######## block 1 ########
Block 1, sequential cells colored by netlist name:
Scale bar: 20 um. Other sequential cells in the stronger gray, the rest of the logic in the fainter gray.
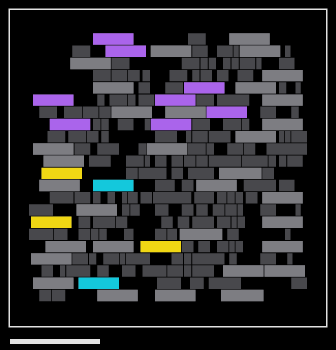

--- src/rtl/reg_xfer_master_pkg.sv ---
// reg_xfer_master_pkg: micro-op codes and sequencer state encodings
package reg_xfer_master_pkg;
  localparam logic [1:0] OP_MOV = 2'b00, OP_LDI = 2'b01, OP_SWP = 2'b10, OP_CLR = 2'b11;
  typedef enum logic [2:0] {
    S_IDLE = 3'd0, S_RD_Y = 3'd1, S_RD_X = 3'd2, S_WR_X = 3'd3, S_WR_Y = 3'd4, S_DONE = 3'd5
  } state_t;
endpackage

--- src/rtl/reg_xfer_master.sv ---
// reg_xfer_master: sequences MOV/LDI/SWP/CLR micro-ops as register_bank read/write cycles
module reg_xfer_master
  import reg_xfer_master_pkg::*;
#(
  parameter int DATA_WIDTH = 8,
  parameter int SEL_WIDTH  = 3
) (
  input  logic                  clk,
  input  logic                  rst_n,
  input  logic                  op_valid,
  output logic                  op_ready,
  input  logic [1:0]            op_code,
  input  logic [SEL_WIDTH-1:0]  op_rx,
  input  logic [SEL_WIDTH-1:0]  op_ry,
  input  logic [DATA_WIDTH-1:0] op_imm,
  output logic                  busy,
  output logic                  done,
  output logic                  reg_read_en,
  output logic                  reg_write_en,
  output logic [SEL_WIDTH-1:0]  reg_rx_sel,
  output logic [SEL_WIDTH-1:0]  reg_ry_sel,
  output logic [DATA_WIDTH-1:0] reg_wdata,
  input  logic [DATA_WIDTH-1:0] bus_data
);
  state_t                state;
  logic [1:0]            op;
  logic [SEL_WIDTH-1:0]  rx, ry;
  logic [DATA_WIDTH-1:0] tmp_a, tmp_b;
  assign op_ready = state == S_IDLE;
  // strobes are set on the edge entering each state so every bank-side output is registered
  always_ff @(posedge clk or negedge rst_n)
    if (!rst_n) begin
      state        <= S_IDLE;
      op           <= '0;
      rx           <= '0;
      ry           <= '0;
      tmp_a        <= '0;
      tmp_b        <= '0;
      busy         <= 1'b0;
      done         <= 1'b0;
      reg_read_en  <= 1'b0;
      reg_write_en <= 1'b0;
      reg_rx_sel   <= '0;
      reg_ry_sel   <= '0;
      reg_wdata    <= '0;
    end else begin
      reg_read_en  <= 1'b0;
      reg_write_en <= 1'b0;
      done         <= 1'b0;
      case (state)
        S_IDLE: if (op_valid) begin
          op   <= op_code;
          rx   <= op_rx;
          ry   <= op_ry;
          busy <= 1'b1;
          if (op_code == OP_MOV || op_code == OP_SWP) begin
            state       <= S_RD_Y;
            reg_read_en <= 1'b1;
            reg_ry_sel  <= op_ry;
          end else begin
            state        <= S_WR_X;
            reg_write_en <= 1'b1;
            reg_rx_sel   <= op_rx;
            reg_wdata    <= op_code == OP_LDI ? op_imm : '0;
          end
        end
        S_RD_Y: begin
          tmp_a <= bus_data;
          if (op == OP_SWP) begin
            state       <= S_RD_X;
            reg_read_en <= 1'b1;
            reg_ry_sel  <= rx;
          end else begin
            state        <= S_WR_X;
            reg_write_en <= 1'b1;
            reg_rx_sel   <= rx;
            reg_wdata    <= bus_data;
          end
        end
        S_RD_X: begin
          tmp_b        <= bus_data;
          state        <= S_WR_X;
          reg_write_en <= 1'b1;
          reg_rx_sel   <= rx;
          reg_wdata    <= tmp_a;
        end
        S_WR_X: if (op == OP_SWP) begin
          state        <= S_WR_Y;
          reg_write_en <= 1'b1;
          reg_rx_sel   <= ry;
          reg_wdata    <= tmp_b;
        end else begin
          state <= S_DONE;
          busy  <= 1'b0;
          done  <= 1'b1;
        end
        S_WR_Y: begin
          state <= S_DONE;
          busy  <= 1'b0;
          done  <= 1'b1;
        end
        default: state <= S_IDLE;
      endcase
    end
endmodule

--- config.mk ---
export PLATFORM = sky130hd
export DESIGN_NAME = reg_xfer_master
export DESIGN_NICKNAME = d
export VERILOG_FILES = /design/src/rtl/reg_xfer_master_pkg.sv /design/src/rtl/reg_xfer_master.sv
export SDC_FILE = /design/constraint.sdc
export NUM_CORES = 1
export LEC_CHECK = 0
export CORE_MARGIN = 4
export CORE_UTILIZATION = 56
export DETAILED_ROUTE_END_ITERATION = 10
export DONT_BUFFER_PORTS = 1
export PLACE_DENSITY = 0.73
export RECOVER_POWER = 100
export SYNTH_ARGS = -nofsm -noshare
export SYNTH_HDL_FRONTEND = slang
export SYNTH_SLANG_ARGS = --single-unit
--- constraint.sdc ---
create_clock -name clk -period 1.71 [get_ports clk]
set_clock_uncertainty 0.15 [all_clocks]
set_input_delay 0.4275 -clock clk [delete_from_list [all_inputs] [get_ports clk]]
set_output_delay 0.4275 -clock clk [all_outputs]
set_load 0.005 [all_outputs]
######## block 2 ########
<file path="config.mk">
export PLATFORM = sky130hd
export DESIGN_NAME = count_monitor
export DESIGN_NICKNAME = d
export VERILOG_FILES = /design/src/rtl/count_monitor.sv
export SDC_FILE = /design/constraint.sdc
export NUM_CORES = 1
export LEC_CHECK = 0
export CAP_MARGIN = 0
export CORE_MARGIN = 2
export CORE_UTILIZATION = 51
export DETAILED_ROUTE_END_ITERATION = 6
export PLACE_DENSITY = 0.88
export SYNTH_ARGS = -nofsm -noshare
export SYNTH_HDL_FRONTEND = slang
export SYNTH_SLANG_ARGS = --single-unit
</file>
<file path="constraint.sdc">
create_clock -name pllclk -period 2.6 [get_ports pllclk]
set_input_delay 0.52 -clock pllclk [delete_from_list [all_inputs] [get_ports pllclk]]
set_output_delay 0.52 -clock pllclk [all_outputs]
set_load 0.01 [all_outputs]
</file>
<file path="src/rtl/count_monitor.sv">
// Sequence monitor for an upstream 4-bit counter: locks after SYNC_LEN correct increments,
// then counts 15->0 wraps and sequence errors seen while locked.
module count_monitor #(
  parameter int unsigned WRAP_W   = 8,
  parameter int unsigned ERR_W    = 4,
  parameter int unsigned SYNC_LEN = 4
) (
  input  logic              pllclk,
  input  logic              rst,
  input  logic              en,
  input  logic              clr,
  input  logic [3:0]        count_in,
  output logic              locked,
  output logic              err_pulse,
  output logic              err_sticky,
  output logic [WRAP_W-1:0] wrap_cnt,
  output logic [ERR_W-1:0]  err_cnt,
  output logic [1:0]        state
);

  typedef enum logic [1:0] {
    StIdle  = 2'd0,
    StSync  = 2'd1,
    StLock  = 2'd2,
    StFault = 2'd3
  } state_e;

  localparam logic [4:0] SyncLen = 5'(SYNC_LEN);

  state_e            state_q, state_d;
  logic [3:0]        run_q, run_d;
  logic [3:0]        prev_q, prev_d;
  logic              have_prev_q, have_prev_d;
  logic              locked_q, locked_d;
  logic              err_pulse_q, err_pulse_d;
  logic              err_sticky_q, err_sticky_d;
  logic [WRAP_W-1:0] wrap_cnt_q, wrap_cnt_d;
  logic [ERR_W-1:0]  err_cnt_q, err_cnt_d;

  logic       seq_ok;
  logic       match;
  logic       mismatch;
  logic       wrap;
  logic       lock_err;
  logic [4:0] run_inc;

  // Sequence checks only apply on edges where the sample is actually taken (en=1).
  always_comb begin
    seq_ok   = (count_in == (prev_q + 4'd1));
    match    = en & have_prev_q & seq_ok;
    mismatch = en & have_prev_q & ~seq_ok;
    wrap     = match & (prev_q == 4'hf);
    lock_err = (state_q == StLock) & mismatch;
    run_inc  = {1'b0, run_q} + 5'd1;
  end

  always_comb begin
    state_d     = state_q;
    run_d       = run_q;
    prev_d      = prev_q;
    have_prev_d = have_prev_q;
    if (!en) begin
      state_d     = StIdle;
      run_d       = 4'd0;
      have_prev_d = 1'b0;
    end else begin
      prev_d      = count_in;
      have_prev_d = 1'b1;
      unique case (state_q)
        StIdle: begin
          state_d = StSync;
          run_d   = 4'd0;
        end
        StSync, StFault: begin
          if (match) begin
            if (run_inc == SyncLen) begin
              state_d = StLock;
              run_d   = 4'd0;
            end else begin
              run_d = run_inc[3:0];
            end
          end else if (mismatch) begin
            run_d = 4'd0;
          end
        end
        StLock: begin
          if (mismatch) state_d = StFault;
        end
        default: state_d = StIdle;
      endcase
    end
  end

  // Clear is applied first so an event on the same edge lands on a zeroed count.
  always_comb begin
    wrap_cnt_d   = clr ? '0 : wrap_cnt_q;
    err_cnt_d    = clr ? '0 : err_cnt_q;
    err_sticky_d = clr ? 1'b0 : err_sticky_q;
    if (wrap && (state_q == StLock)) wrap_cnt_d = wrap_cnt_d + 1'b1;
    if (lock_err) begin
      err_sticky_d = 1'b1;
      if (err_cnt_d != '1) err_cnt_d = err_cnt_d + 1'b1;
    end
    err_pulse_d = lock_err;
    locked_d    = (state_d == StLock);
  end

  always_ff @(posedge pllclk or posedge rst) begin
    if (rst) begin
      state_q      <= StIdle;
      run_q        <= 4'd0;
      prev_q       <= 4'd0;
      have_prev_q  <= 1'b0;
      locked_q     <= 1'b0;
      err_pulse_q  <= 1'b0;
      err_sticky_q <= 1'b0;
      wrap_cnt_q   <= '0;
      err_cnt_q    <= '0;
    end else begin
      state_q      <= state_d;
      run_q        <= run_d;
      prev_q       <= prev_d;
      have_prev_q  <= have_prev_d;
      locked_q     <= locked_d;
      err_pulse_q  <= err_pulse_d;
      err_sticky_q <= err_sticky_d;
      wrap_cnt_q   <= wrap_cnt_d;
      err_cnt_q    <= err_cnt_d;
    end
  end

  assign state      = state_q;
  assign locked     = locked_q;
  assign err_pulse  = err_pulse_q;
  assign err_sticky = err_sticky_q;
  assign wrap_cnt   = wrap_cnt_q;
  assign err_cnt    = err_cnt_q;

endmodule

</file>
Block 1, the metal 1 layer:
Scale bar: 20 um.
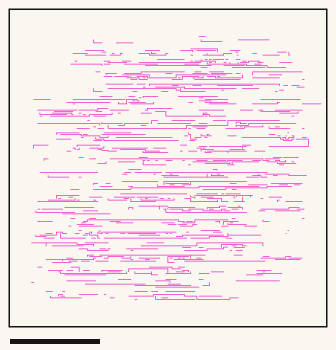
nets with wire on the layer	216
wire length on this layer	2180 um
share of all routed wire	44%
main direction	horizontal
Routed WL: 4.99 mm
Global Route met1 Usage: 25.8%
total via count in the routed design: 1517

## Picture notes: 'sequential cells colored by netlist name' of block 1
color	name in the netlist	flops
cyan	op	2
purple	tmp_b	8
yellow	ry	3
power dissipated in sequential cells: 0.00202 W
share of the final layout cell area in sequential cells: 43.4%
final design utilization: 70.1%

==> notes.md, block 1 <==
Update from the flow run.

The flow ran to the end, but the final reports show violations. The pre-CTS setup check shows a worst slack of -0.00401 ns. RePlAce ended its routability-driven mode at a weighted congestion of 0.820.

The worst setup margin is -0.0339 ns. After Yosys synthesis, full adders, half adders and majority gates account for 0% of the synthesized area. The global routing report lists met2 layer usage as 31.8%. The highest clock rate this design can be run at is 573 MHz. The number of setup violations in the final report is 1. The initial antenna violation count came to 0.

The critical path is of the flip-flop to output pin type. In the floorplan report the effective utilization is 58.7%. The final reports fail on setup timing. For the worst setup path, the data arrival time is 1.17 ns. The number of input and output port buffers inserted is 0.

Per the power-grid run, VDD falls by no more than 1.11 mV. Signal routing reaches up to met4. The fraction of cell area in multi-input combinational cells is reported as 37.6%.
## block 1: worst max-delay path, stage by stage, from the launching register on
cell                      delay, ns
sky130_fd_sc_hd__dfrtp_2       0.45
sky130_fd_sc_hd__buf_4         0.22
sky130_fd_sc_hd__nor3_4        0.21
## block 1: through the flow
stage	area (um^2)	util (%)
3_5_place_dp	2350	63.4
3_3_place_gp	2350	63.4
2_1_floorplan	2190	-
5_1_grt	2610	70.1
6_report	2610	70.1
4_1_cts	2530	68.0
## block 1: final timing paths
check / slack (ns) / end / depth (start not counted) / start
setup / recovery: -0.03 / op_ready / 2 / state[1]
hold / removal: 0.13 / rx[0] / 1 / op_rx[0]
setup reg to reg: 0.01 / reg_wdata[6] / 6 / state[1]
hold reg to reg: 0.36 / tmp_b[0] / 1 / tmp_b[0]
max in group asynchronous: 0.39 / state[0] / 2 / rst_n
min in group asynchronous: 0.58 / tmp_a[5] / 2 / rst_n
## block 1: where the power goes
part	leakage (nW)	switching (W)	internal, W	total [W]
clock	0.0542	0.000342	0.000365	0.000707
combinational	0.596	0.00135	0.00163	0.00298
sequential	0.537	0.000401	0.00162	0.00202
Block 2, sequential cells colored by netlist name:
Scale bar: 20 um. Other sequential cells in the stronger gray, the rest of the logic in the fainter gray.
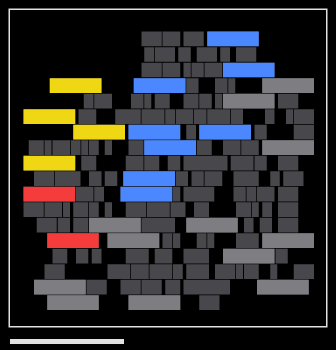
color	name in the netlist	flops
red	state	2
yellow	run_q	4
blue	wrap_cnt	8
not colored	12

==> notes.md, block 2 <==
Update from the flow run.

Counting tap cells, the placed design contains a total of 180 instances. By instance count after routing, the leading logic cell type is sky130_fd_sc_hd__dfrtp_1. The quantity of hold-fixing buffers added after cts is 0. The share of post-route cells with drive strength above 1 is 13.7%. Looking at the max-slew report, the worst-margin pin has a slew of 0.421 ns.

Across every metal layer, demand over resource in global routing totals 18.9%. The relative max-transition margin is 71.9%. The placement-stage worst setup slack is 0.111 ns. Setup repair after global routing left no endpoint under its margin. The endpoint kind of the worst setup timing path is a flip-flop. In this run the cell area measured after placement is 1670 um^2. Overall power consumption after layout is estimated at 0.000689 W. Yosys attributes the largest share of cell area to sky130_fd_sc_hd__dfrtp_1 48%, sky130_fd_sc_hd__mux2_2 5.0%, sky130_fd_sc_hd__ha_1 3.7%.

The flow ran to the end, and the final reports show no timing, DRC or antenna violations. The residual overflow from global routing is 0. In the global route stage, met2 resource usage came out at 35.4%. Routing resource usage on met3 recorded by global route was 3.51%.

The analysis reports a worst IR drop on VDD of 0.273 mV. The overall die size recorded for this design is 3070 um^2. Before placement the cells fill 53.9% of the core. The required time of the worst setup path is 2.81 ns. The sequential power share is 61.3%.

Across the whole layout, multi-input logic makes up 39.2% of the cell area. The path class of the lowest-slack min-delay path is flip-flop to flip-flop. The deepest clock path buffer count is 2. The leakage component of the power was reported as 0.756 nW. The total inserted antenna cells is 0. The OpenROAD report gives the critical path a data arrival time of 2.45 ns. The tool warning count is 26. The endpoint of the worst hold path is reported as run_q[0]. For this design the ratio of total power to cell area is 407 nW/um^2.

The maximum fanout along the worst path is 6. The total iterations of the first detailed-routing run is 4. Endpoints with negative setup slack in the final report add up to 0.
-- block 2: synthesized netlist by cell type (2+ instances only) --
cell                       number
sky130_fd_sc_hd__a21oi_1        3
sky130_fd_sc_hd__a22o_1         2
sky130_fd_sc_hd__a31o_2         2
sky130_fd_sc_hd__and3_1         3
sky130_fd_sc_hd__clkbuf_1       2
sky130_fd_sc_hd__dfrtp_1       26
sky130_fd_sc_hd__ha_1           4
sky130_fd_sc_hd__inv_1          7
sky130_fd_sc_hd__mux2_1         2
sky130_fd_sc_hd__mux2_2         6
sky130_fd_sc_hd__nand2_1        4
sky130_fd_sc_hd__nand2b_1       4
sky130_fd_sc_hd__nand3_1        8
sky130_fd_sc_hd__nand4_1        4
sky130_fd_sc_hd__nand4b_1       2
sky130_fd_sc_hd__nor2_1         5
sky130_fd_sc_hd__nor2b_1        7
sky130_fd_sc_hd__o21ai_0        6
sky130_fd_sc_hd__xnor2_1        3
sky130_fd_sc_hd__xor2_1         4
-- block 2: registers in the layout, indices dropped and copies added, names as in the netlist --
signal       flops
wrap_cnt         8
err_cnt          4
prev_q           4
run_q            4
state            2
err_pulse        1
err_sticky       1
have_prev_q      1
locked           1

######## block 3 ########
Block 3, the clock network:
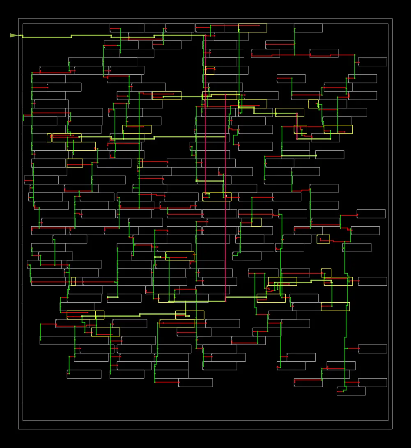

### src/rtl/lcd_cmd_fifo.sv
// lcd_cmd_fifo
// Buffers {cmd, data} write strobes from the upstream interface FSM and plays
// them out on a 4-bit HD44780-style LCD bus. Every setup, pulse, gap and
// execution delay comes from a single 20-bit down-counter.
// Build option: define LCD_INIT_EN to compile in the power-on initialisation
// sequence. Without it, the panel is assumed ready one clock after reset.
module lcd_cmd_fifo #(
  parameter int unsigned DEPTH = 16,
  parameter int unsigned T_PWR = 750000,
  parameter int unsigned T_W1  = 205000,
  parameter int unsigned T_W2  = 5000,
  parameter int unsigned T_NIB = 50,
  parameter int unsigned T_CMD = 2000,
  parameter int unsigned T_CLR = 82000
) (
  input  logic       clk,
  input  logic       rst,
  input  logic       en,
  input  logic       cmd,
  input  logic [7:0] data,
  output logic       buf_full,
  output logic       overflow,
  output logic       init_done,
  output logic       lcd_e,
  output logic       lcd_rs,
  output logic       lcd_rw,
  output logic [3:0] lcd_d
);

  localparam int unsigned AW = $clog2(DEPTH);
  localparam int unsigned CW = AW + 1;

  // Counter load values: a state lasting N cycles is entered with N-1.
  localparam logic [19:0] LD_SETUP = 20'd1;
  localparam logic [19:0] LD_PULSE = 20'd11;
  localparam logic [19:0] LD_HOLD  = 20'd0;
  localparam logic [19:0] LD_NIB   = 20'(T_NIB - 1);
  localparam logic [19:0] LD_CMD   = 20'(T_CMD - 1);
  localparam logic [19:0] LD_CLR   = 20'(T_CLR - 1);

  localparam logic [3:0] S_IDLE  = 4'd0;
  localparam logic [3:0] S_POP   = 4'd1;
  localparam logic [3:0] S_SETUP = 4'd2;
  localparam logic [3:0] S_PULSE = 4'd3;
  localparam logic [3:0] S_HOLD  = 4'd4;
  localparam logic [3:0] S_GAP   = 4'd5;
  localparam logic [3:0] S_WAIT  = 4'd6;
`ifdef LCD_INIT_EN
  localparam logic [3:0] S_BOOT  = 4'd7;
  localparam logic [3:0] S_PWR   = 4'd8;
  localparam logic [3:0] S_RESET = S_BOOT;
`else
  localparam logic [3:0] S_RESET = S_IDLE;
`endif

  // ---------------------------------------------------------------- FIFO
  logic          en_q;
  logic [AW-1:0] wr_ptr_q, wr_ptr_d;
  logic [AW-1:0] rd_ptr_q, rd_ptr_d;
  logic [CW-1:0] count_q, count_d;
  logic          overflow_q, overflow_d;
  logic [8:0]    mem [DEPTH];
  logic [8:0]    head;
  logic          push, push_ok, pop, fifo_full;

  // --------------------------------------------------------------- engine
  logic [3:0]  state_q, state_d;
  logic [19:0] cnt_q, cnt_d;
  logic [8:0]  byte_q, byte_d;     // {rs, data} of the byte on the bus
  logic        hi_q, hi_d;         // currently sending the high nibble
  logic        single_q, single_d; // lone init nibble, no low half follows
  logic        lcd_rs_q, lcd_rs_d;
  logic [3:0]  lcd_d_q, lcd_d_d;
  logic        init_done_q, init_done_d;
  logic [19:0] byte_wait, nib_wait;

`ifdef LCD_INIT_EN
  logic [2:0] init_step_q, init_step_d; // 0-3 single nibbles, 4-7 bytes

  function automatic logic [7:0] init_byte(input logic [1:0] idx);
    case (idx)
      2'd0:    init_byte = 8'h28; // 4-bit bus, 2 lines, 5x8 font
      2'd1:    init_byte = 8'h06; // entry mode: increment, no shift
      2'd2:    init_byte = 8'h0C; // display on, cursor off
      default: init_byte = 8'h01; // clear display
    endcase
  endfunction

  // Wait after each lone init nibble: long, medium, then ordinary.
  always_comb begin
    case (init_step_q)
      3'd0:    nib_wait = 20'(T_W1 - 1);
      3'd1:    nib_wait = 20'(T_W2 - 1);
      default: nib_wait = LD_CMD;
    endcase
  end
`else
  assign nib_wait = LD_CMD;
  logic unused_init_params;
  assign unused_init_params = ^{T_PWR, T_W1, T_W2};
`endif

  assign head      = mem[rd_ptr_q];
  assign buf_full  = !init_done_q || (count_q >= CW'(DEPTH - 2));
  assign overflow  = overflow_q;
  assign init_done = init_done_q;
  assign lcd_e     = (state_q == S_PULSE);
  assign lcd_rs    = lcd_rs_q;
  assign lcd_rw    = 1'b0;
  assign lcd_d     = lcd_d_q;

  // Clear and return-home instructions need the long execution wait.
  assign byte_wait = (!byte_q[8] && (byte_q[7:0] == 8'h01 || byte_q[7:0] == 8'h02))
                     ? LD_CLR : LD_CMD;

  // Edge-detected write, pointer and occupancy bookkeeping.
  always_comb begin
    push       = en & ~en_q;
    fifo_full  = (count_q == CW'(DEPTH));
    push_ok    = push & ~fifo_full;
    pop        = (state_q == S_POP);
    overflow_d = overflow_q | (push & fifo_full);
    wr_ptr_d   = wr_ptr_q + AW'(push_ok);
    rd_ptr_d   = rd_ptr_q + AW'(pop);
    count_d    = count_q + CW'(push_ok) - CW'(pop);
  end

  // Storage array; write-only port here, read through the POP latch.
  always_ff @(posedge clk) begin
    if (push_ok) mem[wr_ptr_q] <= {~cmd, data};
  end

  // Byte / nibble sequencer and optional initialisation walk.
  always_comb begin
    state_d     = state_q;
    cnt_d       = cnt_q;
    byte_d      = byte_q;
    hi_d        = hi_q;
    single_d    = single_q;
    lcd_rs_d    = lcd_rs_q;
    lcd_d_d     = lcd_d_q;
`ifdef LCD_INIT_EN
    init_done_d = init_done_q;
    init_step_d = init_step_q;
`else
    init_done_d = 1'b1;
`endif
    case (state_q)
      S_IDLE: begin
`ifdef LCD_INIT_EN
        if (!init_done_q) begin
          lcd_rs_d = 1'b0;
          state_d  = S_SETUP;
          cnt_d    = LD_SETUP;
          if (init_step_q < 3'd4) begin
            single_d = 1'b1;
            hi_d     = 1'b0;
            lcd_d_d  = (init_step_q == 3'd3) ? 4'h2 : 4'h3;
          end else begin
            single_d = 1'b0;
            hi_d     = 1'b1;
            byte_d   = {1'b0, init_byte(init_step_q[1:0])};
            lcd_d_d  = init_byte(init_step_q[1:0]) >> 4;
          end
        end else
`endif
        if (count_q != '0) state_d = S_POP;
      end
      S_POP: begin
        byte_d   = head;
        hi_d     = 1'b1;
        single_d = 1'b0;
        lcd_rs_d = head[8];
        lcd_d_d  = head[7:4];
        state_d  = S_SETUP;
        cnt_d    = LD_SETUP;
      end
      S_SETUP: begin
        if (cnt_q == '0) begin
          state_d = S_PULSE;
          cnt_d   = LD_PULSE;
        end else cnt_d = cnt_q - 20'd1;
      end
      S_PULSE: begin
        if (cnt_q == '0) begin
          state_d = S_HOLD;
          cnt_d   = LD_HOLD;
        end else cnt_d = cnt_q - 20'd1;
      end
      S_HOLD: begin
        if (cnt_q == '0) begin
          if (single_q) begin
            state_d = S_WAIT;
            cnt_d   = nib_wait;
          end else if (hi_q) begin
            state_d = S_GAP;
            cnt_d   = LD_NIB;
          end else begin
            state_d = S_WAIT;
            cnt_d   = byte_wait;
          end
        end else cnt_d = cnt_q - 20'd1;
      end
      S_GAP: begin
        if (cnt_q == '0) begin
          hi_d    = 1'b0;
          lcd_d_d = byte_q[3:0];
          state_d = S_SETUP;
          cnt_d   = LD_SETUP;
        end else cnt_d = cnt_q - 20'd1;
      end
      S_WAIT: begin
        if (cnt_q == '0) begin
          state_d = S_IDLE;
`ifdef LCD_INIT_EN
          if (!init_done_q) begin
            init_step_d = init_step_q + 3'd1;
            if (init_step_q == 3'd7) init_done_d = 1'b1;
          end
`endif
        end else cnt_d = cnt_q - 20'd1;
      end
`ifdef LCD_INIT_EN
      S_BOOT: begin
        state_d = S_PWR;
        cnt_d   = 20'(T_PWR - 1);
      end
      S_PWR: begin
        if (cnt_q == '0) state_d = S_IDLE;
        else cnt_d = cnt_q - 20'd1;
      end
`endif
      default: state_d = S_IDLE;
    endcase
  end

  // State registers; reset empties the FIFO and parks the bus.
  always_ff @(posedge clk or posedge rst) begin
    if (rst) begin
      en_q        <= 1'b0;
      wr_ptr_q    <= '0;
      rd_ptr_q    <= '0;
      count_q     <= '0;
      overflow_q  <= 1'b0;
      state_q     <= S_RESET;
      cnt_q       <= '0;
      byte_q      <= '0;
      hi_q        <= 1'b0;
      single_q    <= 1'b0;
      lcd_rs_q    <= 1'b0;
      lcd_d_q     <= '0;
      init_done_q <= 1'b0;
`ifdef LCD_INIT_EN
      init_step_q <= '0;
`endif
    end else begin
      en_q        <= en;
      wr_ptr_q    <= wr_ptr_d;
      rd_ptr_q    <= rd_ptr_d;
      count_q     <= count_d;
      overflow_q  <= overflow_d;
      state_q     <= state_d;
      cnt_q       <= cnt_d;
      byte_q      <= byte_d;
      hi_q        <= hi_d;
      single_q    <= single_d;
      lcd_rs_q    <= lcd_rs_d;
      lcd_d_q     <= lcd_d_d;
      init_done_q <= init_done_d;
`ifdef LCD_INIT_EN
      init_step_q <= init_step_d;
`endif
    end
  end

endmodule

### config.mk
export PLATFORM = sky130hd
export DESIGN_NAME = lcd_cmd_fifo
export DESIGN_NICKNAME = d
export VERILOG_FILES = /design/src/rtl/lcd_cmd_fifo.sv
export SDC_FILE = /design/constraint.sdc
export NUM_CORES = 1
export LEC_CHECK = 0
export ABC_AREA = 1
export CAP_MARGIN = 10
export CORE_ASPECT_RATIO = 1.1
export CORE_UTILIZATION = 56
export DETAILED_ROUTE_END_ITERATION = 6
export GPL_ROUTABILITY_DRIVEN = 0
export MAX_ROUTING_LAYER = met4
export PLACE_DENSITY = 0.78
export SLEW_MARGIN = 20
export SYNTH_ARGS = -nofsm -noshare
export SYNTH_HDL_FRONTEND = slang
export SYNTH_SLANG_ARGS = --single-unit
### constraint.sdc
create_clock -name clk -period 2.2 [get_ports clk]
set_input_delay 0.33 -clock clk [delete_from_list [all_inputs] [get_ports clk]]
set_output_delay 0.33 -clock clk [all_outputs]
set_load 0.01 [all_outputs]
######## block 4 ########
<file path="src/rtl/jk_seq_pkg.sv">
// Shared types for the JK counter sequencer: FSM states, excitation modes, J/K mapping.
// Latency: none (types and a pure combinational function).
// Backpressure: not applicable.
package jk_seq_pkg;

  // Widest register the excitation function supports; callers slice the low bits.
  localparam int JK_MAX_W = 32;

  typedef enum logic [1:0] {
    ST_IDLE = 2'b00,
    ST_RUN  = 2'b01,
    ST_DONE = 2'b10
  } state_t;

  typedef enum logic [1:0] {
    MODE_HOLD  = 2'b00,
    MODE_COUNT = 2'b01,
    MODE_LOAD  = 2'b10,
    MODE_CLEAR = 2'b11
  } mode_t;

  typedef struct packed {
    logic [JK_MAX_W-1:0] j;
    logic [JK_MAX_W-1:0] k;
  } jk_vec_t;

  // Per-bit J/K excitation. Counting toggles bit i when all lower bits are
  // 1 (up) or all lower bits are 0 (down); bit 0 always toggles.
  function automatic jk_vec_t jk_excite(input mode_t mode,
                                        input logic [JK_MAX_W-1:0] q,
                                        input logic dir,
                                        input logic [JK_MAX_W-1:0] data);
    jk_vec_t r;
    logic    t_up;
    logic    t_dn;
    r    = '0;
    t_up = 1'b1;
    t_dn = 1'b1;
    for (int i = 0; i < JK_MAX_W; i++) begin
      case (mode)
        MODE_COUNT: begin
          r.j[i] = dir ? t_up : t_dn;
          r.k[i] = dir ? t_up : t_dn;
        end
        MODE_LOAD: begin
          r.j[i] = data[i];
          r.k[i] = ~data[i];
        end
        MODE_CLEAR: begin
          r.j[i] = 1'b0;
          r.k[i] = 1'b1;
        end
        default: begin
          r.j[i] = 1'b0;
          r.k[i] = 1'b0;
        end
      endcase
      t_up = t_up & q[i];
      t_dn = t_dn & ~q[i];
    end
    return r;
  endfunction

endpackage

</file>
<file path="src/rtl/jk_counter_sequencer_if.sv">
// Control/status bundle between lab control logic and the JK counter sequencer.
// Latency: none (wiring only).
// Backpressure: none; LOAD is always accepted and acknowledged by LOAD_ACK.
interface jk_counter_sequencer_if #(parameter int WIDTH = 4);
  logic             input_ENA;
  logic             input_START;
  logic             input_STOP;
  logic             input_DIR;
  logic             input_ONESHOT;
  logic             input_LOAD;
  logic [WIDTH-1:0] input_DATA;
  logic             output_LOAD_ACK;
  logic [WIDTH-1:0] output_Q;
  logic [WIDTH-1:0] output_QL;
  logic             output_TC;
  logic             output_BUSY;
  logic [1:0]       output_STATE;

  modport master (
    output input_ENA, input_START, input_STOP, input_DIR, input_ONESHOT,
           input_LOAD, input_DATA,
    input  output_LOAD_ACK, output_Q, output_QL, output_TC, output_BUSY,
           output_STATE
  );

  modport slave (
    input  input_ENA, input_START, input_STOP, input_DIR, input_ONESHOT,
           input_LOAD, input_DATA,
    output output_LOAD_ACK, output_Q, output_QL, output_TC, output_BUSY,
           output_STATE
  );
endinterface

</file>
<file path="src/rtl/jk_cell.sv">
// Single JK flip-flop stage with complementary outputs.
// Latency: one clock from J/K to QH/QL.
// Backpressure: none.
module jk_cell (
  input  logic clk,
  input  logic rst_n,
  input  logic j,
  input  logic k,
  output logic qh,
  output logic ql
);

  // JK truth table: hold, reset, set, toggle; synchronous active-low reset.
  always_ff @(posedge clk) begin
    if (!rst_n) begin
      qh <= 1'b0;
    end else begin
      case ({j, k})
        2'b01:   qh <= 1'b0;
        2'b10:   qh <= 1'b1;
        2'b11:   qh <= ~qh;
        default: qh <= qh;
      endcase
    end
  end

  assign ql = ~qh;

endmodule

</file>
<file path="src/rtl/jk_counter_sequencer.sv">
// Sequences a WIDTH-bit JK register: hold/count mod MOD_N/load/clear with run-stop-oneshot FSM.
// Latency: one clock from sampled controls to Q; TC and LOAD_ACK are registered (next cycle).
// Backpressure: none; LOAD accepted every cycle. JK_COUNTER_GRAY_EN presents Q in Gray code.
module jk_counter_sequencer
  import jk_seq_pkg::*;
#(
  parameter int WIDTH = 4,
  parameter int MOD_N = 10
) (
  input logic                   input_CLK,
  input logic                   input_RSTN,
  jk_counter_sequencer_if.slave bus
);

  localparam logic [WIDTH-1:0] MAX_VAL = WIDTH'(MOD_N - 1);
  localparam logic [WIDTH:0]   MOD_W   = (WIDTH + 1)'(MOD_N);

  state_t           state;
  state_t           state_nxt;
  mode_t            mode;
  logic [WIDTH-1:0] q;
  logic [WIDTH-1:0] ql;
  logic [WIDTH-1:0] mode_data;
  logic [WIDTH-1:0] load_val;
  logic             terminal;
  logic             tc;
  logic             tc_nxt;
  logic             ack;
  logic             ack_nxt;
  jk_vec_t          exc;
  logic [WIDTH-1:0] j_vec;
  logic [WIDTH-1:0] k_vec;
  logic             unused_exc_hi;

  // Out-of-range load values saturate to the top of the count range.
  assign load_val = ({1'b0, bus.input_DATA} >= MOD_W) ? MAX_VAL : bus.input_DATA;
  assign terminal = bus.input_DIR ? (q == MAX_VAL) : (q == '0);

  // Next state, excitation mode and registered pulses; priority LOAD > STOP > START > tick.
  always_comb begin
    case (state)
      ST_IDLE, ST_RUN, ST_DONE: state_nxt = state;
      default:                  state_nxt = ST_IDLE;
    endcase
    mode      = MODE_HOLD;
    mode_data = load_val;
    tc_nxt    = 1'b0;
    ack_nxt   = 1'b0;
    if (bus.input_LOAD) begin
      mode    = MODE_LOAD;
      ack_nxt = 1'b1;
    end else if (bus.input_STOP) begin
      state_nxt = ST_IDLE;
    end else if (bus.input_START) begin
      case (state)
        ST_IDLE: state_nxt = ST_RUN;
        ST_DONE: begin
          // Restart from the direction's starting point on the same edge.
          state_nxt = ST_RUN;
          if (bus.input_DIR) begin
            mode = MODE_CLEAR;
          end else begin
            mode      = MODE_LOAD;
            mode_data = MAX_VAL;
          end
        end
        ST_RUN:  state_nxt = ST_RUN;
        default: state_nxt = ST_IDLE;
      endcase
    end else if (state == ST_RUN && bus.input_ENA) begin
      if (terminal) begin
        tc_nxt = 1'b1;
        if (bus.input_ONESHOT) begin
          state_nxt = ST_DONE;
        end else if (bus.input_DIR) begin
          mode = MODE_CLEAR;
        end else begin
          mode      = MODE_LOAD;
          mode_data = MAX_VAL;
        end
      end else begin
        mode = MODE_COUNT;
      end
    end
  end

  assign exc   = jk_excite(mode, JK_MAX_W'(q), bus.input_DIR, JK_MAX_W'(mode_data));
  assign j_vec = exc.j[WIDTH-1:0];
  assign k_vec = exc.k[WIDTH-1:0];
  assign unused_exc_hi = ^{exc.j[JK_MAX_W-1:WIDTH], exc.k[JK_MAX_W-1:WIDTH]};

  // FSM state and one-cycle status pulses.
  always_ff @(posedge input_CLK) begin
    if (!input_RSTN) begin
      state <= ST_IDLE;
      tc    <= 1'b0;
      ack   <= 1'b0;
    end else begin
      state <= state_nxt;
      tc    <= tc_nxt;
      ack   <= ack_nxt;
    end
  end

  for (genvar g = 0; g < WIDTH; g++) begin : g_stage
    jk_cell u_cell (
      .clk   (input_CLK),
      .rst_n (input_RSTN),
      .j     (j_vec[g]),
      .k     (k_vec[g]),
      .qh    (q[g]),
      .ql    (ql[g])
    );
  end

`ifdef JK_COUNTER_GRAY_EN
  assign bus.output_Q = q ^ (q >> 1);
`else
  assign bus.output_Q = q;
`endif
  assign bus.output_QL       = ql;
  assign bus.output_TC       = tc;
  assign bus.output_LOAD_ACK = ack;
  assign bus.output_BUSY     = (state == ST_RUN);
  assign bus.output_STATE    = state;

endmodule

</file>
<file path="src/flat_wrapper.sv">
// flat-port wrapper written by rule: the top's interface ports become plain ports
module jk_counter_sequencer_flat import jk_seq_pkg::*;
#(
  parameter int WIDTH = 4,
  parameter int MOD_N = 10
)
  (input_CLK, input_RSTN, bus_input_ENA, bus_input_START, bus_input_STOP, bus_input_DIR, bus_input_ONESHOT, bus_input_LOAD, bus_input_DATA, bus_output_LOAD_ACK, bus_output_Q, bus_output_QL, bus_output_TC, bus_output_BUSY, bus_output_STATE);
  jk_counter_sequencer_if #(.WIDTH(WIDTH)) bus_i ();
  input logic input_CLK;
  input logic input_RSTN;
  input wire logic [$bits(bus_i.input_ENA)-1:0] bus_input_ENA;
  input wire logic [$bits(bus_i.input_START)-1:0] bus_input_START;
  input wire logic [$bits(bus_i.input_STOP)-1:0] bus_input_STOP;
  input wire logic [$bits(bus_i.input_DIR)-1:0] bus_input_DIR;
  input wire logic [$bits(bus_i.input_ONESHOT)-1:0] bus_input_ONESHOT;
  input wire logic [$bits(bus_i.input_LOAD)-1:0] bus_input_LOAD;
  input wire logic [$bits(bus_i.input_DATA)-1:0] bus_input_DATA;
  output wire logic [$bits(bus_i.output_LOAD_ACK)-1:0] bus_output_LOAD_ACK;
  output wire logic [$bits(bus_i.output_Q)-1:0] bus_output_Q;
  output wire logic [$bits(bus_i.output_QL)-1:0] bus_output_QL;
  output wire logic [$bits(bus_i.output_TC)-1:0] bus_output_TC;
  output wire logic [$bits(bus_i.output_BUSY)-1:0] bus_output_BUSY;
  output wire logic [$bits(bus_i.output_STATE)-1:0] bus_output_STATE;
  assign bus_i.input_ENA = bus_input_ENA;
  assign bus_i.input_START = bus_input_START;
  assign bus_i.input_STOP = bus_input_STOP;
  assign bus_i.input_DIR = bus_input_DIR;
  assign bus_i.input_ONESHOT = bus_input_ONESHOT;
  assign bus_i.input_LOAD = bus_input_LOAD;
  assign bus_i.input_DATA = bus_input_DATA;
  assign bus_output_LOAD_ACK = bus_i.output_LOAD_ACK;
  assign bus_output_Q = bus_i.output_Q;
  assign bus_output_QL = bus_i.output_QL;
  assign bus_output_TC = bus_i.output_TC;
  assign bus_output_BUSY = bus_i.output_BUSY;
  assign bus_output_STATE = bus_i.output_STATE;
  jk_counter_sequencer #(.WIDTH(WIDTH), .MOD_N(MOD_N)) u_core (.input_CLK(input_CLK), .input_RSTN(input_RSTN), .bus(bus_i));
endmodule
</file>
<file path="config.mk">
export PLATFORM = sky130hd
export DESIGN_NAME = jk_counter_sequencer_flat
export DESIGN_NICKNAME = d
export VERILOG_FILES = /design/src/rtl/jk_seq_pkg.sv /design/src/rtl/jk_counter_sequencer_if.sv /design/src/rtl/jk_cell.sv /design/src/rtl/jk_counter_sequencer.sv /design/src/flat_wrapper.sv
export SDC_FILE = /design/constraint.sdc
export NUM_CORES = 1
export LEC_CHECK = 0
export CAP_MARGIN = 10
export CORE_UTILIZATION = 46
export DETAILED_ROUTE_END_ITERATION = 6
export GPL_TIMING_DRIVEN = 1
export MAX_ROUTING_LAYER = met4
export PLACE_DENSITY = 0.81
export SYNTH_ARGS = -nofsm -noshare
export SYNTH_HDL_FRONTEND = slang
export SYNTH_SLANG_ARGS = --single-unit
</file>
<file path="constraint.sdc">
create_clock -name input_CLK -period 3.91 [get_ports input_CLK]
set_clock_uncertainty 0.2 [all_clocks]
set_input_delay 0.782 -clock input_CLK [delete_from_list [all_inputs] [get_ports input_CLK]]
set_output_delay 0.782 -clock input_CLK [all_outputs]
set_load 0.01 [all_outputs]
</file>
######## block 5 ########
**config.mk**
```make
export PLATFORM = sky130hd
export DESIGN_NAME = hangman_slot_match
export DESIGN_NICKNAME = d
export VERILOG_FILES = /design/src/rtl/hangman_slot_match.sv
export SDC_FILE = /design/constraint.sdc
export NUM_CORES = 1
export LEC_CHECK = 0
export ABC_AREA = 1
export CAP_MARGIN = 30
export CORE_ASPECT_RATIO = 0.7
export CORE_MARGIN = 5
export CORE_UTILIZATION = 25
export DETAILED_ROUTE_END_ITERATION = 6
export PLACE_DENSITY_LB_ADDON = 0.12
export SLEW_MARGIN = 20
export SYNTH_ARGS = -nofsm -noshare
export SYNTH_HDL_FRONTEND = slang
export SYNTH_SLANG_ARGS = --single-unit
```
**constraint.sdc**
```tcl
create_clock -name vclk -period 0.99
set_input_delay 0.198 -clock vclk [all_inputs]
set_output_delay 0.198 -clock vclk [all_outputs]
set_load 0.01 [all_outputs]
```
**src/rtl/hangman_slot_match.sv**
```systemverilog
// ============================================================================
// Module      : hangman_slot_match
// Description : Combinational per-slot compare of a guess against the word.
// Revision    : 1.0 - initial release
// ============================================================================
`default_nettype none

module hangman_slot_match #(
    parameter int LETTER_W = 5
) (
    input  logic [5:0][LETTER_W-1:0] i_slots,
    input  logic [LETTER_W-1:0]      i_guess,
    input  logic [5:0]               i_revealed,
    output logic [5:0]               o_match,
    output logic                     o_any_letter
);

    logic [5:0] w_eq;

    generate
        for (genvar gi = 0; gi < 6; gi++) begin : g_slot
            assign w_eq[gi] = (i_slots[gi] == i_guess);
        end
    endgenerate

    // A letter already on display is still "in the word": it must not count as a miss.
    assign o_match      = w_eq & ~i_revealed;
    assign o_any_letter = |w_eq;

endmodule : hangman_slot_match

`default_nettype wire

```
######## block 6 ########
$ cat config.mk
export PLATFORM = sky130hd
export DESIGN_NAME = mips_multicycle_control
export DESIGN_NICKNAME = d
export VERILOG_FILES = /design/src/rtl/mips_ctrl_pkg.sv /design/src/rtl/mips_alu_decoder.sv /design/src/rtl/mips_multicycle_control.sv
export SDC_FILE = /design/constraint.sdc
export NUM_CORES = 1
export LEC_CHECK = 0
export ABC_AREA = 1
export CAP_MARGIN = 10
export CELL_PAD_IN_SITES_DETAIL_PLACEMENT = 1
export CELL_PAD_IN_SITES_GLOBAL_PLACEMENT = 2
export CORE_ASPECT_RATIO = 1.5
export CORE_UTILIZATION = 28
export DETAILED_ROUTE_END_ITERATION = 16
export PLACE_DENSITY = 0.84
export SLEW_MARGIN = 20
export SYNTH_ARGS = -nofsm -noshare
export SYNTH_HDL_FRONTEND = slang
export SYNTH_SLANG_ARGS = --single-unit
export TNS_END_PERCENT = 100
$ cat constraint.sdc
create_clock -name clk -period 4.32 [get_ports clk]
set_input_delay 1.08 -clock clk [delete_from_list [all_inputs] [get_ports clk]]
set_output_delay 1.08 -clock clk [all_outputs]
set_load 0.05 [all_outputs]
$ cat src/rtl/mips_ctrl_pkg.sv
// rtl/mips_ctrl_pkg.sv - state codes, opcode/funct and ALU control constants for the multicycle controller
package mips_ctrl_pkg;

  typedef enum logic [3:0] {
    S_FETCH     = 4'd0,
    S_DECODE    = 4'd1,
    S_MEM_ADDR  = 4'd2,
    S_MEM_RD    = 4'd3,
    S_MEM_WB    = 4'd4,
    S_MEM_WR    = 4'd5,
    S_R_EXEC    = 4'd6,
    S_R_WB      = 4'd7,
    S_BRANCH    = 4'd8,
    S_JUMP      = 4'd9,
    S_ADDI_EXEC = 4'd10,
    S_ADDI_WB   = 4'd11,
    S_ILLEGAL   = 4'd12
  } state_t;

  localparam logic [5:0] OP_RTYPE = 6'b000000;
  localparam logic [5:0] OP_LW    = 6'b100011;
  localparam logic [5:0] OP_SW    = 6'b101011;
  localparam logic [5:0] OP_BEQ   = 6'b000100;
  localparam logic [5:0] OP_J     = 6'b000010;
  localparam logic [5:0] OP_ADDI  = 6'b001000;

  localparam logic [5:0] F_ADD = 6'b100000;
  localparam logic [5:0] F_SUB = 6'b100010;
  localparam logic [5:0] F_AND = 6'b100100;
  localparam logic [5:0] F_OR  = 6'b100101;
  localparam logic [5:0] F_SLT = 6'b101010;

  localparam logic [3:0] ALU_ADD = 4'b0010;
  localparam logic [3:0] ALU_SUB = 4'b0110;
  localparam logic [3:0] ALU_AND = 4'b0000;
  localparam logic [3:0] ALU_OR  = 4'b0001;
  localparam logic [3:0] ALU_SLT = 4'b0111;

endpackage

$ cat src/rtl/mips_alu_decoder.sv
// rtl/mips_alu_decoder.sv - R-type funct to ALU control map with legality flag
module mips_alu_decoder
  import mips_ctrl_pkg::*;
(
  input  logic [5:0] funct,
  output logic [3:0] alu_ctrl,
  output logic       legal
);

  // Map the supported R-type functs; anything else is flagged illegal
  always_comb begin
    alu_ctrl = ALU_ADD;
    legal    = 1'b1;
    case (funct)
      F_ADD:   alu_ctrl = ALU_ADD;
      F_SUB:   alu_ctrl = ALU_SUB;
      F_AND:   alu_ctrl = ALU_AND;
      F_OR:    alu_ctrl = ALU_OR;
      F_SLT:   alu_ctrl = ALU_SLT;
      default: legal    = 1'b0;
    endcase
  end

endmodule

$ cat src/rtl/mips_multicycle_control.sv
// rtl/mips_multicycle_control.sv - multicycle MIPS control FSM with memory handshake and retire counter
module mips_multicycle_control
  import mips_ctrl_pkg::*;
#(
  parameter int CNT_W = 32
) (
  input  logic             clk,
  input  logic             reset,
  input  logic [5:0]       opcode,
  input  logic [5:0]       funct,
  input  logic             mem_ready,
  output logic             mem_read,
  output logic             mem_write,
  output logic             i_or_d,
  output logic             ir_write,
  output logic             pc_write,
  output logic             pc_write_cond,
  output logic [1:0]       pc_source,
  output logic             alu_src_a,
  output logic [1:0]       alu_src_b,
  output logic [3:0]       alu_ctrl,
  output logic             reg_dst,
  output logic             mem_to_reg,
  output logic             reg_write,
  output logic             instr_done,
  output logic             illegal_inst,
  output logic [3:0]       state_out,
  output logic [CNT_W-1:0] instr_count
);

  state_t           state;
  state_t           state_next;
  logic [5:0]       op_q;
  logic [5:0]       funct_q;
  logic [CNT_W-1:0] count_q;
  logic [5:0]       dec_funct;
  logic [3:0]       dec_alu_ctrl;
  logic             dec_legal;

  // DECODE judges the live funct; later states only ever see the latched copy
  assign dec_funct = (state == S_DECODE) ? funct : funct_q;

  mips_alu_decoder u_alu_decoder (
    .funct    (dec_funct),
    .alu_ctrl (dec_alu_ctrl),
    .legal    (dec_legal)
  );

  // State, latched instruction fields and retire counter
  always_ff @(posedge clk) begin
    if (reset) begin
      state   <= S_FETCH;
      op_q    <= '0;
      funct_q <= '0;
      count_q <= '0;
    end else begin
      state <= state_next;
      if (state == S_DECODE) begin
        op_q    <= opcode;
        funct_q <= funct;
      end
      if (instr_done) begin
        count_q <= count_q + CNT_W'(1);
      end
    end
  end

  assign state_out   = reset ? 4'd0 : state;
  assign instr_count = reset ? '0 : count_q;

  // Moore output decode and next-state; everything held at zero during reset
  always_comb begin
    state_next    = state;
    mem_read      = 1'b0;
    mem_write     = 1'b0;
    i_or_d        = 1'b0;
    ir_write      = 1'b0;
    pc_write      = 1'b0;
    pc_write_cond = 1'b0;
    pc_source     = 2'b00;
    alu_src_a     = 1'b0;
    alu_src_b     = 2'b00;
    alu_ctrl      = 4'b0000;
    reg_dst       = 1'b0;
    mem_to_reg    = 1'b0;
    reg_write     = 1'b0;
    instr_done    = 1'b0;
    illegal_inst  = 1'b0;
    if (!reset) begin
      case (state)
        S_FETCH: begin
          mem_read  = 1'b1;
          alu_src_b = 2'b01;
          alu_ctrl  = ALU_ADD;
          if (mem_ready) begin
            ir_write   = 1'b1;
            pc_write   = 1'b1;
            state_next = S_DECODE;
          end
        end
        S_DECODE: begin
          alu_src_b = 2'b11;
          alu_ctrl  = ALU_ADD;
          case (opcode)
            OP_LW, OP_SW: state_next = S_MEM_ADDR;
            OP_RTYPE:     state_next = dec_legal ? S_R_EXEC : S_ILLEGAL;
            OP_BEQ:       state_next = S_BRANCH;
            OP_J:         state_next = S_JUMP;
            OP_ADDI:      state_next = S_ADDI_EXEC;
            default:      state_next = S_ILLEGAL;
          endcase
        end
        S_MEM_ADDR: begin
          alu_src_a  = 1'b1;
          alu_src_b  = 2'b10;
          alu_ctrl   = ALU_ADD;
          state_next = (op_q == OP_SW) ? S_MEM_WR : S_MEM_RD;
        end
        S_MEM_RD: begin
          mem_read = 1'b1;
          i_or_d   = 1'b1;
          if (mem_ready) state_next = S_MEM_WB;
        end
        S_MEM_WB: begin
          reg_write  = 1'b1;
          mem_to_reg = 1'b1;
          instr_done = 1'b1;
          state_next = S_FETCH;
        end
        S_MEM_WR: begin
          mem_write = 1'b1;
          i_or_d    = 1'b1;
          if (mem_ready) begin
            instr_done = 1'b1;
            state_next = S_FETCH;
          end
        end
        S_R_EXEC: begin
          alu_src_a  = 1'b1;
          alu_ctrl   = dec_alu_ctrl;
          state_next = S_R_WB;
        end
        S_R_WB: begin
          reg_write  = 1'b1;
          reg_dst    = 1'b1;
          instr_done = 1'b1;
          state_next = S_FETCH;
        end
        S_BRANCH: begin
          alu_src_a     = 1'b1;
          alu_ctrl      = ALU_SUB;
          pc_write_cond = 1'b1;
          pc_source     = 2'b01;
          instr_done    = 1'b1;
          state_next    = S_FETCH;
        end
        S_JUMP: begin
          pc_write   = 1'b1;
          pc_source  = 2'b10;
          instr_done = 1'b1;
          state_next = S_FETCH;
        end
        S_ADDI_EXEC: begin
          alu_src_a  = 1'b1;
          alu_src_b  = 2'b10;
          alu_ctrl   = ALU_ADD;
          state_next = S_ADDI_WB;
        end
        S_ADDI_WB: begin
          reg_write  = 1'b1;
          instr_done = 1'b1;
          state_next = S_FETCH;
        end
        S_ILLEGAL: begin
          illegal_inst = 1'b1;
          state_next   = S_FETCH;
        end
        default: state_next = S_FETCH;
      endcase
    end
  end

endmodule

Block 6, the metal 1 layer:
Scale bar: 20 um.
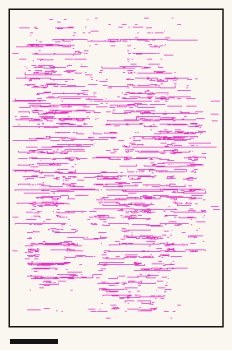
longest straight run	35.0 um
nets with wire on the layer	541
share of all routed wire	39%
main direction	horizontal
Global Route met1 Usage: 19.6%
Routed WL: 10.5 mm
total via count in the routed design: 3445

==> notes.md, block 6 <==
Update from the flow run.

The setup check on the worst reg-to-reg path leaves a slack of 2.10 ns. The max-cap check violation count is 0. CTS added clock buffers totalling 5. According to the cell report, the number of logic gates is 366.

During placement, the flow inserted port buffers numbering 69. The CTS root buffer is sky130_fd_sc_hd__clkbuf_16. On the critical path, the stage with the largest delay is an instance of sky130_fd_sc_hd__clkdlybuf4s50_1. The final critical delay including setup and external delays is 3.79 ns. The residual overflow from global routing is 0. STA lists the startpoint of the worst register-to-register path as state[0]. The relative max-transition margin is 58.0%. The combinational share of cell area is 42.1%. The total number of tap cells is 144. For the worst setup path, the data arrival time is 2.71 ns. The part of the power in combinational logic is 43.4%. VDD sags by at most 0.284 mV. In the finished layout, the clock tree contains a buffer count of 8. The number of post-CTS setup repair buffers is 0. Setup repair after global routing left no endpoint under its margin. The first element of the critical path is reset.

Yosys reports that the most numerous cell types are 113 x sky130_fd_sc_hd__nand2_1, 105 x sky130_fd_sc_hd__nor2_1, 80 x sky130_fd_sc_hd__inv_1. The via count of the first global-routing pass came to 3543. The flow reports an fmax of 264 MHz.

The run finished with clean final reports. The share of post-route cells with drive strength above 1 is 6.70%. The worst stage delay on the critical path is 0.81 ns.
block 6: power by group through the flow:
stage                     clock [W]  sequential (W)  combinational, W
final                      0.000407        0.000537          0.000724
after global routing       0.000430        0.000543          0.000795
after global placement            0        0.000544          0.000717
after floorplan                   0        0.000536          0.000512
after detailed placement          0        0.000548          0.000729
after CTS                  0.000417        0.000538          0.000734
block 6: metrics by stage:
step	cell area (um^2)	setup WS (ns)	hold WS [ns]	total power, W	std cells
after floorplan	3090	0.199	0.430	0.00105	513
after global placement	3970	0.546	0.444	0.00126	718
after detailed placement	3970	0.528	0.467	0.00128	718
after CTS	4120	0.509	0.478	0.00169	726
after global routing	4120	0.363	0.495	0.00177	726
final	4120	0.528	0.473	0.00167	726
block 6: critical path: cells and delay by family:
kind	cells	cell delay, ns
and+or+nand+nor	1	0.11
buffers and inverters	4	1.50
block 6: logic make-up (layout without fill, tap and decap cells):
logic type	Yosys count	count (layout)	synth area share, %
compound gates	65	65	11.0
xor+xnor	8	8	2.27
fa+ha+maj	1	1	0.405
buf+inv	99	168	12.8
flops	48	48	31.1
other cells	1	1	0.121
simple gates	291	291	42.4
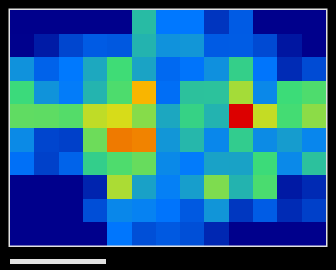
Block 5: wire density map
Scale bar: 20 um. The die is cut into 13 by 10 equal tiles; dark blue is low, red is high, scaled to the fullest tile. Values are wire area over tile area, all layers added.
tiles over half the peak	18%
fullest tile	0.32
nearly empty tiles	19%
mean over tiles	0.090
emptiest ninth of the die	lower left

Block 5, the metal 1 layer:
Scale bar: 20 um.
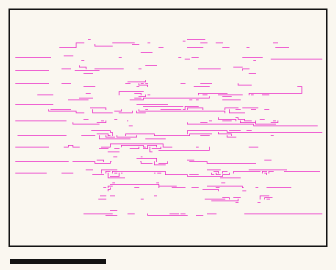
main direction	horizontal
longest straight run	19.8 um
total via count in the routed design: 721
Routed WL: 1.83 mm
Global Route met1 Usage: 15.3%

==> notes.md, block 5 <==
Update from the flow run.

The flow ran to the end, but the final reports show violations. The final reports fail on setup timing. For this run, the detailed router's first-pass iteration total came to 4.

The internal portion of the total power is 0.000277 W. The placement-stage worst setup slack is -1.14 ns. The final timing report lists a hold violation count of 0.

The part of the power in combinational logic is 100.0%. For this sky-water flow run, the detailed-routed wirelength per cell is reported as 10.1 um. In this run, the synthesized area fraction spent on AND-OR/OR-AND gates is recorded as 0%. Per the OpenROAD floorplan log, the area of the die is 3240 um^2. Detailed placement ended at an HPWL of 1.63 mm. The achievable frequency is 786 MHz.

The largest power group is combinational cells. The area fraction in full adders, half adders and majority gates is 0%. Entering global routing, the biggest net connects 8 pins.

Recorded from the global router log, the overflow total was 0. The vertical die size is 49.2 um. STA classifies the critical path endpoint as an output pin. The count of nets left with antenna violations once routing finished came out at 0.

The most common cell after layout, fill and taps aside is sky130_fd_sc_hd__nand2_1. The cell taking the most area after synthesis is sky130_fd_sc_hd__xnor2_1. The pre-placement core utilization is 25.9%.

The share of Yosys cell area claimed by the top area cell type is 28.8%. The horizontal die dimension is 66.0 um. The script computed the net switching share of total power as 42.2%. The yosys stat chip area is 548 um^2. The hold path depth is 5. The worst setup margin is -0.282 ns. In the post-synthesis netlist, the biggest area contributors are sky130_fd_sc_hd__xnor2_1 29%, sky130_fd_sc_hd__nand2_1 25%, sky130_fd_sc_hd__buf_6 8.2%. Synthesis produced a netlist with a net count of 138. In this run, flip-flops and latches consume 0% of the power. The quantity of hold-fixing buffers added after cts is 0. The synthesized area divided by synthesized cell count is 5.65 um^2. The most critical setup path has its startpoint at i_guess[4]. According to the finish report, the design has a final net count of 193. The number of setup violations in the final report is 7.
[block 5: cells in the mapped netlist, drive strengths merged]
cell / number
xnor2: 20
nor2: 10
nand2: 37
inv: 13
nor3: 6
nand3: 6
buf: 5
[block 5: metrics by stage]
stage	instance area, um^2	utilization, %	std cells
floorplan	617	-	97
global placement	1140	53.8	181
detailed placement	1140	53.8	181
CTS	1160	54.8	182
global route	1180	55.7	182
finish	1180	55.7	182
[block 5: area by class of cell]
cell class	count	area, um^2	area share [%]
inverter	13	53.8	4.56
multi-input combinational	79	587	49.7
tap	32	40.0	3.39
timing repair buffer	58	499	42.3
[block 5: metal layers]
| layer | track usage (%) | share of wire (%) | vias to the layer above |
|---|---|---|---|
| met5 | 0 | 0 | - |
| met4 | 0 | 0 | 0 |
| met3 | 1.61 | 7.1 | 0 |
| met2 | 19.1 | 50 | 26 |
| met1 | 15.3 | 43 | 297 |
| li1 | - | - | 398 |
[block 5: repair_timing]
item,4_1_cts,5_1_grt
pin swaps,48,25
buffers inserted,1,0
cloned,0,0
gates resized,121,27
endpoints found under the setup margin,7,7
[block 5: critical path, delay by kind of cell]
family | cells | cell delay (ns)
AND/OR/NAND/NOR | 5 | 0.36
buffers and inverters | 4 | 0.51
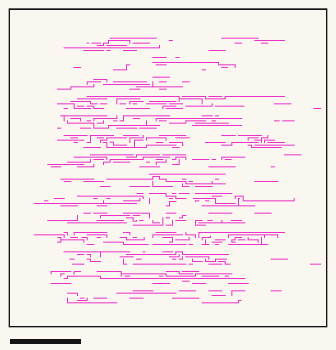
Block 4: the metal 1 layer
Scale bar: 10 um.
longest straight run	20.2 um
wire length on this layer	895 um
Global Route met1 Usage: 33.3%
total via count in the routed design: 925
Routed WL: 2.09 mm

==> notes.md, block 4 <==
Update from the flow run.

The run finished, with violations left. The final reports fail on DRC. Entering global routing, the biggest net connects 12 pins.

The startpoint kind of the worst setup timing path is an input pin. In the routed design, unresolved DRC markers number 4. After detailed routing, the met2 layer carries 949 um of wire.

The library cells used most frequently in the layout, excluding fill and tap cells, are 24 x sky130_fd_sc_hd__clkdlybuf4s50_1, 12 x sky130_fd_sc_hd__nand2_1, 12 x sky130_fd_sc_hd__o21ai_0. The number of nets in the finished design is 153. The most common cell after layout, fill and taps aside is sky130_fd_sc_hd__clkdlybuf4s50_1.

The chip area line in the Yosys stat output reads 821 um^2. The cell count after placement is 155. The arrival time of data at the worst endpoint is listed as 3.51 ns. The later pin in the worst-skew pair is clocked with a latency of 0.26 ns. Per the OpenROAD timing report, the critical path contains 13 cells. The largest part of the power goes to sequential cells. Setup repair after global routing left no endpoint under its margin. The global-route wire length before repair is 3.37 mm.

Yosys printed 0 warnings. The repair_antennas step left the layout with diodes totalling 0. In this run, flip-flops and latches consume 40.7% of the power. The clock passes through at most 2 buffers. In the final routing, the length of wire on met1 measures 894 um. In this run the horizontal extent of the chip is 44.2 um. Counting both buffers and inverters, the worst setup path holds a total of 3. In this run, power in the clock network comes to 0.0000668 W. Endpoints failing hold in the final report were tallied at 0. Among all stages on the critical path, the maximum delay recorded is 0.42 ns. The end point of the most critical hold path is u_core.bus.output_STATE[0].

The via count of the first global-routing pass came to 778.
block 4: worst register-to-register path, delay by kind of cell (launching register included):
| family | cells | cell delay (ns) |
|---|---|---|
| AOI/OAI and AO/OA | 6 | 1.25 |
| buffers and inverters | 2 | 0.32 |
| and+or+nand+nor | 3 | 0.58 |
| DFF | 1 | 0.41 |
| adders and majority gates | 1 | 0.27 |
block 4: cell families after synthesis:
family                     share of synthesized area (%)
and+or+nand+nor                                     29.3
AOI/OAI and AO/OA                                   28.4
buffers and inverters                               14.2
DFF                                                 19.5
adders and majority gates                           7.62
xor gates and xnor gates                            1.07
block 4: per-layer routing:
layer	vias up	GRT usage, %
li1	455	-
met1	400	33.3
met2	59	33.5
met3	11	1.63
met4	0	10.3
met5	-	-
block 4: through the flow:
stage | power [W] | setup WS [ns] | area, um^2 | utilization [%]
global route | 0.000228 | 0.0743 | 1050 | 66.1
finish | 0.000217 | 0.362 | 1050 | 66.1
floorplan | 0.000125 | 0.572 | 821 | -
detailed placement | 0.000151 | 0.153 | 1030 | 64.7
global placement | 0.000149 | 0.243 | 1030 | 64.7
CTS | 0.000217 | 0.385 | 1050 | 66.1
Block 3, sequential cells colored by netlist name:
Scale bar: 20 um. Other sequential cells in the stronger gray, the rest of the logic in the fainter gray.
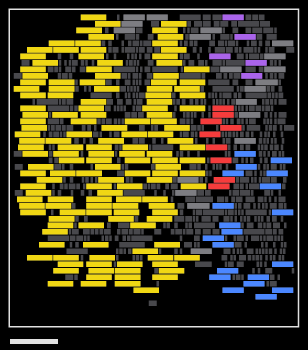
color	name in the netlist	flops
purple	count_q	5
red	byte_q	9
yellow	mem	144
blue	cnt_q	20
not colored	19
share of the final layout cell area in sequential cells: 56.2%
sequential cell area in the final layout: 5650 um^2
power dissipated in sequential cells: 0.00437 W
final design utilization: 66.8%

Block 3, a small window of the routed layout:
Scale bar: 20 um. Region (35, 68) to (85, 118) um. Cells in gray, sequential cells in the stronger gray; small squares are vias.
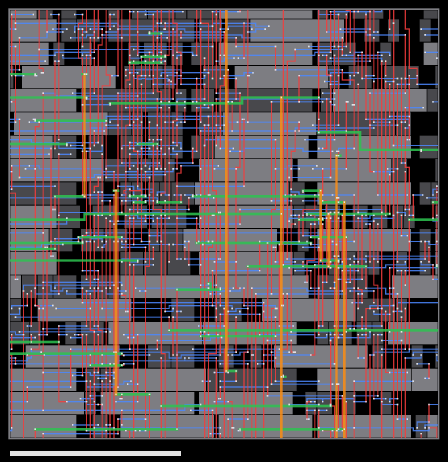
color	layer
blue	met1
orange	met4
red	met2
green	met3
netlist names of flops here include	mem (37), byte_q (2)
cells with their middle in the window	177
most frequent	nor2_1 (43), edfxtp_1 (37), buf_4 (23)
sequential cells in the window	39

Notes on 'the clock network' of block 3 above:
insertion delay of the later-clocked pin in the worst-skew pair: 0.44 ns
number of sinks driven by the clock tree: 197
Worst Clk Skew: 0.0122 ns
number of buffers created by CTS: 17
number of clock buffers in the layout: 21

==> notes.md, block 3 <==
Update from the flow run.

The flow ran to the end, but the final reports show violations. The checks that failed: setup timing. According to the tapcell log, the count of inserted taps is 196. The core footprint is 15100 um^2. The share of synthesized area in the top cell type comes to 50.1%. The internal portion of the total power is 0.00647 W.

The worst reg2reg path depth is 11. Multi-input logic gates represent a cell area share of 26.5%. The global route stage reports its total congestion overflow as 0.

The chip area is 15900 um^2. The endpoint kind of the worst setup timing path is a flip-flop. The final non-filler cell area is 10100 um^2. The number of setup violations in the final report is 1.

For reference, the mux area share after synthesis is 0.232%. The number of antenna diodes in the final layout is 0. The largest net degree at the start of global routing is 65. The root buffer cell chosen for the clock tree is sky130_fd_sc_hd__clkbuf_16. The main area contributors are sky130_fd_sc_hd__edfxtp_1 50%, sky130_fd_sc_hd__dfrtp_1 15%, sky130_fd_sc_hd__nor2_1 6.4%. The number of cells reported by Yosys stat comes to 797. Multi-input combinational cells in the finished layout were counted as 509.

Synthesis produced 797 cells. The area share of and-or/or-and cells after synthesis is 10.3%. The worst setup margin is -0.0334 ns. The total negative slack for setup checks is -0.0334 ns. Of the cells placed in the final design, the portion with a size suffix greater than 1 is 12.8%.
[block 3: how the worst max path moves through the flow]
| stage | slack (ns) | cells after the start | end |
|---|---|---|---|
| floorplan | 0.02 | 13 | count_q[4] |
| global placement | -0.13 | 10 | count_q[4] |
| detailed placement | -0.21 | 10 | count_q[4] |
| CTS | -0.05 | 12 | count_q[4] |
| global route | -0.12 | 12 | count_q[4] |
| finish | -0.03 | 11 | count_q[2] |
[block 3: metal layers]
metal | wire length [um] | part of all wire, % | track usage (%)
met2 | 10400 | 53 | 45.8
met5 | 0 | 0 | -
met3 | 1120 | 5.7 | 5.88
met1 | 7630 | 39 | 31.3
met4 | 452 | 2.3 | 10.0
[block 3: registers in the layout (all words and copies together), names as in the netlist]
register,count
count_q,5
lcd_d,4
byte_q,9
wr_ptr_q,4
rd_ptr_q,4
state_q,3
overflow,1
init_done,1
hi_q,1
en_q,1
cnt_q,20
mem,144
[block 3: through the flow]
step	util [%]	setup slack (ns)
5_1_grt	66.8	-0.116
3_5_place_dp	62.0	-0.214
2_1_floorplan	-	0.0161
4_1_cts	66.8	-0.0483
3_3_place_gp	62.0	-0.135
6_report	66.8	-0.0334

==> gallery <==
I/O pins on the die edge.
Plate I
Scale bar: 20 um. Pins as bars across the die edge, other pins in gray.
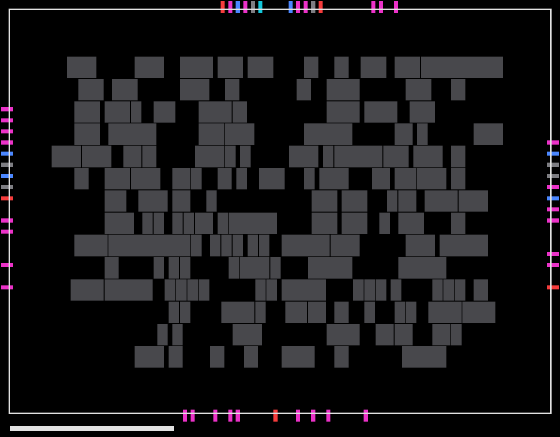
Plate II
Scale bar: 20 um. Pins as bars across the die edge, other pins in gray.
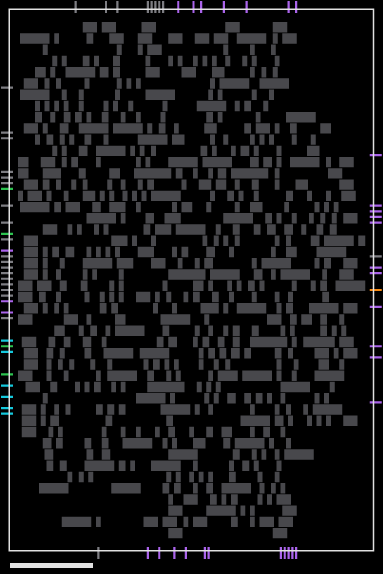
Plate III
Scale bar: 10 um. Pins as bars across the die edge, other pins in gray.
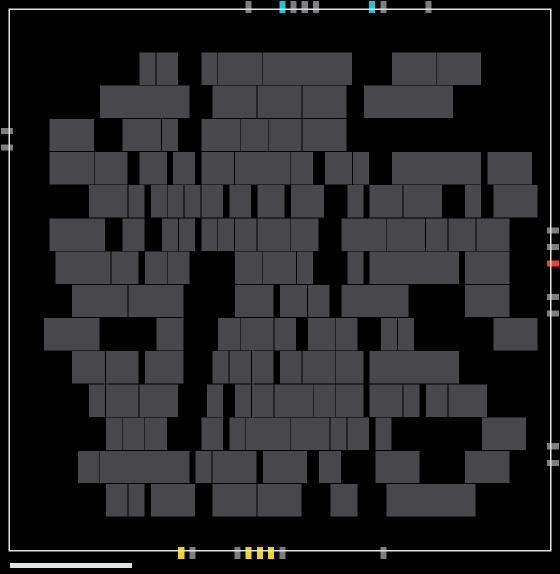
Plate IV
Scale bar: 20 um. Pins as bars across the die edge, other pins in gray.
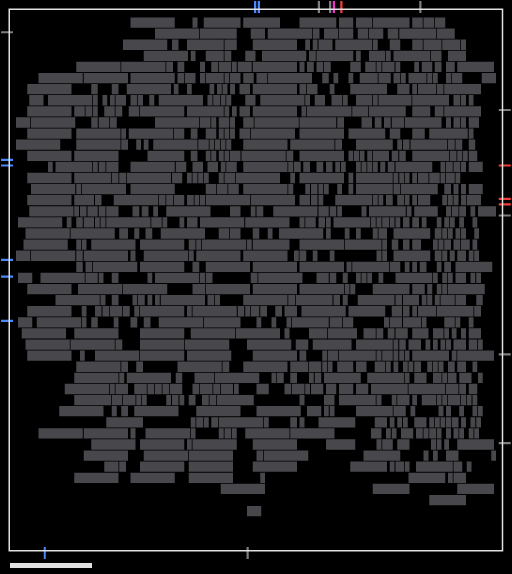
Plate III is block 4.
Plate IV is block 3.
Plate I is block 5.
Plate II is block 6.

Key to Plate IV:
color	port	pins	direction	edge
blue	data	8	input	5 left, 2 top, 1 bottom
red	lcd_d	4	output	3 right, 1 top
magenta	en	1	input	top
all pins by edge	7 top, 7 right, 6 left, 2 bottom



## Gallery

Wire density map.
picture 1
Scale bar: 20 um. The die is cut into 11 by 11 equal tiles; dark blue is low, red is high, scaled to the fullest tile. Values are wire area over tile area, all layers added.
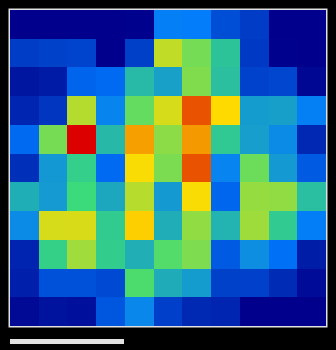
picture 2
Scale bar: 20 um. The die is cut into 14 by 14 equal tiles; dark blue is low, red is high, scaled to the fullest tile. Values are wire area over tile area, all layers added.
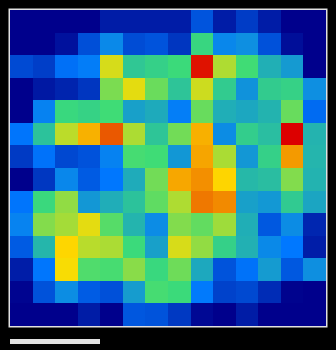
picture 3
Scale bar: 10 um. The die is cut into 9 by 9 equal tiles; dark blue is low, red is high, scaled to the fullest tile. Values are wire area over tile area, all layers added.
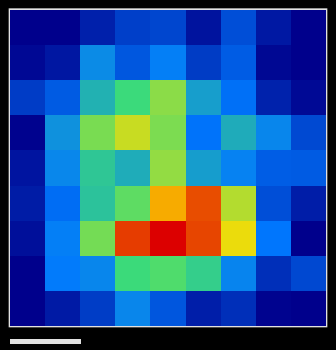
- largest die: picture 2
| from | picture |
|---|---|
| block 2 | picture 1 |
| block 4 | picture 3 |
| block 1 | picture 2 |

Key to picture 2:
tiles over half the peak	26%
densest ninth of the die	center
nearly empty tiles	13%
mean over tiles	0.16
emptiest ninth of the die	upper left


==> layout pictures side by side <==
The clock network.
(a)
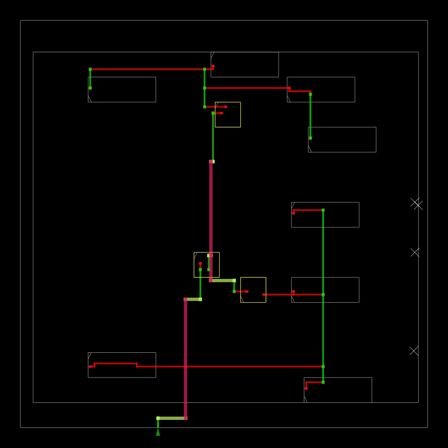
(b)
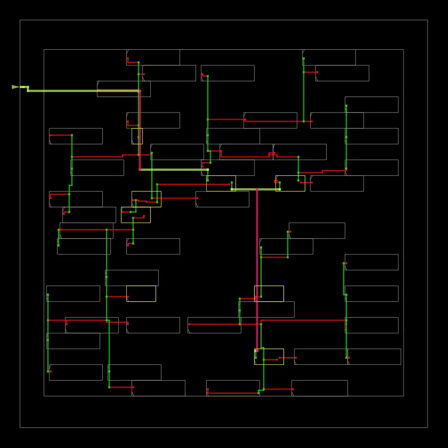
(c)
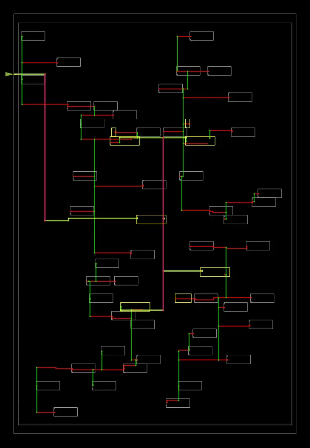
(d)
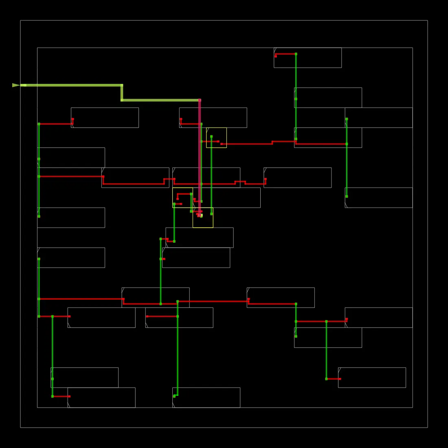
(a) -> block 4
(c) -> block 6
(d) -> block 2
(b) -> block 1
- fewest sequential cells: (a)

Power is estimated from default activity; no workload was simulated.
